# ---- display_scheduler ----
Fig. 1: display_scheduler, placement by cell class
Drawn at 4 px/µm. Fill, decap, tap and diode cells in grey.
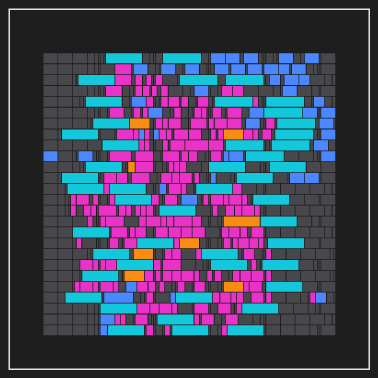
Fig. 2: display_scheduler, clock wiring as the flow saved it
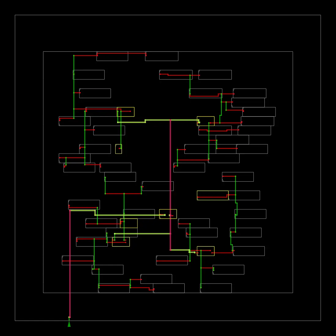
Fig. 3: display_scheduler, clock network drawn from the DEF
Drawn at 6 px/µm.
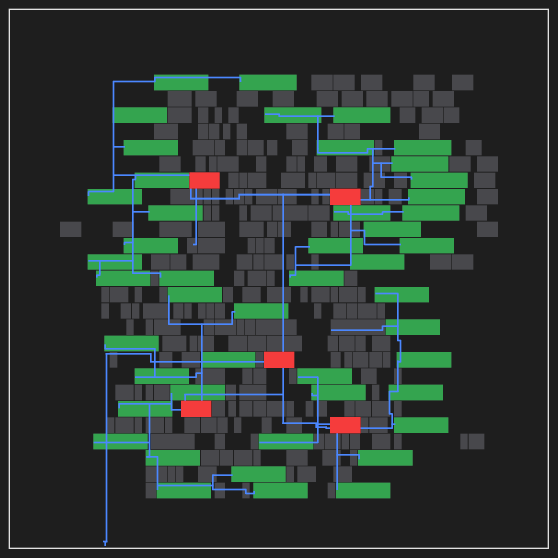
`src/rtl/disp_pkg.sv`:
```
// Shared codes, scheduler states and display-frame packing for the 4-digit display path.
package disp_pkg;

  localparam int unsigned CODE_W = 4;

  localparam logic [CODE_W-1:0] CODE_DASH  = 4'd8;
  localparam logic [CODE_W-1:0] CODE_BLANK = 4'd15;

  typedef enum logic [1:0] {
    STATUS,
    VOL_F,
    OCT_F,
    NOTE_F
  } state_e;

  // d3 is the leftmost digit, d0 the rightmost
  typedef struct packed {
    logic [CODE_W-1:0] d3;
    logic [CODE_W-1:0] d2;
    logic [CODE_W-1:0] d1;
    logic [CODE_W-1:0] d0;
  } frame_t;

  localparam frame_t FRAME_BLANK = '{CODE_BLANK, CODE_BLANK, CODE_BLANK, CODE_BLANK};

  function automatic frame_t STATUS_FRAME(input logic [CODE_W-1:0] c3,
                                          input logic [CODE_W-1:0] c2,
                                          input logic [CODE_W-1:0] c1,
                                          input logic [CODE_W-1:0] c0);
    return '{c3, c2, c1, c0};
  endfunction

endpackage

```
`src/rtl/hold_timer.sv`:
```
// Down-counter timing how long a focus view stays on screen.
module hold_timer #(
  parameter int unsigned TW = 4
) (
  input  logic          clk,
  input  logic          rst_n,
  input  logic          load,
  input  logic [TW-1:0] value,
  input  logic          tick,
  output logic          expired
);

  logic [TW-1:0] count_q;

  // Saturates at zero so a suppressed expiry is seen again next cycle
  always_ff @(posedge clk or negedge rst_n) begin
    if (!rst_n) begin
      count_q <= '0;
    end else if (load) begin
      count_q <= value;
    end else if (tick && (count_q != '0)) begin
      count_q <= count_q - TW'(1);
    end
  end

  assign expired = tick && (count_q == '0);

endmodule

```
`src/rtl/display_scheduler.sv`:
```
// Time-shares the seven-segment display between the status view and transient focus views.
module display_scheduler
  import disp_pkg::*;
#(
  parameter int unsigned HOLD_CYCLES = 100_000_000
) (
  input  logic        clk,
  input  logic        rst_n,
  input  logic [2:0]  volume,
  input  logic [2:0]  octave,
  input  logic        vol_evt,
  input  logic        oct_evt,
  input  logic        note_req,
  input  logic [3:0]  note_code,
  output logic        note_ack,
  input  logic        blank,
  output logic [15:0] disp_codes,
  output logic        busy
);

  localparam int unsigned   TW        = $clog2(HOLD_CYCLES + 1);
  localparam logic [TW-1:0] HOLD_LOAD = TW'(HOLD_CYCLES - 1);

  state_e      state_q, state_d;
  logic        oct_pend_q, oct_pend_d;
  logic [3:0]  note_q, note_d;
  logic        ack_d;
  logic        busy_d;
  frame_t      disp_q, disp_d;
  frame_t      view_frame;
  logic        tmr_load;
  logic        tmr_tick;
  logic        tmr_expired;

  assign tmr_tick = (state_q != STATUS);

  hold_timer #(
    .TW (TW)
  ) u_hold_timer (
    .clk     (clk),
    .rst_n   (rst_n),
    .load    (tmr_load),
    .value   (HOLD_LOAD),
    .tick    (tmr_tick),
    .expired (tmr_expired)
  );

  // Next-state: vol_evt > oct_evt > hold expiry > note request
  always_comb begin
    state_d    = state_q;
    oct_pend_d = oct_pend_q;
    note_d     = note_q;
    ack_d      = 1'b0;
    tmr_load   = 1'b0;

    if (vol_evt) begin
      state_d  = VOL_F;
      tmr_load = 1'b1;
      if (oct_evt) begin
        oct_pend_d = 1'b1;
      end
    end else if (oct_evt) begin
      if (state_q == VOL_F) begin
        oct_pend_d = 1'b1;
      end else begin
        state_d  = OCT_F;
        tmr_load = 1'b1;
      end
    end else if (tmr_expired) begin
      if ((state_q == VOL_F) && oct_pend_q) begin
        state_d    = OCT_F;
        oct_pend_d = 1'b0;
        tmr_load   = 1'b1;
      end else begin
        state_d = STATUS;
      end
    end else if (note_req && !note_ack && !oct_pend_q &&
                 ((state_q == STATUS) || (state_q == NOTE_F))) begin
      state_d  = NOTE_F;
      note_d   = note_code;
      ack_d    = 1'b1;
      tmr_load = 1'b1;
    end

    busy_d = (state_d != STATUS);
  end

  // Frame for the view being entered, using this cycle's volume/octave
  always_comb begin
    view_frame = FRAME_BLANK;
    case (state_d)
      STATUS:  view_frame = STATUS_FRAME(CODE_DASH, 4'(octave), 4'(volume), CODE_DASH);
      VOL_F:   view_frame = STATUS_FRAME(CODE_BLANK, CODE_BLANK, CODE_DASH, 4'(volume));
      OCT_F:   view_frame = STATUS_FRAME(CODE_BLANK, CODE_BLANK, CODE_DASH, 4'(octave));
      NOTE_F:  view_frame = STATUS_FRAME(CODE_BLANK, CODE_BLANK, CODE_BLANK, note_d);
      default: view_frame = FRAME_BLANK;
    endcase
    disp_d = blank ? FRAME_BLANK : view_frame;
  end

  always_ff @(posedge clk or negedge rst_n) begin
    if (!rst_n) begin
      state_q    <= STATUS;
      oct_pend_q <= 1'b0;
      note_q     <= 4'd0;
      note_ack   <= 1'b0;
      busy       <= 1'b0;
      disp_q     <= FRAME_BLANK;
    end else begin
      state_q    <= state_d;
      oct_pend_q <= oct_pend_d;
      note_q     <= note_d;
      note_ack   <= ack_d;
      busy       <= busy_d;
      disp_q     <= disp_d;
    end
  end

  assign disp_codes = disp_q;

endmodule

```
`config.mk`:
```
export PLATFORM = sky130hd
export DESIGN_NAME = display_scheduler
export DESIGN_NICKNAME = d
export VERILOG_FILES = /design/src/rtl/disp_pkg.sv /design/src/rtl/hold_timer.sv /design/src/rtl/display_scheduler.sv
export SDC_FILE = /design/constraint.sdc
export NUM_CORES = 1
export LEC_CHECK = 0
export CORE_MARGIN = 8
export CORE_UTILIZATION = 45
export DETAILED_ROUTE_END_ITERATION = 8
export GPL_TIMING_DRIVEN = 0
export PLACE_DENSITY = 0.76
export SLEW_MARGIN = 20
export SYNTH_ARGS = -nofsm -noshare
export SYNTH_HDL_FRONTEND = slang
export SYNTH_SLANG_ARGS = --single-unit
```
`constraint.sdc`:
```
create_clock -name clk -period 3 [get_ports clk]
set_input_delay 0.3 -clock clk [delete_from_list [all_inputs] [get_ports clk]]
set_output_delay 0.3 -clock clk [all_outputs]
set_load 0.02 [all_outputs]
```
==> run_results.csv <==
group,metric,value,unit
outcome,outcome,"finished clean",
synth,syn-cell-area,2440,µm²
route,vias_per_cell,5.16,
floorplan,placement_rows,26,
power,comb_power_share,12.0,%
synth,yosys.area_share.simple,23.1,%
worst_setup_path,critical_path.reg2reg.endpoint,"u_hold_timer.count_q[7]",
floorplan,die_height,89.6,µm
placed_design,gp_congestion,0.834,
timing,transition_time_at_the_pin_with_the_least_slew_margin,0.676,ns
synth,synth.distinct_cells,45,
synth,edf_count,0,
floorplan,tapcell.inserted,70,
finish,post_route_insts_no_fill,359,
power,top_power_group,"sequential cells",
route,drc,0,
floorplan,io-pin-count,34,
timing,final_max_slew_viol_count,0,
floorplan,die_area,8030,µm²
job,cap_viol_max_count,0,
synth,synth.top_cells.by_area,"sky130_fd_sc_hd__dfrtp_1, sky130_fd_sc_hd__dfstp_2, sky130_fd_sc_hd__nand2_1",
power,p_seq,0.662,mW
finish,layout.filler_cells,447,
global_routing,met2_usage,20.7,%
power,p_int,0.958,mW
synth,synth_warnings,0,
clock_tree,cts_num_sinks,47,
global_routing,grt_util_all_layers,13.6,%
worst_setup_path,r2r_cells,9,
clock_tree,post_cts_resize_count,0,
global_routing,gr-usage-met1,18.2,%
route,drt_first_pass_iters,4,
clock_tree,path_clk_slew,0.09,ns
worst_setup_path,cp_num_cells,9,
timing,finalHoldViolations,0,
synth,yosysTopAreaCell,"sky130_fd_sc_hd__dfrtp_1",
route,route.met2.wl,2.34,mm
finish,finalNetCount,309,
synth,yosysSeqAreaShare,48.8,%
worst_setup_path,rrSetupSlack,0.22,ns
global_routing,grt_use_met3,3.00,%
timing,final_min_period_over_clock_period,92.5,%
finish,non_clock_buffer_area_share,14.2,%
Notes on Fig. 1 above:
- flip-flops: cyan (cells 47; share of their area 41%)
- all other logic: magenta (cells 187; share of their area 41%)
- other buffers and delay cells: blue (cells 47; share of their area 15%)
- clock drivers and dummy loads: orange (cells 8; share of their area 3.9%)

Notes on Fig. 2 above:
clock network power: 0.455 mW
count of clock buffers in the final design: 7
Worst Skew: 0.00765 ns
flip-flop and latch count: 47
Latency at later pin: 0.31 ns

Notes on Fig. 3 above:
- cells driving clock nets: red (count 5)
- clock wires: blue (length 602 µm)
- flip-flops: green (count 47)
- routed clock nets: 6


# ---- branch_predictor_btb_flat ----
===== src/rtl/bp_pkg.sv =====
`default_nettype none
// ============================================================================
// Module   : bp_pkg
// Purpose  : Shared types and helpers for the branch target buffer.
//            - btb_entry_t : one table entry (valid, tag, target, jmp, ctr)
//            - SNT/WNT/WT/ST : 2-bit direction counter encodings
//            - bp_idx_w()  : index width helper
// Config   : BTB_BHT_EN adds the 2-bit direction counter to each entry.
// Revision : 1.0  initial release
// ============================================================================
package bp_pkg;

  // Entries are sized for the RV32 pipeline. Narrower tags are stored
  // zero-extended, so the field covers the smallest legal table (2 entries).
  localparam int BP_XLEN_MAX  = 32;
  localparam int BP_TAG_MAX_W = BP_XLEN_MAX - 3;

  localparam logic [1:0] SNT = 2'b00;
  localparam logic [1:0] WNT = 2'b01;
  localparam logic [1:0] WT  = 2'b10;
  localparam logic [1:0] ST  = 2'b11;

  typedef struct packed {
    logic                    valid;
    logic [BP_TAG_MAX_W-1:0] tag;
    logic [BP_XLEN_MAX-1:0]  target;
    logic                    jmp;
`ifdef BTB_BHT_EN
    logic [1:0]              ctr;
`endif
  } btb_entry_t;

  function automatic int bp_idx_w(input int entries);
    return $clog2(entries);
  endfunction

endpackage
`default_nettype wire


===== src/rtl/branch_predictor_btb_if.sv =====
`default_nettype none
// ============================================================================
// Module   : branch_predictor_btb_if
// Purpose  : Bundle between the pipeline (master) and the BTB (slave).
//   Lookup  : if_pc -> pred_hit, pred_taken, pred_next
//   Resolve : upd_valid, upd_pc, upd_is_br, upd_is_jmp, upd_taken,
//             upd_target, upd_pred_next, stall -> mispredict, redirect_pc
//   Perf    : perf_ctl, perf_mis
// Revision : 1.0  initial release
// ============================================================================
interface branch_predictor_btb_if #(
  parameter int XLEN = 32
);
  logic [XLEN-1:0] if_pc;
  logic            pred_hit;
  logic            pred_taken;
  logic [XLEN-1:0] pred_next;

  logic            upd_valid;
  logic [XLEN-1:0] upd_pc;
  logic            upd_is_br;
  logic            upd_is_jmp;
  logic            upd_taken;
  logic [XLEN-1:0] upd_target;
  logic [XLEN-1:0] upd_pred_next;
  logic            stall;
  logic            mispredict;
  logic [XLEN-1:0] redirect_pc;

  logic [31:0]     perf_ctl;
  logic [31:0]     perf_mis;

  modport master (
    output if_pc, upd_valid, upd_pc, upd_is_br, upd_is_jmp, upd_taken,
           upd_target, upd_pred_next, stall,
    input  pred_hit, pred_taken, pred_next, mispredict, redirect_pc,
           perf_ctl, perf_mis
  );

  modport slave (
    input  if_pc, upd_valid, upd_pc, upd_is_br, upd_is_jmp, upd_taken,
           upd_target, upd_pred_next, stall,
    output pred_hit, pred_taken, pred_next, mispredict, redirect_pc,
           perf_ctl, perf_mis
  );
endinterface
`default_nettype wire


===== src/rtl/bp_sat_ctr.sv =====
`default_nettype none
// ============================================================================
// Module   : bp_sat_ctr
// Purpose  : 2-bit saturating counter next-state function (combinational).
// Ports    : ctr      in  2  current counter
//            taken    in  1  resolved direction
//            ctr_next out 2  counter after the outcome, clamped to SNT..ST
// Revision : 1.0  initial release
// ============================================================================
module bp_sat_ctr
  import bp_pkg::*;
(
  input  logic [1:0] ctr,
  input  logic       taken,
  output logic [1:0] ctr_next
);

  always_comb begin
    ctr_next = ctr;
    if (taken) begin
      if (ctr != ST) ctr_next = ctr + 2'd1;
    end else begin
      if (ctr != SNT) ctr_next = ctr - 2'd1;
    end
  end

endmodule
`default_nettype wire


===== src/rtl/branch_predictor_btb.sv =====
`default_nettype none
// ============================================================================
// Module   : branch_predictor_btb
// Purpose  : Direct-mapped branch target buffer. IF looks it up
//            combinationally; ID reports resolved branches/jumps, which
//            update the table and raise mispredict with a redirect PC.
// Ports    : clk, reset (asynchronous, active-high)
//            bus (branch_predictor_btb_if.slave): lookup, resolution, perf
// Params   : XLEN (<= 32), ENTRIES (power of two, 2..256), CTR_INIT
// Config   : BTB_BHT_EN defined   -> per-entry 2-bit bimodal direction counter
//            BTB_BHT_EN undefined -> every hit is predicted taken
// Revision : 1.0  initial release
// ============================================================================
module branch_predictor_btb
  import bp_pkg::*;
#(
  parameter int         XLEN     = 32,
  parameter int         ENTRIES  = 16,
  parameter logic [1:0] CTR_INIT = WNT
) (
  input  logic                   clk,
  input  logic                   reset,
  branch_predictor_btb_if.slave  bus
);

  localparam int IDX_W = bp_idx_w(ENTRIES);

  btb_entry_t r_table [ENTRIES];

  // --------------------------------------------------------------------------
  // Lookup
  // --------------------------------------------------------------------------
  logic [IDX_W-1:0]        w_lk_idx;
  logic [BP_TAG_MAX_W-1:0] w_lk_tag;
  logic                    w_lk_hit;
  logic                    w_lk_taken;

  assign w_lk_idx = bus.if_pc[IDX_W+1:2];
  assign w_lk_tag = BP_TAG_MAX_W'(bus.if_pc[XLEN-1:IDX_W+2]);
  assign w_lk_hit = r_table[w_lk_idx].valid && (r_table[w_lk_idx].tag == w_lk_tag);

`ifdef BTB_BHT_EN
  assign w_lk_taken = w_lk_hit && (r_table[w_lk_idx].jmp || r_table[w_lk_idx].ctr[1]);
`else
  assign w_lk_taken = w_lk_hit;
`endif

  assign bus.pred_hit   = w_lk_hit;
  assign bus.pred_taken = w_lk_taken;
  assign bus.pred_next  = w_lk_taken ? r_table[w_lk_idx].target[XLEN-1:0]
                                     : bus.if_pc + XLEN'(4);

  // --------------------------------------------------------------------------
  // Resolution
  // --------------------------------------------------------------------------
  logic            w_upd_en;
  logic            w_act_taken;
  logic [XLEN-1:0] w_act_next;

  assign w_upd_en    = bus.upd_valid && !bus.stall;
  // A jump always transfers; bus.upd_taken only matters for branches.
  assign w_act_taken = bus.upd_is_jmp || (bus.upd_is_br && bus.upd_taken);
  assign w_act_next  = w_act_taken ? bus.upd_target : bus.upd_pc + XLEN'(4);

  assign bus.mispredict  = w_upd_en && (w_act_next != bus.upd_pred_next);
  assign bus.redirect_pc = w_act_next;

  // --------------------------------------------------------------------------
  // Table write selection
  // --------------------------------------------------------------------------
  logic [IDX_W-1:0]        w_upd_idx;
  logic [BP_TAG_MAX_W-1:0] w_upd_tag;
  btb_entry_t              w_upd_ent;
  logic                    w_upd_hit;
  logic                    w_wr_en;
  btb_entry_t              w_wr_ent;

  assign w_upd_idx = bus.upd_pc[IDX_W+1:2];
  assign w_upd_tag = BP_TAG_MAX_W'(bus.upd_pc[XLEN-1:IDX_W+2]);
  assign w_upd_ent = r_table[w_upd_idx];
  assign w_upd_hit = w_upd_ent.valid && (w_upd_ent.tag == w_upd_tag);

`ifdef BTB_BHT_EN
  logic [1:0] w_ctr_next;

  bp_sat_ctr u_sat_ctr (
    .ctr      (w_upd_ent.ctr),
    .taken    (bus.upd_taken),
    .ctr_next (w_ctr_next)
  );
`else
  // The counter reset value has no storage to land in without the BHT.
  logic w_unused_ctr_init;
  assign w_unused_ctr_init = ^CTR_INIT;
`endif

  always_comb begin
    w_wr_en  = 1'b0;
    w_wr_ent = w_upd_ent;
    if (w_upd_en) begin
      if (bus.upd_is_jmp) begin
        // Jump wins over a (malformed) simultaneous branch flag.
        w_wr_en         = 1'b1;
        w_wr_ent.valid  = 1'b1;
        w_wr_ent.tag    = w_upd_tag;
        w_wr_ent.target = BP_XLEN_MAX'(bus.upd_target);
        w_wr_ent.jmp    = 1'b1;
      end else if (bus.upd_is_br) begin
`ifdef BTB_BHT_EN
        if (w_upd_hit) begin
          w_wr_en      = 1'b1;
          w_wr_ent.jmp = 1'b0;
          w_wr_ent.ctr = w_ctr_next;
          if (bus.upd_taken) w_wr_ent.target = BP_XLEN_MAX'(bus.upd_target);
        end else if (bus.upd_taken) begin
          w_wr_en         = 1'b1;
          w_wr_ent.valid  = 1'b1;
          w_wr_ent.tag    = w_upd_tag;
          w_wr_ent.target = BP_XLEN_MAX'(bus.upd_target);
          w_wr_ent.jmp    = 1'b0;
          w_wr_ent.ctr    = WT;
        end
`else
        if (bus.upd_taken) begin
          w_wr_en         = 1'b1;
          w_wr_ent.valid  = 1'b1;
          w_wr_ent.tag    = w_upd_tag;
          w_wr_ent.target = BP_XLEN_MAX'(bus.upd_target);
          w_wr_ent.jmp    = 1'b0;
        end else if (w_upd_hit) begin
          w_wr_en        = 1'b1;
          w_wr_ent.valid = 1'b0;
        end
`endif
      end else if (w_upd_hit) begin
        // A non-control instruction sits where a taken transfer was cached.
        w_wr_en        = 1'b1;
        w_wr_ent.valid = 1'b0;
      end
    end
  end

  // Asynchronous reset wins over a same-cycle update, discarding it.
  always_ff @(posedge clk or posedge reset) begin
    if (reset) begin
      for (int i = 0; i < ENTRIES; i++) begin
        r_table[i] <= '0;
`ifdef BTB_BHT_EN
        r_table[i].ctr <= CTR_INIT;
`endif
      end
    end else if (w_wr_en) begin
      r_table[w_upd_idx] <= w_wr_ent;
    end
  end

  // --------------------------------------------------------------------------
  // Performance counters (saturating)
  // --------------------------------------------------------------------------
  logic [31:0] r_perf_ctl;
  logic [31:0] r_perf_mis;
  logic        w_ctl_evt;

  assign w_ctl_evt = w_upd_en && (bus.upd_is_br || bus.upd_is_jmp);

  always_ff @(posedge clk or posedge reset) begin
    if (reset) begin
      r_perf_ctl <= '0;
      r_perf_mis <= '0;
    end else begin
      if (w_ctl_evt && (r_perf_ctl != 32'hFFFF_FFFF))
        r_perf_ctl <= r_perf_ctl + 32'd1;
      if (bus.mispredict && (r_perf_mis != 32'hFFFF_FFFF))
        r_perf_mis <= r_perf_mis + 32'd1;
    end
  end

  assign bus.perf_ctl = r_perf_ctl;
  assign bus.perf_mis = r_perf_mis;

  // Word-aligned fetch: the low PC bits never select anything.
  logic w_unused_pc_lsbs;
  assign w_unused_pc_lsbs = ^{bus.if_pc[1:0], bus.upd_pc[1:0]};

endmodule
`default_nettype wire

===== src/flat_wrapper.sv =====
// flat-port wrapper written by rule: the top's interface ports become plain ports
module branch_predictor_btb_flat import bp_pkg::*;
#(
  parameter int         XLEN     = 32,
  parameter int         ENTRIES  = 16,
  parameter logic [1:0] CTR_INIT = WNT
)
  (clk, reset, bus_if_pc, bus_upd_valid, bus_upd_pc, bus_upd_is_br, bus_upd_is_jmp, bus_upd_taken, bus_upd_target, bus_upd_pred_next, bus_stall, bus_pred_hit, bus_pred_taken, bus_pred_next, bus_mispredict, bus_redirect_pc, bus_perf_ctl, bus_perf_mis);
  branch_predictor_btb_if #(.XLEN(XLEN)) bus_i ();
  input  logic clk;
  input  logic reset;
  input wire logic [$bits(bus_i.if_pc)-1:0] bus_if_pc;
  input wire logic [$bits(bus_i.upd_valid)-1:0] bus_upd_valid;
  input wire logic [$bits(bus_i.upd_pc)-1:0] bus_upd_pc;
  input wire logic [$bits(bus_i.upd_is_br)-1:0] bus_upd_is_br;
  input wire logic [$bits(bus_i.upd_is_jmp)-1:0] bus_upd_is_jmp;
  input wire logic [$bits(bus_i.upd_taken)-1:0] bus_upd_taken;
  input wire logic [$bits(bus_i.upd_target)-1:0] bus_upd_target;
  input wire logic [$bits(bus_i.upd_pred_next)-1:0] bus_upd_pred_next;
  input wire logic [$bits(bus_i.stall)-1:0] bus_stall;
  output wire logic [$bits(bus_i.pred_hit)-1:0] bus_pred_hit;
  output wire logic [$bits(bus_i.pred_taken)-1:0] bus_pred_taken;
  output wire logic [$bits(bus_i.pred_next)-1:0] bus_pred_next;
  output wire logic [$bits(bus_i.mispredict)-1:0] bus_mispredict;
  output wire logic [$bits(bus_i.redirect_pc)-1:0] bus_redirect_pc;
  output wire logic [$bits(bus_i.perf_ctl)-1:0] bus_perf_ctl;
  output wire logic [$bits(bus_i.perf_mis)-1:0] bus_perf_mis;
  assign bus_i.if_pc = bus_if_pc;
  assign bus_i.upd_valid = bus_upd_valid;
  assign bus_i.upd_pc = bus_upd_pc;
  assign bus_i.upd_is_br = bus_upd_is_br;
  assign bus_i.upd_is_jmp = bus_upd_is_jmp;
  assign bus_i.upd_taken = bus_upd_taken;
  assign bus_i.upd_target = bus_upd_target;
  assign bus_i.upd_pred_next = bus_upd_pred_next;
  assign bus_i.stall = bus_stall;
  assign bus_pred_hit = bus_i.pred_hit;
  assign bus_pred_taken = bus_i.pred_taken;
  assign bus_pred_next = bus_i.pred_next;
  assign bus_mispredict = bus_i.mispredict;
  assign bus_redirect_pc = bus_i.redirect_pc;
  assign bus_perf_ctl = bus_i.perf_ctl;
  assign bus_perf_mis = bus_i.perf_mis;
  branch_predictor_btb #(.XLEN(XLEN), .ENTRIES(ENTRIES), .CTR_INIT(CTR_INIT)) u_core (.clk(clk), .reset(reset), .bus(bus_i));
endmodule

===== config.mk =====
export PLATFORM = sky130hd
export DESIGN_NAME = branch_predictor_btb_flat
export DESIGN_NICKNAME = d
export VERILOG_FILES = /design/src/rtl/bp_pkg.sv /design/src/rtl/branch_predictor_btb_if.sv /design/src/rtl/bp_sat_ctr.sv /design/src/rtl/branch_predictor_btb.sv /design/src/flat_wrapper.sv
export SDC_FILE = /design/constraint.sdc
export NUM_CORES = 2
export LEC_CHECK = 0
export CAP_MARGIN = 10
export CORE_MARGIN = 2
export CORE_UTILIZATION = 55
export DETAILED_ROUTE_END_ITERATION = 8
export PLACE_DENSITY = 0.81
export REMOVE_ABC_BUFFERS = 1
export SYNTH_ARGS = -nofsm -noshare
export SYNTH_HDL_FRONTEND = slang
export SYNTH_HIERARCHICAL = 1
export SYNTH_SLANG_ARGS = --single-unit

===== constraint.sdc =====
create_clock -name clk -period 49.2 [get_ports clk]
set_input_delay 9.84 -clock clk [delete_from_list [all_inputs] [get_ports clk]]
set_output_delay 9.84 -clock clk [all_outputs]
set_load 0.02 [all_outputs]

==> run_results.csv <==
group,metric,value,unit
placed_design,dp_worst_setup_slack,23.95,ns
finish,post_route_insts_no_fill,5697,
global_routing,grt_pass1_vias,40810,
global_routing,met2_usage,48.4,%
clock_tree,clockRootBuffer,"sky130_fd_sc_hd__clkbuf_16",
finish,largestClassByArea,"logic gates",
synth,edf_count,0,
clock_tree,cts-buffers-inserted,113,
worst_setup_path,crit_family,"buffers and inverters",
route,drc,0,
power,power.density_cell_area,33.3,nW/µm²
timing,setup_viol,0,
finish,area_share_clock_buf_inv,6.01,%
synth,synthesis.area_per_instance,14.4,µm²
job,log.warning_count,35,
clock_tree,post_cts_resize_count,0,
worst_setup_path,worstSetupEndpointType,"output port",
outcome,outcome,"finished clean",
min_path,whs_path_depth,2,
timing,setup_total_negative_slack,0,ns
finish,biggest_register,"u_core/r_table",
route,antenna_left,0,
synth,yosysTopAreaCell,"sky130_fd_sc_hd__dfrtp_1",
worst_setup_path,slowest_cell_on_the_critical_path,"sky130_fd_sc_hd__buf_4",
finish,finish.utilization,62.1,%
power,pwr-share-clk,41.3,%
finish,finalNetCount,4342,
synth,yosys-dominant-comb-family,"multiplexers",
timing,worst_skew,0.0558,ns
global_routing,grt_use_met3,12.1,%
worst_setup_path,worst-endpoint-arrival,15.46,ns
worst_setup_path,cp_num_cells,12,
power,comb_power,0.325,mW
finish,inverter_tally_of_the_final_layout_excluding_the_clock_network,32,
placed_design,dpl.hpwl,115,mm
finish,layout-area-overhead-vs-synth,12.2,%
synth,synth_warnings,6,
min_path,holdCritStartpoint,"u_core/r_table[125]",
finish,number_of_logic_gates,2651,
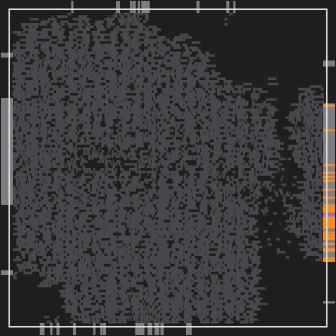
Fig. 4. I/O pins on the die edge (branch_predictor_btb_flat).
Pins as bars across the die edge, other pins in grey.
- bus_perf_ctl: orange (pins 32; direction output; edge right)
- bus_upd_taken: purple (pins 1; direction input; edge right)
- all pins by edge: 127 right, 88 left, 32 bottom, 19 top

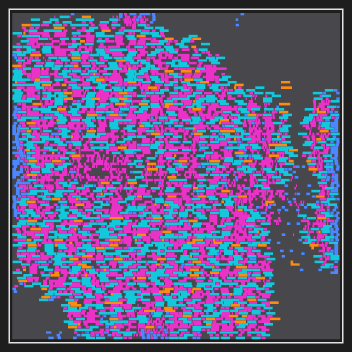
Fig. 5. Placement by cell class (branch_predictor_btb_flat).
Drawn at 1 px/µm. Fill, decap, tap and diode cells in grey.
- other buffers and delay cells: blue (cells 346; share of their area 5.2%)
- flip-flops: cyan (cells 1056; share of their area 41%)
- clock drivers and dummy loads: orange (cells 204; share of their area 6.2%)
- all other logic: magenta (cells 2683; share of their area 48%)

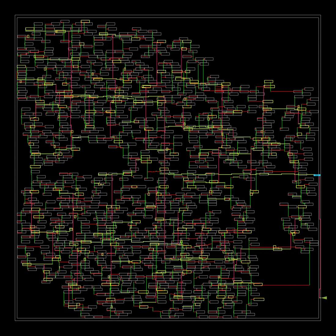
Fig. 6. Clock wiring as the flow saved it (branch_predictor_btb_flat).
clock sink total: 1056
flip-flop and latch count: 1056
count of clock buffers in the final design: 161


# ---- convolution_unit ----
Fig. 7: convolution_unit, clock network drawn from the DEF
Drawn at 2 px/µm.
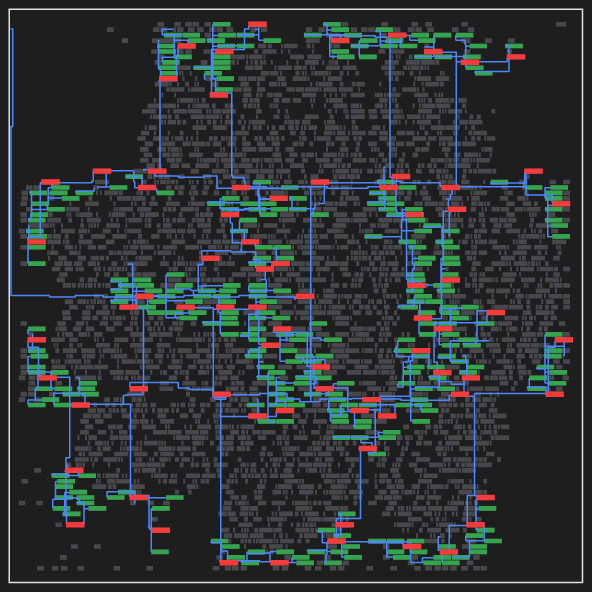
Fig. 8: convolution_unit, placement by cell class
Drawn at 1 px/µm. Fill, decap, tap and diode cells in grey.
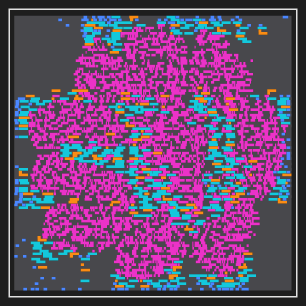
## src/rtl/convolution_unit.sv

```systemverilog
// 3x3 multiply-accumulate window engine: unsigned pixels times signed coefficients,
// three-stage pipeline ending in a saturated signed result register.
module convolution_unit #(
    parameter int PIXEL_W = 8,
    parameter int COEFF_W = 8,
    parameter int OUT_W   = 16
) (
    input  logic                      clk,
    input  logic                      rst,
    input  logic [9*PIXEL_W-1:0]      image,
    input  logic [9*COEFF_W-1:0]      kernel,
    output logic signed [OUT_W-1:0]   result
);

    localparam int PROD_W = PIXEL_W + 1 + COEFF_W;
    localparam int SUM_W  = PROD_W + 4;
    localparam logic signed [SUM_W-1:0] SAT_MAX = SUM_W'((1 << (OUT_W - 1)) - 1);
    localparam logic signed [SUM_W-1:0] SAT_MIN = SUM_W'(-(1 << (OUT_W - 1)));

    function automatic logic signed [OUT_W-1:0] sat_out(input logic signed [SUM_W-1:0] s);
        if (s > SAT_MAX)
            return SAT_MAX[OUT_W-1:0];
        else if (s < SAT_MIN)
            return SAT_MIN[OUT_W-1:0];
        else
            return s[OUT_W-1:0];
    endfunction

    logic        [9*PIXEL_W-1:0] r_img_p0;
    logic        [9*COEFF_W-1:0] r_ker_p0;
    logic signed [PROD_W-1:0]    w_prod   [9];
    logic signed [PROD_W-1:0]    r_prod_p1 [9];
    logic signed [SUM_W-1:0]     w_sum;
    logic signed [OUT_W-1:0]     r_result_p2;

    // Stage p0: capture the window and kernel
    always_ff @(posedge clk or negedge rst) begin
        if (!rst) begin
            r_img_p0 <= '0;
            r_ker_p0 <= '0;
        end else begin
            r_img_p0 <= image;
            r_ker_p0 <= kernel;
        end
    end

    // Index 0 lives in the top byte, so position i is read from slot 8-i
    always_comb begin
        for (int i = 0; i < 9; i++) begin
            w_prod[i] = $signed({1'b0, r_img_p0[(8-i)*PIXEL_W +: PIXEL_W]})
                      * $signed(r_ker_p0[(8-i)*COEFF_W +: COEFF_W]);
        end
    end

    // Stage p1: nine registered products
    always_ff @(posedge clk or negedge rst) begin
        if (!rst) begin
            for (int i = 0; i < 9; i++) r_prod_p1[i] <= '0;
        end else begin
            for (int i = 0; i < 9; i++) r_prod_p1[i] <= w_prod[i];
        end
    end

    always_comb begin
        w_sum = '0;
        for (int i = 0; i < 9; i++) begin
            w_sum = w_sum + SUM_W'(r_prod_p1[i]);
        end
    end

    // Stage p2: saturated sum drives the output
    always_ff @(posedge clk or negedge rst) begin
        if (!rst)
            r_result_p2 <= '0;
        else
            r_result_p2 <= sat_out(w_sum);
    end

    assign result = r_result_p2;

endmodule

```

## config.mk

```make
export PLATFORM = sky130hd
export DESIGN_NAME = convolution_unit
export DESIGN_NICKNAME = d
export VERILOG_FILES = /design/src/rtl/convolution_unit.sv
export SDC_FILE = /design/constraint.sdc
export NUM_CORES = 2
export LEC_CHECK = 0
export CORE_MARGIN = 4
export CORE_UTILIZATION = 40
export CTS_CLUSTER_DIAMETER = 30
export DETAILED_ROUTE_END_ITERATION = 10
export SLEW_MARGIN = 20
export SYNTH_ARGS = -nofsm -noshare
export SYNTH_HDL_FRONTEND = slang
export SYNTH_SLANG_ARGS = --single-unit
export TNS_END_PERCENT = 50
```

## constraint.sdc

```tcl
create_clock -name clk -period 15.5 [get_ports clk]
set_input_delay 2.325 -clock clk [delete_from_list [all_inputs] [get_ports clk]]
set_output_delay 2.325 -clock clk [all_outputs]
set_load 0.05 [all_outputs]
```

==> run_results.csv <==
group,metric,value,unit
global_routing,met2_usage,29.6,%
clock_tree,latency_at_later_pin,0.60,ns
timing,final_min_period_over_clock_period,36.1,%
timing,worst_skew,0.0216,ns
worst_setup_path,crit_path_start_kind,"register",
worst_setup_path,rr_startpoint,"r_prod_p1[104]",
route,via_count,19692,
synth,yosys.area_share.simple,12.4,%
finish,post_layout_inst_area,36300,µm²
placed_design,placed_cells,4121,
worst_setup_path,r2r_cells,16,
global_routing,grt_pass1_vias,21541,
finish,post_route_insts_no_fill,4257,
finish,largestClassByArea,"logic gates",
clock_tree,post_cts_resize_count,0,
finish,finalNetCount,4176,
finish,ff_count,313,
clock_tree,cts_num_sinks,313,
worst_setup_path,worst-endpoint-arrival,6.01,ns
synth,ys_cells,2929,
synth,yosys.area.top_type_share,29.5,%
worst_setup_path,critical_path.reg2reg.endpoint,"result[6]",
timing,setup_viol,0,
timing,finalCriticalPeriod,5.59,ns
timing,hold-worst-slack,0.678,ns
global_routing,pin_count_of_the_biggest_net_entering_global_routing,74,
worst_setup_path,critical-path-max-stage-delay,0.57,ns
global_routing,grt_util_all_layers,17.2,%
clock_tree,cts_tree,"built",
route,top_layer_used,"met4",
finish,finish.utilization,47.7,%
worst_setup_path,crit_family,"adder cells",
outcome,outcome,"finished clean",
synth,edf_count,0,
clock_tree,path_clk_slew,0.04,ns
clock_tree,clk_path_buf_depth,3,
timing,rsz0062_at_grt,"false",
finish,number_of_logic_gates,1964,
floorplan,tapcell.inserted,1030,
synth,synth.net_count,3938,
synth,yosys.area_share.adder,46.0,%
## Picture notes: Fig. 7
- flip-flops: green (count 313)
- cells driving clock nets: red (count 74)
- clock wires: blue (length 5380 µm)
- routed clock nets: 75

## Picture notes: Fig. 8
- all other logic: magenta (cells 2613; share of their area 66%)
- flip-flops: cyan (cells 313; share of their area 22%)
- clock drivers and dummy loads: orange (cells 136; share of their area 7.2%)
- other buffers and delay cells: blue (cells 165; share of their area 4.7%)


# ---- mux_2x1 ----
Fig. 9: mux_2x1, placement by cell class
Drawn at 8 px/µm. Fill, decap, tap and diode cells in grey.
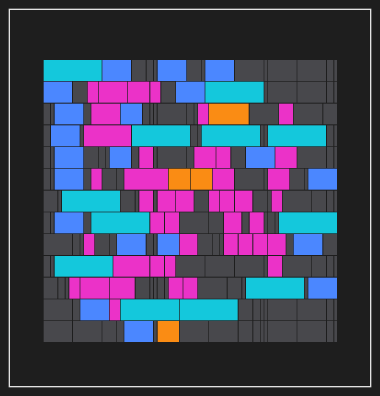
--- src/rtl/mux_2x1.sv ---
// Registered 2:1 multiplexer with capture enable, valid flag and select-change tracking.
// Every output is a flop; nothing combinational reaches the ports.
module mux_2x1 #(
    parameter int unsigned WIDTH = 1,
    parameter int unsigned CNT_W = 8
) (
    input  logic             clk,
    input  logic             rst,
    input  logic [WIDTH-1:0] in0,
    input  logic [WIDTH-1:0] in1,
    input  logic             sel,
    input  logic             en,
    output logic [WIDTH-1:0] out,
    output logic             out_valid,
    output logic             sel_q,
    output logic             sel_toggle,
    output logic [CNT_W-1:0] toggle_count
);

    logic [WIDTH-1:0] data_q, data_d;
    logic             valid_q, valid_d;
    logic             sel_reg_q, sel_reg_d;
    logic             toggle_q, toggle_d;
    logic [CNT_W-1:0] count_q, count_d;

    always_comb begin
        data_d    = data_q;
        valid_d   = valid_q;
        sel_reg_d = sel_reg_q;
        toggle_d  = 1'b0;
        count_d   = count_q;
        if (en) begin
            data_d    = sel ? in1 : in0;
            valid_d   = 1'b1;
            sel_reg_d = sel;
            // The first capture after reset has no previous select to compare against.
            toggle_d  = valid_q && (sel != sel_reg_q);
            if (toggle_d && (count_q != {CNT_W{1'b1}})) begin
                count_d = count_q + CNT_W'(1);
            end
        end
    end

    always_ff @(posedge clk) begin
        if (rst) begin
            data_q    <= '0;
            valid_q   <= 1'b0;
            sel_reg_q <= 1'b0;
            toggle_q  <= 1'b0;
            count_q   <= '0;
        end else begin
            data_q    <= data_d;
            valid_q   <= valid_d;
            sel_reg_q <= sel_reg_d;
            toggle_q  <= toggle_d;
            count_q   <= count_d;
        end
    end

    assign out          = data_q;
    assign out_valid    = valid_q;
    assign sel_q        = sel_reg_q;
    assign sel_toggle   = toggle_q;
    assign toggle_count = count_q;

endmodule

--- config.mk ---
export PLATFORM = sky130hd
export DESIGN_NAME = mux_2x1
export DESIGN_NICKNAME = d
export VERILOG_FILES = /design/src/rtl/mux_2x1.sv
export SDC_FILE = /design/constraint.sdc
export NUM_CORES = 1
export LEC_CHECK = 0
export ABC_CLOCK_PERIOD_IN_PS = 2100
export CAP_MARGIN = 20
export CORE_AREA = 4 4 41 43
export DETAILED_ROUTE_END_ITERATION = 7
export DIE_AREA = 0 0 45 47
export PLACE_DENSITY = 0.68
export SYNTH_ARGS = -nofsm -noshare
export SYNTH_HDL_FRONTEND = slang
export SYNTH_SLANG_ARGS = --single-unit
--- constraint.sdc ---
create_clock -name clk -period 2.1 [get_ports clk]
set_clock_uncertainty 0.1 [all_clocks]
set_input_delay 0.315 -clock clk [delete_from_list [all_inputs] [get_ports clk]]
set_output_delay 0.315 -clock clk [all_outputs]
set_load 0.05 [all_outputs]
==> run_results.csv <==
group,metric,value,unit
outcome,outcome,"finished clean",
floorplan,tapcell.inserted,15,
synth,synthMuxAreaShare,5.71,%
synth,synth_warnings,0,
global_routing,met2_usage,17.2,%
worst_setup_path,crit_family,"buffers and inverters",
synth,synth.top_cells.by_area,"sky130_fd_sc_hd__dfxtp_1, sky130_fd_sc_hd__a21oi_1, sky130_fd_sc_hd__mux2i_1",
timing,max_slew_margin,66.2,%
route,top_layer_used,"met4",
route,totalWireLength,1.10,mm
worst_setup_path,critical_path.reg2reg.endpoint,"toggle_count[1]",
synth,edf_count,0,
timing,layout_setup_ws,0.108,ns
synth,synth.ff_latch_count,12,
worst_setup_path,rrSetupSlack,0.32,ns
power,p_seq,0.238,mW
finish,post_route_insts_no_fill,94,
finish,post_layout_inst_area,758,µm²
clock_tree,cts_max_level,1,
route,route.met2.wl,469,µm
placed_design,dpl.hpwl,814,µm
finish,number_of_logic_gates,42,
finish,non_clock_buffer_area_share,25.4,%
min_path,hold_endpoint,"out",
clock_tree,postCtsSetupBuffers,0,
worst_setup_path,worstPathCellList,"clkdlybuf4s50_1",
route,detail_route.wirelength.met1,539,µm
floorplan,io-pin-count,18,
floorplan,die_area,2120,µm²
timing,final_min_period_over_clock_period,94.8,%
finish,leading_cell_types_in_the_layout_fill_and_taps_excluded,"sky130_fd_sc_hd__clkdlybuf4s50_1, sky130_fd_sc_hd__dfxtp_1, sky130_fd_sc_hd__nor2_1",
finish,finalNetCount,87,
job,cap_viol_max_count,0,
worst_setup_path,startpoint,"toggle_count[2]",
worst_setup_path,timing.critical_path.required,1.68,ns
global_routing,global_route.peak_usage_layer,"met2",
clock_tree,cts-buffers-inserted,3,
synth,yosys.area.top_type_share,45.7,%
Notes on Fig. 9 above:
- other buffers and delay cells: blue (cells 20; share of their area 26%)
- clock drivers and dummy loads: orange (cells 4; share of their area 4.9%)
- flip-flops: cyan (cells 12; share of their area 32%)
- all other logic: magenta (cells 43; share of their area 37%)


# ---- efb_wb_arbiter_flat ----
Fig. 10: efb_wb_arbiter_flat, clock network drawn from the DEF
Drawn at 10 px/µm.
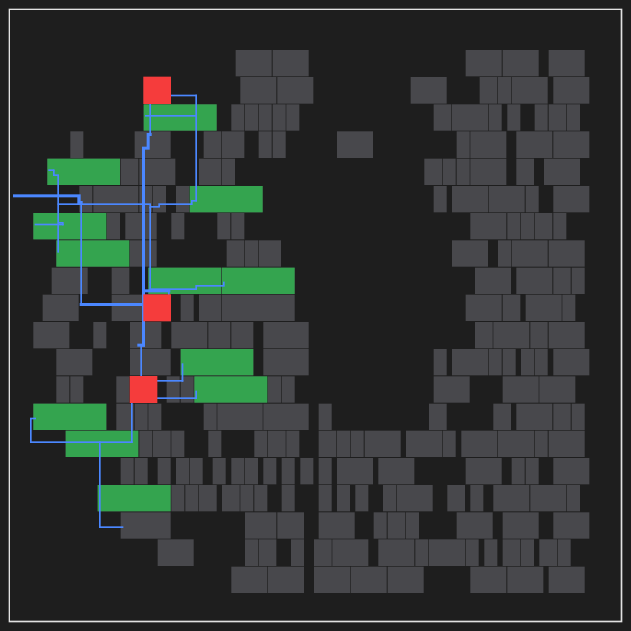
--- src/rtl/efb_wb_arbiter_pkg.sv ---
// Shared definitions for the EFB Wishbone arbiter: grant FSM encodings and
// the configuration-interface register addresses of the MachXO2 EFB.
package efb_pkg;

    typedef enum logic [1:0] {
        ARB_IDLE   = 2'd0,
        ARB_GRANT0 = 2'd1,
        ARB_GRANT1 = 2'd2
    } arb_state_t;

    localparam logic [7:0] CFGCR   = 8'h70;
    localparam logic [7:0] CFGTXDR = 8'h71;
    localparam logic [7:0] CFGSR   = 8'h72;
    localparam logic [7:0] CFGRXDR = 8'h73;

endpackage

--- src/rtl/efb_wb_arbiter_if.sv ---
// One 8-bit Wishbone link; `lock` holds an arbiter grant across a session.
interface efb_wb_if;

    logic       cyc;
    logic       stb;
    logic       we;
    logic [7:0] adr;
    logic [7:0] dat_o;
    logic [7:0] dat_i;
    logic       ack;
    logic       err;
    logic       lock;

    modport master (
        output cyc, stb, we, adr, dat_o, lock,
        input  dat_i, ack, err
    );

    modport slave (
        input  cyc, stb, we, adr, dat_o, lock,
        output dat_i, ack, err
    );

endinterface

--- src/rtl/efb_wb_watchdog.sv ---
// Counts consecutive cycles of an unacknowledged strobe and pulses `expire`
// in the cycle the count reaches TIMEOUT.
module efb_wb_watchdog #(
    parameter int TIMEOUT = 255
) (
    input  logic clk,
    input  logic rst,
    input  logic pending,
    output logic expire
);

    localparam int W = $clog2(TIMEOUT + 1);
    localparam logic [W-1:0] LIMIT = W'(TIMEOUT);

    logic [W-1:0] count;

    assign expire = pending && (count == LIMIT);

    // Restart after an abort so a retained grant gets a fresh budget.
    always_ff @(posedge clk) begin
        if (rst)
            count <= '0;
        else if (!pending || expire)
            count <= '0;
        else
            count <= count + W'(1);
    end

endmodule

--- src/rtl/efb_wb_arbiter.sv ---
// Two-master arbiter in front of the MachXO2 EFB Wishbone port. A grant is
// held while the owner keeps cyc or lock high, so multi-byte sessions stay intact.
module efb_wb_arbiter
    import efb_pkg::*;
#(
    parameter int TIMEOUT = 255
) (
    input  logic     clk,
    input  logic     rst,
    efb_wb_if.slave  m0,
    efb_wb_if.slave  m1,
    efb_wb_if.master s,
    output logic     busy,
    output logic     timeout,
    output logic     err_seen
);

    arb_state_t state, state_nxt;
    logic       last;
    logic       req0, req1;
    logic       pending, expire;

    assign req0 = m0.cyc | m0.lock;
    assign req1 = m1.cyc | m1.lock;

    always_ff @(posedge clk) begin
        if (rst) begin
            state    <= ARB_IDLE;
            last     <= 1'b1;
            err_seen <= 1'b0;
        end else begin
            state <= state_nxt;
            if (state == ARB_IDLE && state_nxt == ARB_GRANT0)
                last <= 1'b0;
            else if (state == ARB_IDLE && state_nxt == ARB_GRANT1)
                last <= 1'b1;
            if (expire)
                err_seen <= 1'b1;
        end
    end

    // Grants always pass through IDLE, giving the EFB its turnaround cycle.
    always_comb begin
        state_nxt = state;
        case (state)
            ARB_IDLE: begin
                if (req0 && req1)
                    state_nxt = last ? ARB_GRANT0 : ARB_GRANT1;
                else if (req0)
                    state_nxt = ARB_GRANT0;
                else if (req1)
                    state_nxt = ARB_GRANT1;
            end
            ARB_GRANT0: if (!req0) state_nxt = ARB_IDLE;
            ARB_GRANT1: if (!req1) state_nxt = ARB_IDLE;
            default:    state_nxt = ARB_IDLE;
        endcase
    end

    assign pending = ((state == ARB_GRANT0 && m0.stb) ||
                      (state == ARB_GRANT1 && m1.stb)) && !s.ack;

    efb_wb_watchdog #(.TIMEOUT(TIMEOUT)) u_watchdog (
        .clk     (clk),
        .rst     (rst),
        .pending (pending),
        .expire  (expire)
    );

    // An expiring strobe is withdrawn from the EFB and answered locally with err.
    always_comb begin
        s.cyc   = 1'b0;
        s.stb   = 1'b0;
        s.we    = 1'b0;
        s.adr   = 8'h00;
        s.dat_o = 8'h00;
        m0.ack  = 1'b0;
        m0.err  = 1'b0;
        m1.ack  = 1'b0;
        m1.err  = 1'b0;
        case (state)
            ARB_GRANT0: begin
                s.cyc   = m0.cyc & ~expire;
                s.stb   = m0.stb & ~expire;
                s.we    = m0.we;
                s.adr   = m0.adr;
                s.dat_o = m0.dat_o;
                m0.ack  = s.ack | expire;
                m0.err  = expire;
            end
            ARB_GRANT1: begin
                s.cyc   = m1.cyc & ~expire;
                s.stb   = m1.stb & ~expire;
                s.we    = m1.we;
                s.adr   = m1.adr;
                s.dat_o = m1.dat_o;
                m1.ack  = s.ack | expire;
                m1.err  = expire;
            end
            default: ;
        endcase
    end

    assign s.lock   = 1'b0;
    assign m0.dat_i = s.dat_i;
    assign m1.dat_i = s.dat_i;
    assign busy     = (state != ARB_IDLE);
    assign timeout  = expire;

endmodule

--- src/flat_wrapper.sv ---
// flat-port wrapper written by rule: the top's interface ports become plain ports
module efb_wb_arbiter_flat import efb_pkg::*;
#(
    parameter int TIMEOUT = 255
)
  (clk, rst, busy, timeout, err_seen, m0_cyc, m0_stb, m0_we, m0_adr, m0_dat_o, m0_lock, m0_dat_i, m0_ack, m0_err, m1_cyc, m1_stb, m1_we, m1_adr, m1_dat_o, m1_lock, m1_dat_i, m1_ack, m1_err, s_cyc, s_stb, s_we, s_adr, s_dat_o, s_lock, s_dat_i, s_ack, s_err);
  efb_wb_if m0_i ();
  efb_wb_if m1_i ();
  efb_wb_if s_i ();
  input  logic clk;
  input  logic rst;
  output logic busy;
  output logic timeout;
  output logic err_seen;
  input wire logic [$bits(m0_i.cyc)-1:0] m0_cyc;
  input wire logic [$bits(m0_i.stb)-1:0] m0_stb;
  input wire logic [$bits(m0_i.we)-1:0] m0_we;
  input wire logic [$bits(m0_i.adr)-1:0] m0_adr;
  input wire logic [$bits(m0_i.dat_o)-1:0] m0_dat_o;
  input wire logic [$bits(m0_i.lock)-1:0] m0_lock;
  output wire logic [$bits(m0_i.dat_i)-1:0] m0_dat_i;
  output wire logic [$bits(m0_i.ack)-1:0] m0_ack;
  output wire logic [$bits(m0_i.err)-1:0] m0_err;
  input wire logic [$bits(m1_i.cyc)-1:0] m1_cyc;
  input wire logic [$bits(m1_i.stb)-1:0] m1_stb;
  input wire logic [$bits(m1_i.we)-1:0] m1_we;
  input wire logic [$bits(m1_i.adr)-1:0] m1_adr;
  input wire logic [$bits(m1_i.dat_o)-1:0] m1_dat_o;
  input wire logic [$bits(m1_i.lock)-1:0] m1_lock;
  output wire logic [$bits(m1_i.dat_i)-1:0] m1_dat_i;
  output wire logic [$bits(m1_i.ack)-1:0] m1_ack;
  output wire logic [$bits(m1_i.err)-1:0] m1_err;
  output wire logic [$bits(s_i.cyc)-1:0] s_cyc;
  output wire logic [$bits(s_i.stb)-1:0] s_stb;
  output wire logic [$bits(s_i.we)-1:0] s_we;
  output wire logic [$bits(s_i.adr)-1:0] s_adr;
  output wire logic [$bits(s_i.dat_o)-1:0] s_dat_o;
  output wire logic [$bits(s_i.lock)-1:0] s_lock;
  input wire logic [$bits(s_i.dat_i)-1:0] s_dat_i;
  input wire logic [$bits(s_i.ack)-1:0] s_ack;
  input wire logic [$bits(s_i.err)-1:0] s_err;
  assign m0_i.cyc = m0_cyc;
  assign m0_i.stb = m0_stb;
  assign m0_i.we = m0_we;
  assign m0_i.adr = m0_adr;
  assign m0_i.dat_o = m0_dat_o;
  assign m0_i.lock = m0_lock;
  assign m0_dat_i = m0_i.dat_i;
  assign m0_ack = m0_i.ack;
  assign m0_err = m0_i.err;
  assign m1_i.cyc = m1_cyc;
  assign m1_i.stb = m1_stb;
  assign m1_i.we = m1_we;
  assign m1_i.adr = m1_adr;
  assign m1_i.dat_o = m1_dat_o;
  assign m1_i.lock = m1_lock;
  assign m1_dat_i = m1_i.dat_i;
  assign m1_ack = m1_i.ack;
  assign m1_err = m1_i.err;
  assign s_cyc = s_i.cyc;
  assign s_stb = s_i.stb;
  assign s_we = s_i.we;
  assign s_adr = s_i.adr;
  assign s_dat_o = s_i.dat_o;
  assign s_lock = s_i.lock;
  assign s_i.dat_i = s_dat_i;
  assign s_i.ack = s_ack;
  assign s_i.err = s_err;
  efb_wb_arbiter #(.TIMEOUT(TIMEOUT)) u_core (.clk(clk), .rst(rst), .m0(m0_i), .m1(m1_i), .s(s_i), .busy(busy), .timeout(timeout), .err_seen(err_seen));
endmodule
--- config.mk ---
export PLATFORM = sky130hd
export DESIGN_NAME = efb_wb_arbiter_flat
export DESIGN_NICKNAME = d
export VERILOG_FILES = /design/src/rtl/efb_wb_arbiter_pkg.sv /design/src/rtl/efb_wb_arbiter_if.sv /design/src/rtl/efb_wb_watchdog.sv /design/src/rtl/efb_wb_arbiter.sv /design/src/flat_wrapper.sv
export SDC_FILE = /design/constraint.sdc
export NUM_CORES = 1
export LEC_CHECK = 0
export ABC_AREA = 1
export CAP_MARGIN = 30
export CORE_MARGIN = 2
export CORE_UTILIZATION = 34
export CTS_CLUSTER_DIAMETER = 200
export DETAILED_ROUTE_END_ITERATION = 16
export PLACE_DENSITY = 0.9
export REMOVE_ABC_BUFFERS = 1
export SYNTH_ARGS = -nofsm -noshare
export SYNTH_HDL_FRONTEND = slang
export SYNTH_SLANG_ARGS = --single-unit
--- constraint.sdc ---
create_clock -name clk -period 5.2 [get_ports clk]
set_clock_uncertainty 0.15 [all_clocks]
set_input_delay 1.04 -clock clk [delete_from_list [all_inputs] [get_ports clk]]
set_output_delay 1.04 -clock clk [all_outputs]
set_load 0.05 [all_outputs]
==> run_results.csv <==
group,metric,value,unit
route,drc,0,
worst_setup_path,critical_path.endpoint,"m0_ack",
clock_tree,path_clk_slew,0.08,ns
clock_tree,ctsHoldBuffers,0,
global_routing,global_route.peak_usage_layer,"met2",
global_routing,pin_count_of_the_biggest_net_entering_global_routing,24,
synth,post-synth-top-count-cell,"sky130_fd_sc_hd__nand2_1",
route,antenna_left,0,
finish,seq_share,13.9,%
timing,setup_viol,0,
synth,yosys.area_share.simple,39.0,%
global_routing,gr-usage-met1,16.6,%
global_routing,grt_util_all_layers,16.3,%
route,detailedRoute.firstIterationViolations,47,
timing,finalCriticalPeriod,4.10,ns
route,vias_per_cell,4.49,
worst_setup_path,startpoint,"m0_stb",
finish,largestClassByArea,"buffers",
synth,synth_async_sr_flop_share,0,%
clock_tree,postCtsSetupBuffers,0,
timing,setup_total_negative_slack,0,ns
clock_tree,cts_num_sinks,12,
synth,yosysSeqAreaShare,21.7,%
timing,max_freq,244,MHz
placed_design,placed_cells,272,
power,top_power_group,"combinational logic",
floorplan,floorplan.initialDensity,36.0,%
power,totalPowerFinal,0.514,mW
synth,ys_cells,182,
worst_setup_path,rr_startpoint,"u_core.state[0]",
worst_setup_path,worstPathCellList,"clkdlybuf4s50_1 > inv_1 > o21ai_2 > nand2_2 > nor2_8 > nor2_2 > nor2_1 > clkdlybuf4s50_1",
synth,synth_warnings,0,
outcome,outcome,"finished clean",
synth,edf_count,0,
min_path,hold_endpoint,"u_core.u_watchdog.count[0]",
timing,rsz0062_at_grt,"false",
power,p_seq,0.108,mW
synth,yosys.area_share.adder,5.65,%
synth,synth.top_cells.by_area,"sky130_fd_sc_hd__dfxtp_1, sky130_fd_sc_hd__nand2_1, sky130_fd_sc_hd__buf_4",
synth,synth.cellmix.compoundShare,11.4,%
finish,clkbuf_count,4,
floorplan,placeableCoreArea,3080,µm²
synth,synth.ff_latch_count,12,
worst_setup_path,rrSetupSlack,3.12,ns
About Fig. 10:
- flip-flops: green (count 12)
- clock wires: blue (length 162 µm)
- cells driving clock nets: red (count 3)
- routed clock nets: 4


# ---- pc_stack ----
Fig. 11: pc_stack, metal 2
Drawn at 3 px/µm.
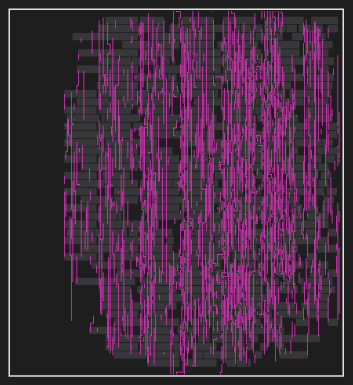
Fig. 12: pc_stack, clock network drawn from the DEF
Drawn at 4 px/µm.
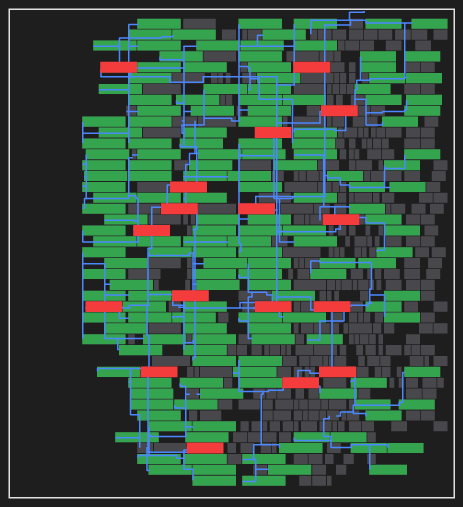
Fig. 13: pc_stack, placement by cell class
Drawn at 3 px/µm. Fill, decap, tap and diode cells in grey.
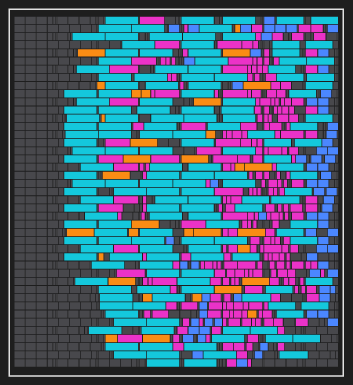
==> config.mk <==
export PLATFORM = sky130hd
export DESIGN_NAME = pc_stack
export DESIGN_NICKNAME = d
export VERILOG_FILES = /design/src/rtl/pc_stack.sv
export SDC_FILE = /design/constraint.sdc
export NUM_CORES = 1
export LEC_CHECK = 0
export CORE_ASPECT_RATIO = 1.1
export CORE_UTILIZATION = 55
export DETAILED_ROUTE_END_ITERATION = 6
export PLACE_DENSITY = 0.87
export SLEW_MARGIN = 20
export SYNTH_ARGS = -nofsm -noshare
export SYNTH_HDL_FRONTEND = slang
export SYNTH_SLANG_ARGS = --single-unit
==> constraint.sdc <==
create_clock -name clock -period 3.67 [get_ports clock]
set_input_delay 0.5505 -clock clock [delete_from_list [all_inputs] [get_ports clock]]
set_output_delay 0.5505 -clock clock [all_outputs]
set_load 0.02 [all_outputs]
==> src/rtl/pc_stack.sv <==
// Program counter with load/increment/call/return and a hardware return-address stack.
// Optional PC-relative branch input rel_en is built when PC_REL_BRANCH_EN is defined.
module pc_stack #(
  parameter int                 WIDTH       = 16,
  parameter int                 DEPTH       = 8,
  parameter logic [WIDTH-1:0]   RESET_VALUE = WIDTH'(1)
) (
  input  logic             clock,
  input  logic             reset_n,
  input  logic [WIDTH-1:0] data_in,
  input  logic             read_en,
  input  logic             write_en,
  input  logic             inc,
  input  logic             call,
  input  logic             ret,
  input  logic             err_clr,
`ifdef PC_REL_BRANCH_EN
  input  logic             rel_en,
`endif
  output logic [WIDTH-1:0] data_out,
  output logic [WIDTH-1:0] pc_value,
  output logic             stack_full,
  output logic             stack_empty,
  output logic             stack_err
);

  localparam int AW = $clog2(DEPTH);
  localparam int CW = AW + 1;

  logic [WIDTH-1:0] pc;
  logic [WIDTH-1:0] pc_next;
  logic [WIDTH-1:0] pc_plus1;
  logic [CW-1:0]    count;
  logic [CW-1:0]    count_next;
  logic [AW-1:0]    wr_idx;
  logic [AW-1:0]    top_idx;
  logic             push;
  logic             err_set;
  logic [WIDTH-1:0] mem [DEPTH];

  assign pc_plus1 = pc + WIDTH'(1);
  assign wr_idx   = count[AW-1:0];
  assign top_idx  = count[AW-1:0] - AW'(1);
  assign pc_value = pc;

  // Exactly one PC action per cycle: ret > call > write_en > rel_en > inc.
  always_comb begin
    pc_next    = pc;
    count_next = count;
    push       = 1'b0;
    err_set    = 1'b0;
    if (ret) begin
      if (stack_empty) begin
        err_set = 1'b1;
      end else begin
        count_next = count - CW'(1);
        pc_next    = mem[top_idx];
      end
    end else if (call) begin
      if (stack_full) begin
        err_set = 1'b1;
      end else begin
        push       = 1'b1;
        count_next = count + CW'(1);
        pc_next    = data_in;
      end
    end else if (write_en) begin
      pc_next = data_in;
`ifdef PC_REL_BRANCH_EN
    end else if (rel_en) begin
      // Two's-complement add: unsigned wrap gives the signed offset result.
      pc_next = pc + data_in;
`endif
    end else if (inc) begin
      pc_next = pc_plus1;
    end
  end

  always_ff @(posedge clock or negedge reset_n) begin
    if (!reset_n) begin
      pc          <= RESET_VALUE;
      data_out    <= '0;
      count       <= '0;
      stack_full  <= 1'b0;
      stack_empty <= 1'b1;
      stack_err   <= 1'b0;
    end else begin
      pc          <= pc_next;
      count       <= count_next;
      stack_full  <= (count_next == CW'(DEPTH));
      stack_empty <= (count_next == '0);
      if (read_en) begin
        data_out <= pc;
      end
      // A new error in the same cycle as err_clr keeps the flag set.
      if (err_set) begin
        stack_err <= 1'b1;
      end else if (err_clr) begin
        stack_err <= 1'b0;
      end
    end
  end

  // Stack storage needs no reset; entries are only read below count.
  always_ff @(posedge clock) begin
    if (push) begin
      mem[wr_idx] <= pc_plus1;
    end
  end

endmodule

==> run_results.csv <==
group,metric,value,unit
outcome,outcome,"finished clean",
timing,hold-worst-slack,0.230,ns
finish,layout.filler_cells,771,
global_routing,gr-usage-met1,31.5,%
route,detail_route.wirelength.met1,5.98,mm
synth,yosys.area.top_type_share,53.6,%
power,p_seq,3.06,mW
finish,non_clock_buffer_area_share,8.12,%
worst_setup_path,rr_startpoint,"count[1]",
timing,worst_skew,0.00949,ns
placed_design,buffer_ports.inserted,58,
clock_tree,cts_tree,"built",
finish,logic_area,2190,µm²
worst_setup_path,critical-path-max-stage-delay,0.72,ns
global_routing,grt_use_met3,6.32,%
worst_setup_path,critical_path.most_common_cell,"sky130_fd_sc_hd__nand2_1",
route,antenna_left,0,
synth,synth.net_count,483,
power,pwr-share-clk,20.9,%
global_routing,first_pass_grt_wire_length,24.8,mm
synth,yosys.area_share.adder,0.523,%
timing,finalHoldViolations,0,
synth,synth_async_sr_flop_share,23.4,%
global_routing,grt-ovfl-total,0,
synth,edf_count,128,
floorplan,placeableCoreArea,12600,µm²
route,totalWireLength,16.1,mm
power,comb_power_share,39.8,%
global_routing,met2_usage,41.5,%
min_path,holdCritPathClass,"in -> async",
synth,ys_cells,456,
finish,clkbuf_count,17,
floorplan,placement_rows,43,
worst_setup_path,startpoint,"count[1]",
power,sequential_cell_fraction_of_total_power,39.3,%
worst_setup_path,crit_path_start_kind,"register",
## Picture notes: Fig. 11
- nets with wire on the layer: 496
- longest straight run: 87.7 µm

## Picture notes: Fig. 12
- clock wires: blue (length 1690 µm)
- flip-flops: green (count 167)
- cells driving clock nets: red (count 17)
- routed clock nets: 18
- flops lie: all over the die

## Picture notes: Fig. 13
- all other logic: magenta (cells 265; share of their area 27%)
- clock drivers and dummy loads: orange (cells 32; share of their area 6.6%)
- flip-flops: cyan (cells 167; share of their area 58%)
- other buffers and delay cells: blue (cells 73; share of their area 8.3%)


# ---- fwd_hazard_unit ----
## src/rtl/fwd_hazard_unit.sv

```systemverilog
// Operand-forwarding and load-use hazard unit: tracks pending register writes from EXE to WB,
// picks each EXE operand source at ID, and stalls ID when load data cannot arrive in time.
module fwd_hazard_unit #(
   parameter int  DATA_W     = 32,
   parameter int  ADDR_W     = 5,
   parameter int  NUM_RD     = 2,
   parameter int  DEPTH      = 3,
   parameter int  LOAD_STAGE = 2,
   localparam int SEL_W      = $clog2(DEPTH + 1)
) (
   input  logic                       clk,
   input  logic                       rst_n,
   input  logic                       pipe_en,
   input  logic                       flush,
   input  logic                       id_valid,
   input  logic                       id_wen,
   input  logic [ADDR_W-1:0]          id_waddr,
   input  logic                       id_is_load,
   input  logic [NUM_RD*ADDR_W-1:0]   id_raddr,
   input  logic [NUM_RD-1:0]          id_rused,
   input  logic [NUM_RD*DATA_W-1:0]   id_rf_data,
   input  logic [DEPTH*DATA_W-1:0]    stage_data,
   output logic                       stall,
   output logic [NUM_RD*DATA_W-1:0]   exe_opnd,
   output logic [NUM_RD*SEL_W-1:0]    exe_fwd_sel,
   output logic [31:0]                stall_cnt
);

   logic [DEPTH-1:0]                vld_q, vld_d;
   logic [DEPTH-1:0]                wen_q, wen_d;
   logic [DEPTH-1:0]                load_q, load_d;
   logic [DEPTH-1:0][ADDR_W-1:0]    waddr_q, waddr_d;
   logic [NUM_RD-1:0][DATA_W-1:0]   opnd_q, opnd_d;
   logic [NUM_RD-1:0][SEL_W-1:0]    sel_q, sel_d;
   logic [31:0]                     stall_cnt_q, stall_cnt_d;

   logic [NUM_RD-1:0]               hit;
   logic [NUM_RD-1:0]               hazard;
   logic [NUM_RD-1:0][SEL_W-1:0]    hit_k;
   logic [NUM_RD-1:0][DATA_W-1:0]   exe_mux;
   logic                            unused_slot0;

   // Producer in slot 0 is still computing at EXE, so its result is never read here.
   assign unused_slot0 = ^stage_data[DATA_W-1:0];

   // Scan oldest to youngest so the youngest matching producer is the one kept.
   always_comb begin
      hit    = '0;
      hazard = '0;
      hit_k  = '0;
      for (int p = 0; p < NUM_RD; p++) begin
         for (int k = DEPTH - 1; k >= 0; k--) begin
            if (id_rused[p] && (id_raddr[p*ADDR_W +: ADDR_W] != '0) &&
                vld_q[k] && wen_q[k] &&
                (waddr_q[k] == id_raddr[p*ADDR_W +: ADDR_W])) begin
               hit[p]   = 1'b1;
               hit_k[p] = SEL_W'(k);
            end
         end
         hazard[p] = hit[p] && load_q[hit_k[p]] &&
                     ((int'(hit_k[p]) + 1) < LOAD_STAGE);
      end
   end

   assign stall = id_valid & (|hazard) & ~flush;

   always_comb begin
      vld_d[0]   = id_valid & ~stall & ~flush;
      wen_d[0]   = vld_d[0] & id_wen;
      waddr_d[0] = vld_d[0] ? id_waddr : '0;
      load_d[0]  = vld_d[0] & id_is_load;
      for (int j = 1; j < DEPTH; j++) begin
         vld_d[j]   = vld_q[j-1];
         wen_d[j]   = wen_q[j-1];
         waddr_d[j] = waddr_q[j-1];
         load_d[j]  = load_q[j-1];
      end

      // A WB-stage producer is gone by EXE, so its value is captured now instead of bypassed later.
      for (int p = 0; p < NUM_RD; p++) begin
         opnd_d[p] = id_rf_data[p*DATA_W +: DATA_W];
         sel_d[p]  = '0;
         if (stall) begin
            opnd_d[p] = '0;
         end else if (hit[p]) begin
            if (hit_k[p] == SEL_W'(DEPTH - 1)) begin
               opnd_d[p] = stage_data[(DEPTH-1)*DATA_W +: DATA_W];
            end else begin
               sel_d[p] = hit_k[p] + SEL_W'(1);
            end
         end
      end

      stall_cnt_d = stall_cnt_q;
      if (stall && (stall_cnt_q != 32'hFFFF_FFFF)) begin
         stall_cnt_d = stall_cnt_q + 32'd1;
      end
   end

   always_ff @(posedge clk or negedge rst_n) begin
      if (!rst_n) begin
         vld_q       <= '0;
         wen_q       <= '0;
         load_q      <= '0;
         waddr_q     <= '0;
         opnd_q      <= '0;
         sel_q       <= '0;
         stall_cnt_q <= '0;
      end else if (pipe_en) begin
         vld_q       <= vld_d;
         wen_q       <= wen_d;
         load_q      <= load_d;
         waddr_q     <= waddr_d;
         opnd_q      <= opnd_d;
         sel_q       <= sel_d;
         stall_cnt_q <= stall_cnt_d;
      end
   end

   always_comb begin
      for (int p = 0; p < NUM_RD; p++) begin
         exe_mux[p] = opnd_q[p];
         for (int j = 1; j < DEPTH; j++) begin
            if (sel_q[p] == SEL_W'(j)) begin
               exe_mux[p] = stage_data[j*DATA_W +: DATA_W];
            end
         end
      end
   end

   assign exe_opnd    = exe_mux;
   assign exe_fwd_sel = sel_q;
   assign stall_cnt   = stall_cnt_q;

endmodule

```

## config.mk

```make
export PLATFORM = sky130hd
export DESIGN_NAME = fwd_hazard_unit
export DESIGN_NICKNAME = d
export VERILOG_FILES = /design/src/rtl/fwd_hazard_unit.sv
export SDC_FILE = /design/constraint.sdc
export NUM_CORES = 1
export LEC_CHECK = 0
export CAP_MARGIN = 20
export CORE_ASPECT_RATIO = 2
export CORE_MARGIN = 5
export CORE_UTILIZATION = 41
export DETAILED_ROUTE_END_ITERATION = 16
export GPL_TIMING_DRIVEN = 0
export HOLD_SLACK_MARGIN = 0.12
export PLACE_DENSITY = 0.78
export SYNTH_ARGS = -nofsm -noshare
export SYNTH_HDL_FRONTEND = slang
export SYNTH_SLANG_ARGS = --single-unit
export TNS_END_PERCENT = 5
```

## constraint.sdc

```tcl
create_clock -name clk -period 2.5 [get_ports clk]
set_clock_uncertainty 0.2 [all_clocks]
set_input_delay 0.5 -clock clk [delete_from_list [all_inputs] [get_ports clk]]
set_output_delay 0.5 -clock clk [all_outputs]
set_load 0.01 [all_outputs]
```

==> run_results.csv <==
group,metric,value,unit
outcome,outcome,"finished with violations",
outcome,failed_checks,"negative setup slack",
synth,edf_count,0,
power,power.leakage,5.15,nW
finish,largestClassByArea,"logic gates",
finish,comb_share,40.6,%
timing,setup_viol,93,
finish,seq_share,25.3,%
timing,final_max_slew_viol_count,0,
global_routing,grt_pass1_vias,8515,
synth,ys_cells,844,
synth,synthesis.area_per_instance,9.41,µm²
global_routing,pin_count_of_the_biggest_net_entering_global_routing,91,
worst_setup_path,critical_path.reg2reg.endpoint,"stall_cnt[3]",
timing,rsz0062_at_grt,"true",
clock_tree,ctsHoldBuffers,1,
synth,synth_warnings,0,
synth,number_of_instances_in_the_synthesized_netlist,844,
synth,syn-cell-area,7940,µm²
worst_setup_path,worst-endpoint-arrival,2.88,ns
worst_setup_path,startpoint,"waddr_d[6]",
global_routing,first_pass_grt_wire_length,47.4,mm
timing,layout_setup_ws,-0.280,ns
floorplan,io-pin-count,285,
finish,area_share_clock_buf_inv,5.41,%
finish,finish.utilization,63.1,%
synth,synth.net_count,1029,
global_routing,grt-ovfl-total,0,
synth,yosys.stat.chipArea,7940,µm²
timing,setup_total_negative_slack,-12.04,ns
route,route.met2.wl,17.2,mm
worst_setup_path,timing.critical_path.required,2.60,ns
placed_design,dp_worst_setup_slack,-1.15,ns
clock_tree,post_cts_resize_count,388,
synth,synth.cellmix.compoundShare,20.3,%
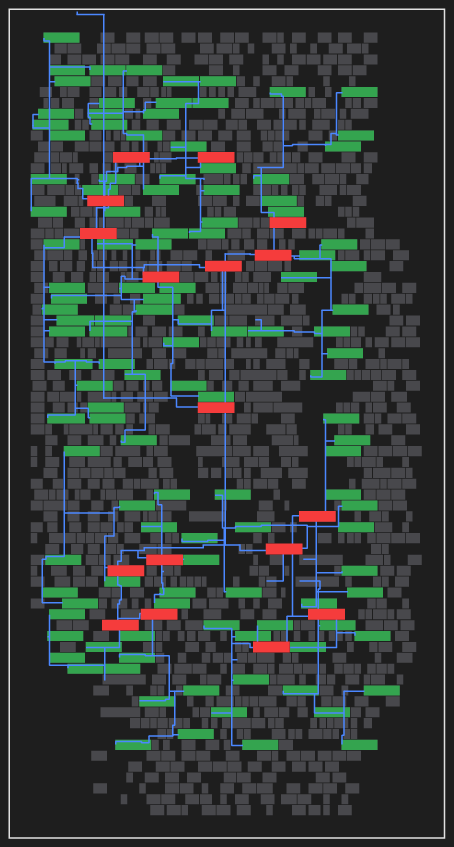
Fig. 14. Clock network drawn from the DEF (fwd_hazard_unit).
Drawn at 4 px/µm.
- flip-flops: green (count 122)
- cells driving clock nets: red (count 17)
- clock wires: blue (length 1790 µm)
- routed clock nets: 18

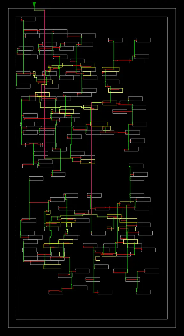
Fig. 15. Clock wiring as the flow saved it (fwd_hazard_unit).
number of buffers created by CTS: 17
clock network power: 2.75 mW
count of clock buffers in the final design: 22
flip-flop and latch count: 122
Latency at later pin: 0.42 ns

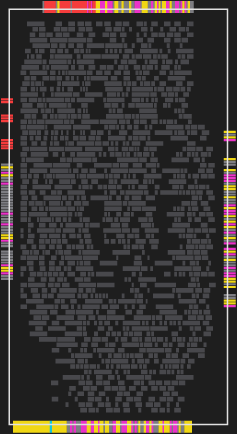
Fig. 16. I/O pins on the die edge (fwd_hazard_unit).
Drawn at 2 px/µm. Pins as bars across the die edge, other pins in grey.
- stall_cnt: red (pins 32; direction output; edge 23 top, 9 left)
- rst_n: cyan (pins 1; direction input; edge bottom)
- stage_data: yellow (pins 96; direction input; edge 53 bottom, 19 right, 18 top, 6 left)
- id_rf_data: magenta (pins 64; direction input; edge 22 bottom, 19 top, 16 right, 7 left)
- all pins by edge: 97 bottom, 82 top, 55 right, 51 left


# ---- encoder_4_2_seq_flat ----
Fig. 17: encoder_4_2_seq_flat, metal 2
Drawn at 8 px/µm.
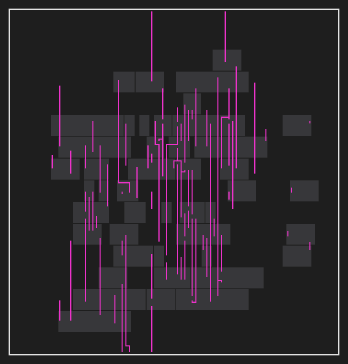
## src/rtl/encoder_4_2_seq_if.sv

```systemverilog
// Event-encoder bus: capture inputs, encoded index output and its valid/ready handshake.
interface encoder_4_2_seq_if;
  logic       en;
  logic [0:3] in;
  logic       ready;
  logic       a;
  logic       b;
  logic       valid;
  logic       ovf;

  modport master (output en, in, ready, input a, b, valid, ovf);
  modport slave  (input en, in, ready, output a, b, valid, ovf);
endinterface

```

## src/rtl/encoder_4_2_seq.sv

```systemverilog
// Sequential 4:2 priority encoder: latches events into a pending mask and serves
// them lowest-index-first through a registered valid/ready output stage.
module encoder_4_2_seq (
  input  logic                clk,
  input  logic                rst_n,
  encoder_4_2_seq_if.slave    bus
);
  localparam logic [0:0] S_IDLE = 1'b0;
  localparam logic [0:0] S_HOLD = 1'b1;

  logic [0:0] state, state_nxt;
  logic [0:3] pend, pend_nxt, cap, clr;
  logic [1:0] sel, idx;
  logic       has_pend, load, accept, ovf_r, ovf_set;

  // Selection looks only at registered pend, never at the live inputs.
  always_comb begin
    if (pend[0])      sel = 2'd0;
    else if (pend[1]) sel = 2'd1;
    else if (pend[2]) sel = 2'd2;
    else              sel = 2'd3;
  end

  always_comb begin
    has_pend = |pend;
    accept   = (state == S_HOLD) && bus.ready;
    load     = ((state == S_IDLE) || bus.ready) && has_pend;
    cap      = bus.en ? bus.in : 4'b0000;
    clr      = 4'b0000;
    if (load) clr[sel] = 1'b1;
    // Capture is OR-ed in after the clear, so a same-edge re-arrival stays pending.
    pend_nxt = (pend & ~clr) | cap;
    ovf_set  = |(cap & pend & ~clr);
  end

  always_comb begin
    state_nxt = state;
    case (state)
      S_IDLE:  if (load) state_nxt = S_HOLD;
      S_HOLD:  if (accept && !has_pend) state_nxt = S_IDLE;
      default: state_nxt = S_IDLE;
    endcase
  end

  always_ff @(posedge clk or negedge rst_n) begin
    if (!rst_n) begin
      state <= S_IDLE;
      pend  <= 4'b0000;
      idx   <= 2'd0;
      ovf_r <= 1'b0;
    end else begin
      state <= state_nxt;
      pend  <= pend_nxt;
      if (load)    idx   <= sel;
      if (ovf_set) ovf_r <= 1'b1;
    end
  end

  assign bus.a     = idx[0];
  assign bus.b     = idx[1];
  assign bus.valid = (state == S_HOLD);
  assign bus.ovf   = ovf_r;
endmodule

```

## src/flat_wrapper.sv

```systemverilog
// flat-port wrapper written by rule: the top's interface ports become plain ports
module encoder_4_2_seq_flat 
  (clk, rst_n, bus_en, bus_in, bus_ready, bus_a, bus_b, bus_valid, bus_ovf);
  encoder_4_2_seq_if bus_i ();
  input  logic clk;
  input  logic rst_n;
  input wire logic [$bits(bus_i.en)-1:0] bus_en;
  input wire logic [$bits(bus_i.in)-1:0] bus_in;
  input wire logic [$bits(bus_i.ready)-1:0] bus_ready;
  output wire logic [$bits(bus_i.a)-1:0] bus_a;
  output wire logic [$bits(bus_i.b)-1:0] bus_b;
  output wire logic [$bits(bus_i.valid)-1:0] bus_valid;
  output wire logic [$bits(bus_i.ovf)-1:0] bus_ovf;
  assign bus_i.en = bus_en;
  assign bus_i.in = bus_in;
  assign bus_i.ready = bus_ready;
  assign bus_a = bus_i.a;
  assign bus_b = bus_i.b;
  assign bus_valid = bus_i.valid;
  assign bus_ovf = bus_i.ovf;
  encoder_4_2_seq u_core (.clk(clk), .rst_n(rst_n), .bus(bus_i));
endmodule
```

## config.mk

```make
export PLATFORM = sky130hd
export DESIGN_NAME = encoder_4_2_seq_flat
export DESIGN_NICKNAME = d
export VERILOG_FILES = /design/src/rtl/encoder_4_2_seq_if.sv /design/src/rtl/encoder_4_2_seq.sv /design/src/flat_wrapper.sv
export SDC_FILE = /design/constraint.sdc
export NUM_CORES = 1
export LEC_CHECK = 0
export CAP_MARGIN = 20
export CORE_AREA = 2 2 39 41
export DETAILED_ROUTE_END_ITERATION = 16
export DIE_AREA = 0 0 41 43
export PLACE_DENSITY = 0.55
export SLEW_MARGIN = 20
export SYNTH_ARGS = -nofsm -noshare
export SYNTH_HDL_FRONTEND = slang
export SYNTH_SLANG_ARGS = --single-unit
```

## constraint.sdc

```tcl
create_clock -name clk -period 3.27 [get_ports clk]
set_clock_uncertainty 0.2 [all_clocks]
set_input_delay 0.654 -clock clk [delete_from_list [all_inputs] [get_ports clk]]
set_output_delay 0.654 -clock clk [all_outputs]
set_load 0.05 [all_outputs]
```

==> run_results.csv <==
group,metric,value,unit
outcome,outcome,"finished clean",
min_path,whs_path_depth,2,
power,swShare,31.6,%
worst_setup_path,critical_path_peak_fanout,3,
placed_design,dp_worst_setup_slack,1.23,ns
job,cap_viol_max_count,0,
synth,synth.ff_latch_count,8,
synth,synth_warnings,0,
min_path,holdCritStartpoint,"u_core.bus.ovf",
finish,logic_area,194,µm²
finish,inverter_tally_of_the_final_layout_excluding_the_clock_network,2,
worst_setup_path,critical_path.reg2reg.endpoint,"u_core.pend[1]",
clock_tree,latency_at_later_pin,0.25,ns
power,vdd_ir_drop_max,0.169,mV
synth,yosys.area.top_type_share,47.2,%
job,log.warning_count,26,
route,detailedRoute.firstIterationViolations,3,
## Picture notes: Fig. 17
- wire length on this layer: 416 µm
- nets with wire on the layer: 52
- longest straight run: 27.2 µm
- main direction: vertical
- share of all routed wire: 49%


# ---- cond_status_unit ----
**src/rtl/cond_status_unit_pkg.sv**
```systemverilog
// Shared definitions for the condition/status unit: condition-code values,
// flag bit positions inside {N,Z,C,V}, and the condition field width.
package cond_status_unit_pkg;

   localparam int COND_W = 4;

   // Flag bit positions inside the 4-bit status word {N,Z,C,V}
   localparam int N_BIT = 3;
   localparam int Z_BIT = 2;
   localparam int C_BIT = 1;
   localparam int V_BIT = 0;

   // Condition codes
   localparam logic [COND_W-1:0] COND_EQ = 4'h0;
   localparam logic [COND_W-1:0] COND_NE = 4'h1;
   localparam logic [COND_W-1:0] COND_CS = 4'h2;
   localparam logic [COND_W-1:0] COND_CC = 4'h3;
   localparam logic [COND_W-1:0] COND_MI = 4'h4;
   localparam logic [COND_W-1:0] COND_PL = 4'h5;
   localparam logic [COND_W-1:0] COND_VS = 4'h6;
   localparam logic [COND_W-1:0] COND_VC = 4'h7;
   localparam logic [COND_W-1:0] COND_HI = 4'h8;
   localparam logic [COND_W-1:0] COND_LS = 4'h9;
   localparam logic [COND_W-1:0] COND_GE = 4'hA;
   localparam logic [COND_W-1:0] COND_LT = 4'hB;
   localparam logic [COND_W-1:0] COND_GT = 4'hC;
   localparam logic [COND_W-1:0] COND_LE = 4'hD;
   localparam logic [COND_W-1:0] COND_AL = 4'hE;
   localparam logic [COND_W-1:0] COND_NV = 4'hF;

   // AL and NV ignore the flags, so an in-flight flag write cannot change them
   function automatic logic is_flag_free(input logic [COND_W-1:0] cond);
      return (cond == COND_AL) || (cond == COND_NV);
   endfunction

endpackage

```
**src/rtl/cond_status_unit_cond_eval.sv**
```systemverilog
// Combinational condition evaluator: one 4-bit condition code against one
// {N,Z,C,V} flag word, producing a single pass bit.
module cond_eval
   import cond_status_unit_pkg::*;
(
   input  logic [COND_W-1:0] cond,
   input  logic [3:0]        flags,
   output logic              pass
);

   logic n, z, c, v;

   assign n = flags[N_BIT];
   assign z = flags[Z_BIT];
   assign c = flags[C_BIT];
   assign v = flags[V_BIT];

   // Decode the condition code against the flag bits
   always_comb begin
      pass = 1'b0;
      case (cond)
         COND_EQ: pass = z;
         COND_NE: pass = ~z;
         COND_CS: pass = c;
         COND_CC: pass = ~c;
         COND_MI: pass = n;
         COND_PL: pass = ~n;
         COND_VS: pass = v;
         COND_VC: pass = ~v;
         COND_HI: pass = c & ~z;
         COND_LS: pass = ~c | z;
         COND_GE: pass = (n == v);
         COND_LT: pass = (n != v);
         COND_GT: pass = ~z & (n == v);
         COND_LE: pass = z | (n != v);
         COND_AL: pass = 1'b1;
         COND_NV: pass = 1'b0;
         default: pass = 1'b0;
      endcase
   end

endmodule

```
**src/rtl/cond_status_unit.sv**
```systemverilog
// Condition/status unit: holds the {N,Z,C,V} status register and evaluates
// up to LANES condition queries per cycle with one-cycle registered results.
// Optional macro COND_FLAG_FWD_EN: when defined, a same-cycle flag write is
// forwarded into the evaluation and no hazard stall is ever requested; when
// undefined, queries that depend on flags being written this cycle raise
// hazard_stall and are not marked valid.
module cond_status_unit
   import cond_status_unit_pkg::*;
#(
   parameter int         LANES  = 1,
   parameter logic [3:0] SR_RST = 4'b0000
)(
   input  logic                  clk,
   input  logic                  rst,
   input  logic                  stall,
   input  logic                  flush,
   input  logic                  flag_we,
   input  logic [3:0]            flag_in,
   input  logic [LANES-1:0]      q_valid,
   input  logic [4*LANES-1:0]    q_cond,
   output logic [LANES-1:0]      q_pass,
   output logic [LANES-1:0]      q_out_valid,
   output logic                  hazard_stall,
   output logic [3:0]            sr_out
);

   logic [3:0]       sr;
   logic [3:0]       ef;
   logic [LANES-1:0] lane_pass;
   logic [LANES-1:0] lane_block;

`ifdef COND_FLAG_FWD_EN
   assign ef           = flag_we ? flag_in : sr;
   assign lane_block   = '0;
   assign hazard_stall = 1'b0;
`else
   assign ef = sr;

   // A valid lane reading flags that are being rewritten this cycle is stale
   always_comb begin
      lane_block = '0;
      for (int i = 0; i < LANES; i++) begin
         lane_block[i] = flag_we & q_valid[i] & ~is_flag_free(q_cond[4*i +: 4]);
      end
   end

   assign hazard_stall = ~rst & (|lane_block);
`endif

   assign sr_out = sr;

   // One evaluator per lane, all sharing the effective flags
   for (genvar g = 0; g < LANES; g++) begin : g_lane
      cond_eval u_eval (
         .cond  (q_cond[4*g +: 4]),
         .flags (ef),
         .pass  (lane_pass[g])
      );
   end

   // Status register: loads on an unstalled flag write; flush leaves it alone
   always_ff @(posedge clk or posedge rst) begin
      if (rst) begin
         sr <= SR_RST;
      end else if (flag_we && !stall) begin
         sr <= flag_in;
      end
   end

   // Result registers: flush squashes valids, stall holds, otherwise capture
   always_ff @(posedge clk or posedge rst) begin
      if (rst) begin
         q_pass      <= '0;
         q_out_valid <= '0;
      end else if (flush) begin
         q_out_valid <= '0;
      end else if (!stall) begin
         q_out_valid <= q_valid & ~lane_block;
         q_pass      <= q_valid & ~lane_block & lane_pass;
      end
   end

endmodule

```
**config.mk**
```make
export PLATFORM = sky130hd
export DESIGN_NAME = cond_status_unit
export DESIGN_NICKNAME = d
export VERILOG_FILES = /design/src/rtl/cond_status_unit_pkg.sv /design/src/rtl/cond_status_unit_cond_eval.sv /design/src/rtl/cond_status_unit.sv
export SDC_FILE = /design/constraint.sdc
export NUM_CORES = 1
export LEC_CHECK = 0
export CAP_MARGIN = 20
export CORE_AREA = 2 2 39 41
export DETAILED_ROUTE_END_ITERATION = 10
export DIE_AREA = 0 0 41 43
export GPL_TIMING_DRIVEN = 0
export MAX_ROUTING_LAYER = met4
export PLACE_DENSITY = 0.67
export RECOVER_POWER = 50
export SYNTH_ARGS = -nofsm -noshare
export SYNTH_HDL_FRONTEND = slang
export SYNTH_HIERARCHICAL = 1
export SYNTH_SLANG_ARGS = --single-unit
```
**constraint.sdc**
```tcl
create_clock -name clk -period 2.08 [get_ports clk]
set_input_delay 0.208 -clock clk [delete_from_list [all_inputs] [get_ports clk]]
set_output_delay 0.208 -clock clk [all_outputs]
set_load 0.01 [all_outputs]
```
==> run_results.csv <==
group,metric,value,unit
outcome,outcome,"finished clean",
clock_tree,latency_at_later_pin,0.24,ns
global_routing,pin_count_of_the_biggest_net_entering_global_routing,9,
timing,final_max_slew_viol_count,0,
finish,largestClassByArea,"logic gates",
power,totalPowerFinal,0.394,mW
route,met3RoutedLength,58,µm
timing,max_freq,542,MHz
synth,synth.ff_latch_count,6,
worst_setup_path,critical_path.reg2reg.endpoint,"q_pass",
worst_setup_path,crit_family,"buffers and inverters",
synth,ys_cells,43,
global_routing,first_pass_grt_wire_length,1.39,mm
timing,setup_viol,0,
power,comb_power_share,36.2,%
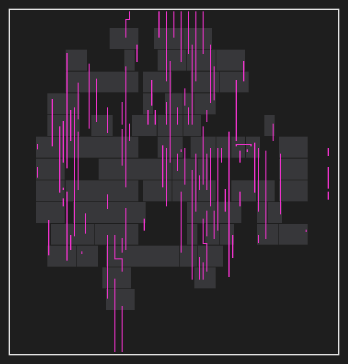
Fig. 18. Metal 2 (cond_status_unit).
Drawn at 8 px/µm.
- longest straight run: 18.0 µm
- share of all routed wire: 47%

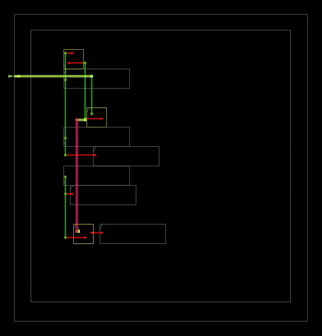
Fig. 19. Clock wiring as the flow saved it (cond_status_unit).
clock network power: 0.103 mW
clock sink total: 6


# ---- ppt_pulse_engine ----
Fig. 20: ppt_pulse_engine, metal 2
Drawn at 3 px/µm.
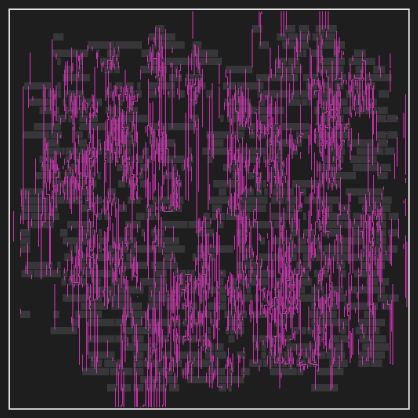
## src/rtl/ppt_pulse_engine.sv

```systemverilog
// ============================================================================
// Module   : ppt_pulse_engine
// Purpose  : Prescaled pulse-train generator driving the PPT fire line.
// Revision : 1.0  initial release
// ============================================================================
`default_nettype none

module ppt_pulse_engine #(
  parameter int PRESC_W = 32
) (
  input  logic        clk,
  input  logic        rst,
  input  logic [4:0]  clk_div,
  input  logic [15:0] period,
  input  logic [15:0] width,
  input  logic [7:0]  count,
  input  logic        run_ppt,
  output logic        ppt_fire,
  output logic [7:0]  count_done,
  output logic        done,
  output logic        busy
);

  typedef enum logic [1:0] {
    S_IDLE  = 2'd0,
    S_PULSE = 2'd1,
    S_GAP   = 2'd2,
    S_DONE  = 2'd3
  } state_t;

  state_t               state_q, state_d;
  logic [4:0]           clk_div_q, clk_div_d;
  logic [15:0]          period_q, period_d;
  logic [15:0]          width_q, width_d;
  logic [7:0]           count_q, count_d;
  logic [PRESC_W-1:0]   presc_q, presc_d;
  logic [PRESC_W-1:0]   presc_max;
  logic [15:0]          phase_q, phase_d;
  logic [15:0]          phase_inc;
  logic [7:0]           count_done_q, count_done_d;
  logic [7:0]           count_done_inc;
  logic                 ppt_fire_q, ppt_fire_d;
  logic                 done_q, done_d;
  logic                 busy_q, busy_d;
  logic                 tick;

  // Terminal prescaler value 2^(clk_div+1)-1; a shift of the full width yields all ones.
  assign presc_max = ~({PRESC_W{1'b1}} << ({1'b0, clk_div_q} + 6'd1));

  always_comb begin
    state_d        = state_q;
    clk_div_d      = clk_div_q;
    period_d       = period_q;
    width_d        = width_q;
    count_d        = count_q;
    presc_d        = presc_q;
    phase_d        = phase_q;
    count_done_d   = count_done_q;
    ppt_fire_d     = ppt_fire_q;
    done_d         = done_q;
    tick           = 1'b0;
    phase_inc      = phase_q + 16'd1;
    count_done_inc = count_done_q + 8'd1;

    unique case (state_q)
      S_IDLE: begin
        if (run_ppt) begin
          clk_div_d    = clk_div;
          period_d     = period;
          width_d      = width;
          count_d      = count;
          count_done_d = 8'd0;
          done_d       = 1'b0;
          presc_d      = '0;
          phase_d      = 16'd0;
          if ((count == 8'd0) || (period == 16'd0)) begin
            state_d = S_DONE;
            done_d  = 1'b1;
          end else if (width != 16'd0) begin
            state_d    = S_PULSE;
            ppt_fire_d = 1'b1;
          end else begin
            state_d = S_GAP;
          end
        end
      end

      S_PULSE, S_GAP: begin
        if (!run_ppt) begin
          state_d    = S_IDLE;
          ppt_fire_d = 1'b0;
        end else begin
          tick    = (presc_q == presc_max);
          presc_d = tick ? '0 : presc_q + {{(PRESC_W-1){1'b0}}, 1'b1};
          if (tick) begin
            // Period end outranks the pulse-end test so width >= period never sees a GAP tick.
            if (phase_q == period_q - 16'd1) begin
              phase_d      = 16'd0;
              count_done_d = count_done_inc;
              if (count_done_inc == count_q) begin
                state_d    = S_DONE;
                done_d     = 1'b1;
                ppt_fire_d = 1'b0;
              end else if (width_q != 16'd0) begin
                state_d    = S_PULSE;
                ppt_fire_d = 1'b1;
              end else begin
                state_d    = S_GAP;
                ppt_fire_d = 1'b0;
              end
            end else begin
              phase_d = phase_inc;
              if ((state_q == S_PULSE) && (phase_inc == width_q)) begin
                state_d    = S_GAP;
                ppt_fire_d = 1'b0;
              end
            end
          end
        end
      end

      S_DONE: begin
        ppt_fire_d = 1'b0;
        if (!run_ppt) begin
          state_d = S_IDLE;
        end
      end

      default: begin
        state_d    = S_IDLE;
        ppt_fire_d = 1'b0;
      end
    endcase

    busy_d = (state_d == S_PULSE) || (state_d == S_GAP);
  end

  always_ff @(posedge clk or posedge rst) begin
    if (rst) begin
      state_q      <= S_IDLE;
      clk_div_q    <= 5'd0;
      period_q     <= 16'd0;
      width_q      <= 16'd0;
      count_q      <= 8'd0;
      presc_q      <= '0;
      phase_q      <= 16'd0;
      count_done_q <= 8'd0;
      ppt_fire_q   <= 1'b0;
      done_q       <= 1'b0;
      busy_q       <= 1'b0;
    end else begin
      state_q      <= state_d;
      clk_div_q    <= clk_div_d;
      period_q     <= period_d;
      width_q      <= width_d;
      count_q      <= count_d;
      presc_q      <= presc_d;
      phase_q      <= phase_d;
      count_done_q <= count_done_d;
      ppt_fire_q   <= ppt_fire_d;
      done_q       <= done_d;
      busy_q       <= busy_d;
    end
  end

  assign ppt_fire   = ppt_fire_q;
  assign count_done = count_done_q;
  assign done       = done_q;
  assign busy       = busy_q;

endmodule

`default_nettype wire

```

## config.mk

```make
export PLATFORM = sky130hd
export DESIGN_NAME = ppt_pulse_engine
export DESIGN_NICKNAME = d
export VERILOG_FILES = /design/src/rtl/ppt_pulse_engine.sv
export SDC_FILE = /design/constraint.sdc
export NUM_CORES = 1
export LEC_CHECK = 0
export ABC_CLOCK_PERIOD_IN_PS = 4150
export CAP_MARGIN = 5
export CORE_MARGIN = 3
export CORE_UTILIZATION = 45
export CTS_CLUSTER_DIAMETER = 50
export DETAILED_ROUTE_END_ITERATION = 7
export MAX_ROUTING_LAYER = met4
export PLACE_DENSITY = 0.64
export SLEW_MARGIN = 15
export SYNTH_ARGS = -nofsm -noshare
export SYNTH_HDL_FRONTEND = slang
export SYNTH_SLANG_ARGS = --single-unit
```

## constraint.sdc

```tcl
create_clock -name clk -period 4.15 [get_ports clk]
set_clock_uncertainty 0.1 [all_clocks]
set_input_delay 0.415 -clock clk [delete_from_list [all_inputs] [get_ports clk]]
set_output_delay 0.415 -clock clk [all_outputs]
set_load 0.005 [all_outputs]
```

==> run_results.csv <==
group,metric,value,unit
job,cap_viol_max_count,0,
finish,non_clock_buffer_area_share,8.05,%
worst_setup_path,worstSetupEndpointType,"register",
route,detailedRoute.firstIterationViolations,410,
finish,area_share_clock_buf_inv,3.72,%
floorplan,die_area,17600,µm²
timing,setup_total_negative_slack,0,ns
worst_setup_path,worst-endpoint-arrival,3.95,ns
clock_tree,cts_num_sinks,106,
worst_setup_path,rr_startpoint,"clk_div_q[0]",
synth,synthMuxAreaShare,7.62,%
timing,hold-worst-slack,0.433,ns
global_routing,first_pass_grt_wire_length,31.9,mm
worst_setup_path,crit_family,"simple AND/OR/NAND/NOR gates",
global_routing,met2_usage,36.6,%
global_routing,grt_use_met3,4.30,%
timing,max_freq,263,MHz
power,swShare,43.6,%
synth,synth.top_cells.by_area,"sky130_fd_sc_hd__dfrtp_1, sky130_fd_sc_hd__mux2_2, sky130_fd_sc_hd__xnor2_1",
synth,yosys-dominant-comb-family,"simple AND/OR/NAND/NOR gates",
worst_setup_path,cp_num_cells,13,
power,clock_network_power,0.906,mW
power,total_switching_power,2.34,mW
clock_tree,cts-buffers-inserted,9,
worst_setup_path,startpoint,"clk_div_q[0]",
route,route.met2.wl,9.26,mm
placed_design,placedInstanceArea,8020,µm²
synth,ys_top_cells_by_count,"sky130_fd_sc_hd__dfrtp_1, sky130_fd_sc_hd__nor2_1, sky130_fd_sc_hd__nand2_1, sky130_fd_sc_hd__xnor2_1, sky130_fd_sc_hd__mux2_2",
timing,final_max_slew_viol_count,0,
timing,final_min_period_over_clock_period,91.5,%
clock_tree,cts_max_level,3,
outcome,outcome,"finished clean",
global_routing,grt_util_all_layers,22.9,%
power,power.density_cell_area,645,nW/µm²
Notes on Fig. 20 above:
- share of all routed wire: 49%
- nets with wire on the layer: 759


# ---- calc_input_conditioner ----
Fig. 21: calc_input_conditioner, placement by cell class
Drawn at 4 px/µm. Fill, decap, tap and diode cells in grey.
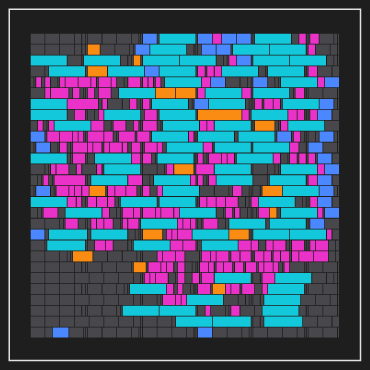
[src/rtl/calc_pkg.sv]
`default_nettype none
// +----------------------------------------------------------------------+
// | calc_pkg: constants shared by the calculator input conditioner        |
// | Rev 1.0                                                               |
// +----------------------------------------------------------------------+
package calc_pkg;

  localparam logic DB_RELEASED = 1'b0;
  localparam logic DB_PRESSED  = 1'b1;

  localparam int DEBOUNCE_CYCLES_DEFAULT = 500000;

  localparam int OPERAND_LSB = 0;
  localparam int OPERAND_MSB = 7;
  localparam int OPCODE_LSB  = 8;
  localparam int OPCODE_MSB  = 11;

endpackage
`default_nettype wire

[src/rtl/btn_debounce.sv]
`default_nettype none
// +----------------------------------------------------------------------+
// | btn_debounce: 2-flop sync, polarity fix, stability counter, FSM      |
// | Rev 1.0                                                               |
// +----------------------------------------------------------------------+
module btn_debounce
  import calc_pkg::*;
#(
  parameter int DEBOUNCE_CYCLES = DEBOUNCE_CYCLES_DEFAULT,
  parameter int CNT_W           = 19,
  parameter int BTN_ACTIVE_LOW  = 1
) (
  input  logic clock,
  input  logic reset_n,
  input  logic i_btn,
  output logic o_level,
  output logic o_press
);

  localparam logic             c_RAW_RELEASED = (BTN_ACTIVE_LOW != 0) ? 1'b1 : 1'b0;
  localparam logic [CNT_W-1:0] c_CNT_LAST     = CNT_W'(DEBOUNCE_CYCLES - 1);

  logic             r_sync1;
  logic             r_sync2;
  logic [CNT_W-1:0] r_cnt;
  logic             r_state;

  logic w_synced;
  logic w_level_now;
  logic w_differs;
  logic w_flip;

  assign w_synced    = r_sync2 ^ c_RAW_RELEASED;
  assign w_level_now = (r_state == DB_PRESSED);
  assign w_differs   = (w_synced != w_level_now);
  assign w_flip      = w_differs && (r_cnt == c_CNT_LAST);

  always_ff @(posedge clock or negedge reset_n) begin
    if (!reset_n) begin
      r_sync1 <= c_RAW_RELEASED;
      r_sync2 <= c_RAW_RELEASED;
      r_cnt   <= '0;
      r_state <= DB_RELEASED;
    end else begin
      r_sync1 <= i_btn;
      r_sync2 <= r_sync1;
      // Any sample agreeing with the current level restarts the stability window.
      if (!w_differs) begin
        r_cnt <= '0;
      end else if (w_flip) begin
        r_cnt   <= '0;
        r_state <= w_level_now ? DB_RELEASED : DB_PRESSED;
      end else begin
        r_cnt <= r_cnt + 1'b1;
      end
    end
  end

  assign o_level = w_level_now;
  assign o_press = w_flip && (r_state == DB_RELEASED);

endmodule
`default_nettype wire

[src/rtl/calc_input_conditioner.sv]
`default_nettype none
// +----------------------------------------------------------------------+
// | calc_input_conditioner: debounced Enter/Clear strobes, operand latch |
// | Rev 1.0                                                               |
// +----------------------------------------------------------------------+
module calc_input_conditioner
  import calc_pkg::*;
#(
  parameter int DEBOUNCE_CYCLES = DEBOUNCE_CYCLES_DEFAULT,
  parameter int CNT_W           = 19,
  parameter int BTN_ACTIVE_LOW  = 1
) (
  input  logic        clock,
  input  logic        reset_n,
  input  logic [11:0] Switchs,
  input  logic        EnterBtn,
  input  logic        ClearBtn,
  output logic        EnterLevel,
  output logic        ClearLevel,
  output logic        EnterPulse,
  output logic        ClearPulse,
  output logic [7:0]  Operand,
  output logic [3:0]  Opcode
);

  logic [11:0] r_sw1;
  logic [11:0] r_sw2;
  logic        r_enter_pulse;
  logic        r_clear_pulse;
  logic [7:0]  r_operand;
  logic [3:0]  r_opcode;

  logic w_enter_press;
  logic w_clear_press;

  btn_debounce #(
    .DEBOUNCE_CYCLES (DEBOUNCE_CYCLES),
    .CNT_W           (CNT_W),
    .BTN_ACTIVE_LOW  (BTN_ACTIVE_LOW)
  ) u_enter_db (
    .clock   (clock),
    .reset_n (reset_n),
    .i_btn   (EnterBtn),
    .o_level (EnterLevel),
    .o_press (w_enter_press)
  );

  btn_debounce #(
    .DEBOUNCE_CYCLES (DEBOUNCE_CYCLES),
    .CNT_W           (CNT_W),
    .BTN_ACTIVE_LOW  (BTN_ACTIVE_LOW)
  ) u_clear_db (
    .clock   (clock),
    .reset_n (reset_n),
    .i_btn   (ClearBtn),
    .o_level (ClearLevel),
    .o_press (w_clear_press)
  );

  always_ff @(posedge clock or negedge reset_n) begin
    if (!reset_n) begin
      r_sw1         <= '0;
      r_sw2         <= '0;
      r_enter_pulse <= 1'b0;
      r_clear_pulse <= 1'b0;
      r_operand     <= '0;
      r_opcode      <= '0;
    end else begin
      r_sw1         <= Switchs;
      r_sw2         <= r_sw1;
      r_clear_pulse <= w_clear_press;
      // Clear takes priority over a simultaneous Enter and suppresses its capture.
      r_enter_pulse <= w_enter_press && !w_clear_press;
      if (w_clear_press) begin
        r_operand <= '0;
        r_opcode  <= '0;
      end else if (w_enter_press) begin
        r_operand <= r_sw2[OPERAND_MSB:OPERAND_LSB];
        r_opcode  <= r_sw2[OPCODE_MSB:OPCODE_LSB];
      end
    end
  end

  assign EnterPulse = r_enter_pulse;
  assign ClearPulse = r_clear_pulse;
  assign Operand    = r_operand;
  assign Opcode     = r_opcode;

endmodule
`default_nettype wire
[config.mk]
export PLATFORM = sky130hd
export DESIGN_NAME = calc_input_conditioner
export DESIGN_NICKNAME = d
export VERILOG_FILES = /design/src/rtl/calc_pkg.sv /design/src/rtl/btn_debounce.sv /design/src/rtl/calc_input_conditioner.sv
export SDC_FILE = /design/constraint.sdc
export NUM_CORES = 1
export LEC_CHECK = 0
export ABC_CLOCK_PERIOD_IN_PS = 5900
export CAP_MARGIN = 20
export CORE_MARGIN = 5
export CORE_UTILIZATION = 56
export DETAILED_ROUTE_END_ITERATION = 8
export PLACE_DENSITY = 0.86
export REMOVE_ABC_BUFFERS = 1
export SLEW_MARGIN = 30
export SYNTH_ARGS = -nofsm -noshare
export SYNTH_HDL_FRONTEND = slang
export SYNTH_SLANG_ARGS = --single-unit
[constraint.sdc]
create_clock -name clock -period 5.9 [get_ports clock]
set_clock_uncertainty 0.2 [all_clocks]
set_input_delay 1.475 -clock clock [delete_from_list [all_inputs] [get_ports clock]]
set_output_delay 1.475 -clock clock [all_outputs]
set_load 0.01 [all_outputs]
==> run_results.csv <==
group,metric,value,unit
outcome,outcome,"finished clean",
timing,setup_total_negative_slack,0,ns
min_path,holdCritPathClass,"reg -> reg",
global_routing,first_pass_grt_wire_length,11.4,mm
clock_tree,postCtsSetupBuffers,0,
clock_tree,path_clk_slew,0.09,ns
global_routing,grt_use_met3,6.24,%
synth,post-synth-top-count-cell,"sky130_fd_sc_hd__dfrtp_1",
worst_setup_path,rr_startpoint,"u_enter_db.r_cnt[7]",
route,drc,0,
route,antenna_left,0,
synth,yosys-dominant-comb-family,"simple AND/OR/NAND/NOR gates",
finish,layout-area-overhead-vs-synth,17.0,%
finish,layout-drive-gt1-share,9.52,%
power,totalPowerFinal,1.02,mW
global_routing,grt-ovfl-total,0,
worst_setup_path,rrSetupSlack,3.32,ns
finish,flop_area,2060,µm²
finish,post_layout_inst_area,3930,µm²
synth,number_of_instances_in_the_synthesized_netlist,300,
route,drt_first_pass_iters,4,
finish,post_route_insts_no_fill,411,
floorplan,die_height,87.4,µm
worst_setup_path,critical_path_buf_inv_count,1,
clock_tree,cts-buffers-inserted,9,
clock_tree,cts_tree,"built",
worst_setup_path,critical-path-max-stage-delay,0.58,ns
route,top_layer_used,"met4",
synth,ys_top_cells_by_count,"sky130_fd_sc_hd__dfrtp_1, sky130_fd_sc_hd__nor2_1, sky130_fd_sc_hd__xnor2_1, sky130_fd_sc_hd__a21oi_1, sky130_fd_sc_hd__nand4_1",
synth,yosys.area_share.adder,0.745,%
power,clock_network_power,0.407,mW
synth,yosysTopAreaCell,"sky130_fd_sc_hd__dfrtp_1",
clock_tree,ctsHoldBuffers,0,
clock_tree,clockRootBuffer,"sky130_fd_sc_hd__clkbuf_8",
min_path,hold_endpoint,"r_sw2[5]",
worst_setup_path,startpoint,"u_clear_db.o_level",
clock_tree,latency_at_later_pin,0.35,ns
floorplan,tapcell.inserted,75,
## Picture notes: Fig. 21
- flip-flops: cyan (cells 82; share of their area 54%)
- clock drivers and dummy loads: orange (cells 16; share of their area 5.3%)
- other buffers and delay cells: blue (cells 31; share of their area 8.1%)
- all other logic: magenta (cells 207; share of their area 33%)


# ---- mul_share_arb ----
Fig. 22: mul_share_arb, I/O pins on the die edge
Drawn at 3 px/µm. Pins as bars across the die edge, other pins in grey.
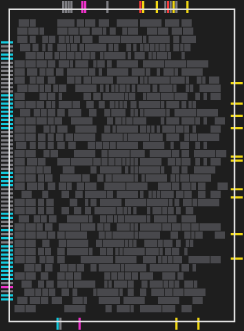
### src/rtl/mul_pkg.sv
// Shared constants and types for the shared-multiplier arbiter.
//   NREQ   : number of requesters sharing one multiplier
//   OP_W   : unsigned operand width
//   PROD_W : full product width (no truncation)
//   ID_W   : requester index width
package mul_pkg;

    localparam int NREQ   = 4;
    localparam int OP_W   = 8;
    localparam int PROD_W = 16;
    localparam int ID_W   = 2;

    typedef logic [OP_W-1:0]   op_t;
    typedef logic [PROD_W-1:0] prod_t;
    typedef logic [ID_W-1:0]   id_t;

endpackage

### src/rtl/mul_share_arb_wallace.sv
// wallace: combinational 8x8 unsigned multiplier built as a carry-save
// (Wallace) reduction of the partial products, followed by one final adder.
// Ports:
//   a, b : unsigned operands
//   p    : full 16-bit product
module wallace
    import mul_pkg::*;
(
    input  logic [OP_W-1:0]   a,
    input  logic [OP_W-1:0]   b,
    output logic [PROD_W-1:0] p
);

    // 3:2 compressor across a whole row: {carry<<1, sum}
    function automatic logic [2*PROD_W-1:0] csa(input prod_t x, input prod_t y, input prod_t z);
        prod_t s;
        prod_t c;
        s = x ^ y ^ z;
        c = ((x & y) | (x & z) | (y & z)) << 1;
        return {c, s};
    endfunction

    prod_t                 pp [OP_W];
    logic [2*PROD_W-1:0]   r1a, r1b, r2a, r2b, r3, r4;

    // Carry bits shifted past bit 15 are dropped; the arithmetic stays exact
    // modulo 2^16 and the product never exceeds 16 bits.
    always_comb begin
        for (int i = 0; i < OP_W; i++) begin
            pp[i] = b[i] ? (prod_t'(a) << i) : '0;
        end
        r1a = csa(pp[0], pp[1], pp[2]);
        r1b = csa(pp[3], pp[4], pp[5]);
        r2a = csa(r1a[PROD_W-1:0], r1a[2*PROD_W-1:PROD_W], r1b[PROD_W-1:0]);
        r2b = csa(r1b[2*PROD_W-1:PROD_W], pp[6], pp[7]);
        r3  = csa(r2a[PROD_W-1:0], r2a[2*PROD_W-1:PROD_W], r2b[PROD_W-1:0]);
        r4  = csa(r3[PROD_W-1:0], r3[2*PROD_W-1:PROD_W], r2b[2*PROD_W-1:PROD_W]);
        p   = r4[PROD_W-1:0] + r4[2*PROD_W-1:PROD_W];
    end

endmodule

### src/rtl/mul_share_arb.sv
// mul_share_arb: round-robin arbiter sharing one 8x8 multiplier between
// NREQ requesters through a two-stage valid/ready pipeline.
//   S1 holds the granted operands and id; the multiplier sits between S1
//   and S2; S2 holds the product and id and drives the response directly.
// Ports:
//   clk, rst            : clock, synchronous active-high reset
//   req_valid/req_ready : per-requester handshake (req_ready one-hot or zero)
//   req_a, req_b        : packed 8-bit operands, requester i on [8i+7:8i]
//   rsp_valid/rsp_ready : result handshake
//   rsp_data, rsp_id    : 16-bit product and issuing requester index
//   busy                : any stage holds a valid entry
module mul_share_arb #(
    parameter int NREQ = mul_pkg::NREQ
) (
    input  logic                             clk,
    input  logic                             rst,
    input  logic [NREQ-1:0]                  req_valid,
    input  logic [NREQ*mul_pkg::OP_W-1:0]    req_a,
    input  logic [NREQ*mul_pkg::OP_W-1:0]    req_b,
    output logic [NREQ-1:0]                  req_ready,
    output logic                             rsp_valid,
    input  logic                             rsp_ready,
    output logic [mul_pkg::PROD_W-1:0]       rsp_data,
    output logic [mul_pkg::ID_W-1:0]         rsp_id,
    output logic                             busy
);

    localparam int OP_W = mul_pkg::OP_W;

    logic            s1_valid;
    mul_pkg::op_t    s1_a, s1_b;
    mul_pkg::id_t    s1_id;
    logic            s2_valid;
    mul_pkg::prod_t  s2_data;
    mul_pkg::id_t    s2_id;
    mul_pkg::id_t    last_grant;
    mul_pkg::prod_t  product;

    logic            s2_load;
    logic            s1_accept;
    logic            grant_found;
    logic            grant_take;
    mul_pkg::id_t    grant_id;
    mul_pkg::id_t    cand;

    // S2 may take S1's contents when it is empty or draining this cycle;
    // S1 may take a new grant when empty or moving into S2.
    assign s2_load   = !s2_valid || rsp_ready;
    assign s1_accept = !s1_valid || s2_load;

    // Search order last_grant+1 .. last_grant+NREQ; the 2-bit wrap does the mod.
    always_comb begin
        grant_found = 1'b0;
        grant_id    = last_grant;
        cand        = last_grant;
        for (int k = 1; k <= NREQ; k++) begin
            cand = last_grant + mul_pkg::id_t'(k);
            if (!grant_found && req_valid[cand]) begin
                grant_found = 1'b1;
                grant_id    = cand;
            end
        end
    end

    always_comb begin
        req_ready = '0;
        if (!rst && s1_accept && grant_found) begin
            req_ready[grant_id] = 1'b1;
        end
    end

    assign grant_take = |req_ready;

    always_ff @(posedge clk) begin
        if (rst) begin
            s1_valid   <= 1'b0;
            s1_a       <= '0;
            s1_b       <= '0;
            s1_id      <= '0;
            last_grant <= mul_pkg::id_t'(NREQ - 1);
        end else if (s1_accept) begin
            s1_valid <= grant_take;
            if (grant_take) begin
                s1_a       <= req_a[grant_id*OP_W +: OP_W];
                s1_b       <= req_b[grant_id*OP_W +: OP_W];
                s1_id      <= grant_id;
                last_grant <= grant_id;
            end
        end
    end

    wallace u_mul (
        .a (s1_a),
        .b (s1_b),
        .p (product)
    );

    // When S1 is empty the old product/id are kept but marked invalid.
    always_ff @(posedge clk) begin
        if (rst) begin
            s2_valid <= 1'b0;
            s2_data  <= '0;
            s2_id    <= '0;
        end else if (s2_load) begin
            s2_valid <= s1_valid;
            if (s1_valid) begin
                s2_data <= product;
                s2_id   <= s1_id;
            end
        end
    end

    assign rsp_valid = s2_valid;
    assign rsp_data  = s2_data;
    assign rsp_id    = s2_id;
    assign busy      = s1_valid || s2_valid;

endmodule
### config.mk
export PLATFORM = sky130hd
export DESIGN_NAME = mul_share_arb
export DESIGN_NICKNAME = d
export VERILOG_FILES = /design/src/rtl/mul_pkg.sv /design/src/rtl/mul_share_arb_wallace.sv /design/src/rtl/mul_share_arb.sv
export SDC_FILE = /design/constraint.sdc
export NUM_CORES = 1
export LEC_CHECK = 0
export ABC_CLOCK_PERIOD_IN_PS = 10800
export CORE_ASPECT_RATIO = 1.4
export CORE_UTILIZATION = 55
export CTS_BUF_LIST = sky130_fd_sc_hd__clkbuf_4 sky130_fd_sc_hd__clkbuf_8 sky130_fd_sc_hd__clkbuf_16
export DETAILED_ROUTE_END_ITERATION = 16
export GPL_ROUTABILITY_DRIVEN = 0
export GPL_TIMING_DRIVEN = 0
export PLACE_DENSITY = 0.88
export SYNTH_ARGS = -nofsm -noshare
export SYNTH_HDL_FRONTEND = slang
export SYNTH_SLANG_ARGS = --single-unit
### constraint.sdc
create_clock -name clk -period 10.8 [get_ports clk]
set_input_delay 2.16 -clock clk [delete_from_list [all_inputs] [get_ports clk]]
set_output_delay 2.16 -clock clk [all_outputs]
set_load 0.05 [all_outputs]
==> run_results.csv <==
group,metric,value,unit
finish,post_route_insts_no_fill,662,
synth,ys_top_cells_by_count,"sky130_fd_sc_hd__and2_1, sky130_fd_sc_hd__nand2_1, sky130_fd_sc_hd__dfxtp_1, sky130_fd_sc_hd__fa_1, sky130_fd_sc_hd__a211oi_1",
clock_tree,cts_tree,"built",
worst_setup_path,critical_path.most_common_cell,"sky130_fd_sc_hd__clkdlybuf4s50_1",
synth,yosys.stat.chipArea,4060,µm²
synth,post-synth-top-count-cell,"sky130_fd_sc_hd__and2_1",
floorplan,tapcell.inserted,95,
route,drt_first_pass_iters,5,
clock_tree,cts-buffers-inserted,5,
global_routing,initial_antenna_violation_count,0,
outcome,outcome,"finished clean",
power,power.density_cell_area,177,nW/µm²
route,route.met2.wl,5.54,mm
placed_design,placedInstanceArea,5120,µm²
timing,hold-worst-slack,0.455,ns
## Picture notes: Fig. 22
- rsp_id: red (pins 2; direction output; edge top)
- rsp_data: yellow (pins 16; direction output; edge 10 right, 4 top, 2 bottom)
- req_ready: magenta (pins 4; direction output; edge 2 top, 1 bottom, 1 left)
- req_a: cyan (pins 32; direction input; edge 31 left, 1 bottom)
- all pins by edge: 64 left, 16 top, 10 right, 5 bottom


# ---- alu_issue_stage ----
`src/rtl/alu_pkg.sv`:
```
// Shared types and constants for the ALU issue/retire stage and its command FIFO.
package alu_pkg;

  localparam int ALU_W = 8;
  localparam int RES_W = 16;
  localparam int SEL_W = 4;
  localparam int CMD_W = SEL_W + 2 * ALU_W;

  localparam logic [SEL_W-1:0] OP_ADD = 4'b0000;
  localparam logic [SEL_W-1:0] OP_SUB = 4'b0001;
  localparam logic [SEL_W-1:0] OP_MUL = 4'b0010;
  localparam logic [SEL_W-1:0] OP_DIV = 4'b0011;
  localparam logic [SEL_W-1:0] OP_SHL = 4'b0100;
  localparam logic [SEL_W-1:0] OP_SHR = 4'b0101;
  localparam logic [SEL_W-1:0] OP_AND = 4'b1000;
  localparam logic [SEL_W-1:0] OP_OR  = 4'b1001;
  localparam logic [SEL_W-1:0] OP_XOR = 4'b1010;
  localparam logic [SEL_W-1:0] OP_GT  = 4'b1110;
  localparam logic [SEL_W-1:0] OP_EQ  = 4'b1111;

  typedef enum logic [1:0] {IDLE, EXEC, RESP} state_e;

  function automatic logic is_legal_op(input logic [SEL_W-1:0] sel);
    case (sel)
      OP_ADD, OP_SUB, OP_MUL, OP_DIV, OP_SHL, OP_SHR,
      OP_AND, OP_OR, OP_XOR, OP_GT, OP_EQ: return 1'b1;
      default:                             return 1'b0;
    endcase
  endfunction

endpackage

```
`src/rtl/alu_cmd_fifo.sv`:
```
// Synchronous command FIFO; pointers carry an extra wrap bit so full/empty fall out of the difference.
module alu_cmd_fifo
  import alu_pkg::*;
#(
  parameter int DEPTH = 4,
  parameter int CNT_W = $clog2(DEPTH) + 1
) (
  input  logic             clk,
  input  logic             rst_n,
  input  logic             push_i,
  input  logic [CMD_W-1:0] wdata_i,
  input  logic             pop_i,
  output logic [CMD_W-1:0] rdata_o,
  output logic             full_o,
  output logic             empty_o,
  output logic [CNT_W-1:0] count_o
);

  localparam int AW = $clog2(DEPTH);

  logic [CMD_W-1:0] mem_q [DEPTH];
  logic [CNT_W-1:0] wr_ptr_q, wr_ptr_d;
  logic [CNT_W-1:0] rd_ptr_q, rd_ptr_d;

  assign wr_ptr_d = push_i ? wr_ptr_q + 1'b1 : wr_ptr_q;
  assign rd_ptr_d = pop_i  ? rd_ptr_q + 1'b1 : rd_ptr_q;

  always_ff @(posedge clk or negedge rst_n) begin
    if (!rst_n) begin
      wr_ptr_q <= '0;
      rd_ptr_q <= '0;
    end else begin
      wr_ptr_q <= wr_ptr_d;
      rd_ptr_q <= rd_ptr_d;
    end
  end

  // Storage is data only; emptiness after reset comes from the pointers.
  always_ff @(posedge clk) begin
    if (push_i) mem_q[wr_ptr_q[AW-1:0]] <= wdata_i;
  end

  assign count_o = wr_ptr_q - rd_ptr_q;
  assign full_o  = (count_o == CNT_W'(DEPTH));
  assign empty_o = (count_o == '0);
  assign rdata_o = mem_q[rd_ptr_q[AW-1:0]];

endmodule

```
`src/rtl/alu_issue_stage.sv`:
```
// Issue/retire stage in front of the combinational 8-bit ALU: queue commands, launch one at a time,
// capture the ALU one cycle later and hold it on a valid/ready response port.
module alu_issue_stage
  import alu_pkg::*;
#(
  parameter int DEPTH = 4,
  parameter int CNT_W = $clog2(DEPTH) + 1
) (
  input  logic             clk,
  input  logic             rst_n,
  input  logic             cmd_valid,
  output logic             cmd_ready,
  input  logic [3:0]       cmd_sel,
  input  logic [7:0]       cmd_a,
  input  logic [7:0]       cmd_b,
  output logic [7:0]       alu_a,
  output logic [7:0]       alu_b,
  output logic [3:0]       alu_sel,
  input  logic [15:0]      alu_result,
  input  logic [7:0]       alu_quotient,
  input  logic [7:0]       alu_remainder,
  input  logic             alu_carry,
  input  logic             alu_div0,
  output logic             rsp_valid,
  input  logic             rsp_ready,
  output logic [15:0]      rsp_result,
  output logic [7:0]       rsp_quotient,
  output logic [7:0]       rsp_remainder,
  output logic             rsp_carry,
  output logic             rsp_div0,
  output logic [3:0]       rsp_sel,
  output logic             rsp_illegal,
  output logic [CNT_W-1:0] fifo_count
);

  state_e             state_q, state_d;
  logic [ALU_W-1:0]   alu_a_q, alu_a_d, alu_b_q, alu_b_d;
  logic [SEL_W-1:0]   alu_sel_q, alu_sel_d;
  logic [RES_W-1:0]   rsp_result_q, rsp_result_d;
  logic [ALU_W-1:0]   rsp_quot_q, rsp_quot_d, rsp_rem_q, rsp_rem_d;
  logic               rsp_carry_q, rsp_carry_d, rsp_div0_q, rsp_div0_d;
  logic [SEL_W-1:0]   rsp_sel_q, rsp_sel_d;
  logic               rsp_ill_q, rsp_ill_d;

  logic               fifo_push, fifo_pop, fifo_full, fifo_empty, pop_slot;
  logic [CMD_W-1:0]   fifo_rdata;
  logic [SEL_W-1:0]   head_sel;
  logic [ALU_W-1:0]   head_a, head_b;

  assign cmd_ready = !fifo_full;
  assign fifo_push = cmd_valid && cmd_ready;
  assign {head_sel, head_a, head_b} = fifo_rdata;

  alu_cmd_fifo #(.DEPTH(DEPTH), .CNT_W(CNT_W)) u_fifo (
    .clk     (clk),
    .rst_n   (rst_n),
    .push_i  (fifo_push),
    .wdata_i ({cmd_sel, cmd_a, cmd_b}),
    .pop_i   (fifo_pop),
    .rdata_o (fifo_rdata),
    .full_o  (fifo_full),
    .empty_o (fifo_empty),
    .count_o (fifo_count)
  );

  always_comb begin
    state_d      = state_q;
    alu_a_d      = alu_a_q;
    alu_b_d      = alu_b_q;
    alu_sel_d    = alu_sel_q;
    rsp_result_d = rsp_result_q;
    rsp_quot_d   = rsp_quot_q;
    rsp_rem_d    = rsp_rem_q;
    rsp_carry_d  = rsp_carry_q;
    rsp_div0_d   = rsp_div0_q;
    rsp_sel_d    = rsp_sel_q;
    rsp_ill_d    = rsp_ill_q;
    pop_slot     = 1'b0;
    fifo_pop     = 1'b0;

    case (state_q)
      IDLE: pop_slot = 1'b1;
      EXEC: begin
        rsp_result_d = alu_result;
        rsp_quot_d   = alu_quotient;
        rsp_rem_d    = alu_remainder;
        rsp_carry_d  = alu_carry;
        rsp_div0_d   = alu_div0;
        rsp_sel_d    = alu_sel_q;
        rsp_ill_d    = 1'b0;
        state_d      = RESP;
      end
      RESP: begin
        if (rsp_ready) begin
          pop_slot = 1'b1;
          state_d  = IDLE;
        end
      end
      default: state_d = IDLE;
    endcase

    // Illegal opcodes bypass the ALU and answer directly; alu_* keep their last legal launch.
    if (pop_slot && !fifo_empty) begin
      fifo_pop = 1'b1;
      if (is_legal_op(head_sel)) begin
        alu_a_d   = head_a;
        alu_b_d   = head_b;
        alu_sel_d = head_sel;
        state_d   = EXEC;
      end else begin
        rsp_result_d = '0;
        rsp_quot_d   = '0;
        rsp_rem_d    = '0;
        rsp_carry_d  = 1'b0;
        rsp_div0_d   = 1'b0;
        rsp_sel_d    = head_sel;
        rsp_ill_d    = 1'b1;
        state_d      = RESP;
      end
    end
  end

  always_ff @(posedge clk or negedge rst_n) begin
    if (!rst_n) begin
      state_q      <= IDLE;
      alu_a_q      <= '0;
      alu_b_q      <= '0;
      alu_sel_q    <= '0;
      rsp_result_q <= '0;
      rsp_quot_q   <= '0;
      rsp_rem_q    <= '0;
      rsp_carry_q  <= 1'b0;
      rsp_div0_q   <= 1'b0;
      rsp_sel_q    <= '0;
      rsp_ill_q    <= 1'b0;
    end else begin
      state_q      <= state_d;
      alu_a_q      <= alu_a_d;
      alu_b_q      <= alu_b_d;
      alu_sel_q    <= alu_sel_d;
      rsp_result_q <= rsp_result_d;
      rsp_quot_q   <= rsp_quot_d;
      rsp_rem_q    <= rsp_rem_d;
      rsp_carry_q  <= rsp_carry_d;
      rsp_div0_q   <= rsp_div0_d;
      rsp_sel_q    <= rsp_sel_d;
      rsp_ill_q    <= rsp_ill_d;
    end
  end

  assign alu_a         = alu_a_q;
  assign alu_b         = alu_b_q;
  assign alu_sel       = alu_sel_q;
  assign rsp_valid     = (state_q == RESP);
  assign rsp_result    = rsp_result_q;
  assign rsp_quotient  = rsp_quot_q;
  assign rsp_remainder = rsp_rem_q;
  assign rsp_carry     = rsp_carry_q;
  assign rsp_div0      = rsp_div0_q;
  assign rsp_sel       = rsp_sel_q;
  assign rsp_illegal   = rsp_ill_q;

endmodule

```
`config.mk`:
```
export PLATFORM = sky130hd
export DESIGN_NAME = alu_issue_stage
export DESIGN_NICKNAME = d
export VERILOG_FILES = /design/src/rtl/alu_pkg.sv /design/src/rtl/alu_cmd_fifo.sv /design/src/rtl/alu_issue_stage.sv
export SDC_FILE = /design/constraint.sdc
export NUM_CORES = 1
export LEC_CHECK = 0
export CORE_MARGIN = 2
export CORE_UTILIZATION = 57
export CTS_BUF_LIST = sky130_fd_sc_hd__clkbuf_8
export DETAILED_ROUTE_END_ITERATION = 7
export PLACE_DENSITY = 0.87
export SYNTH_ARGS = -nofsm -noshare
export SYNTH_HDL_FRONTEND = slang
export SYNTH_SLANG_ARGS = --single-unit
```
`constraint.sdc`:
```
create_clock -name clk -period 6.8 [get_ports clk]
set_input_delay 1.7 -clock clk [delete_from_list [all_inputs] [get_ports clk]]
set_output_delay 1.7 -clock clk [all_outputs]
set_load 0.03 [all_outputs]
```
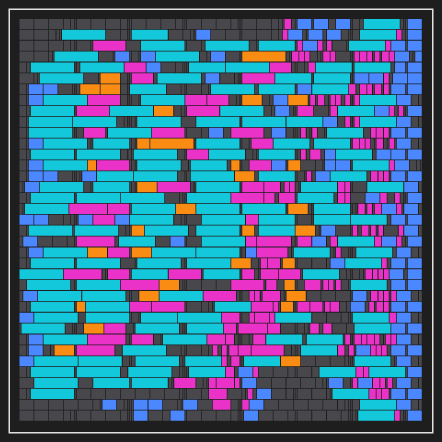
Fig. 23. Placement by cell class (alu_issue_stage).
Drawn at 4 px/µm. Fill, decap, tap and diode cells in grey.
- other buffers and delay cells: blue (cells 125; share of their area 17%)
- clock drivers and dummy loads: orange (cells 32; share of their area 5.6%)
- flip-flops: cyan (cells 147; share of their area 55%)
- all other logic: magenta (cells 203; share of their area 23%)

==> run_results.csv <==
group,metric,value,unit
worst_setup_path,worstSetupEndpointType,"output port",
power,p_int,2.57,mW
worst_setup_path,cp_num_cells,5,
finish,post_route_insts_no_fill,643,
synth,synthMuxAreaShare,13.9,%
route,detail_route.wirelength.met1,4.72,mm
power,power.density_cell_area,548,nW/µm²
global_routing,initial_antenna_violation_count,0,
synth,synth_async_sr_flop_share,45.6,%
power,swShare,38.1,%
route,met3RoutedLength,752,µm
timing,transition_time_at_the_pin_with_the_least_slew_margin,1.14,ns
clock_tree,latency_at_later_pin,0.43,ns
power,comb_power_share,48.8,%
global_routing,global_route.peak_usage_layer,"met2",
power,clock_network_power,0.694,mW
timing,rsz0062_at_grt,"false",
finish,clkbuf_count,20,
outcome,outcome,"finished clean",
job,log.warning_count,29,
worst_setup_path,setup.worst_path.class,"reg -> out",
route,vias_per_cell,5.35,


## Gallery

I/O pins on the die edge.
(a)
Drawn at 2 px/µm. Pins as bars across the die edge, other pins in grey.
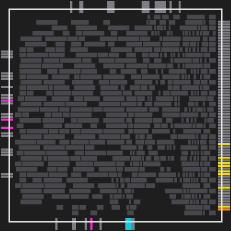
(b)
Drawn at 2 px/µm. Pins as bars across the die edge, other pins in grey.
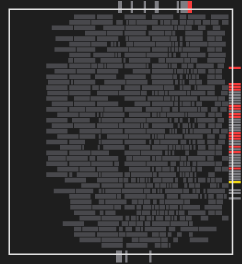
(c)
Drawn at 4 px/µm. Pins as bars across the die edge, other pins in grey.
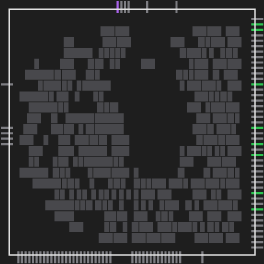
(d)
Drawn at 2 px/µm. Pins as bars across the die edge, other pins in grey.
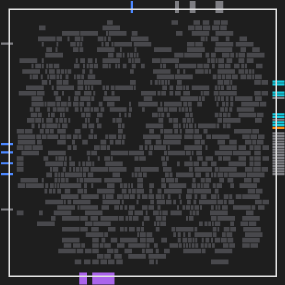
(e)
Drawn at 6 px/µm. Pins as bars across the die edge, other pins in grey.
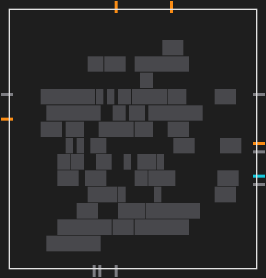
(f)
Drawn at 3 px/µm. Pins as bars across the die edge, other pins in grey.
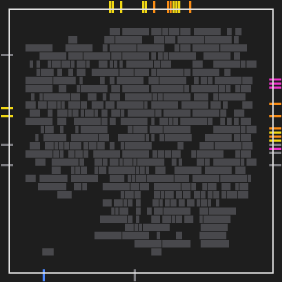
- pc_stack = (b)
- alu_issue_stage = (a)
- efb_wb_arbiter_flat = (c)
- encoder_4_2_seq_flat = (e)
- calc_input_conditioner = (f)
- ppt_pulse_engine = (d)
- smallest die: (e)
- fewest pins: (e)


==> gallery <==
Metal 2.
picture 1
Drawn at 8 px/µm.
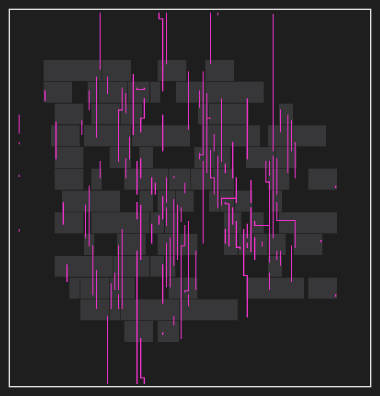
picture 2
Drawn at 1 px/µm.
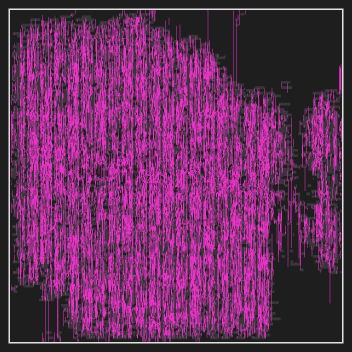
picture 3
Drawn at 6 px/µm.
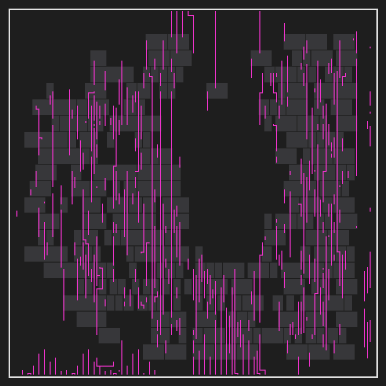
picture 4
Drawn at 4 px/µm.
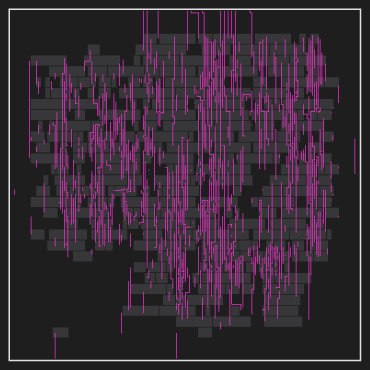
picture 5
Drawn at 4 px/µm.
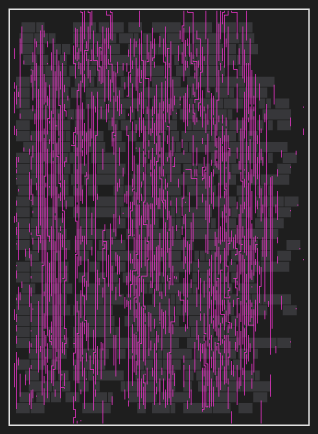
picture 6
Drawn at 4 px/µm.
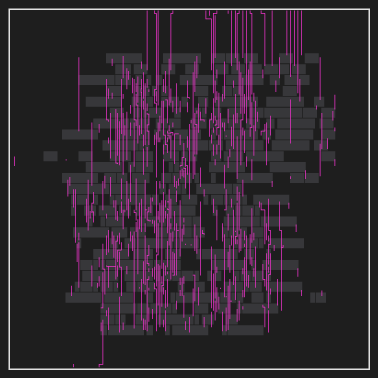
- mux_2x1 = picture 1
- efb_wb_arbiter_flat = picture 3
- calc_input_conditioner = picture 4
- mul_share_arb = picture 5
- branch_predictor_btb_flat = picture 2
- display_scheduler = picture 6

Power and IR drop assume default switching activity.
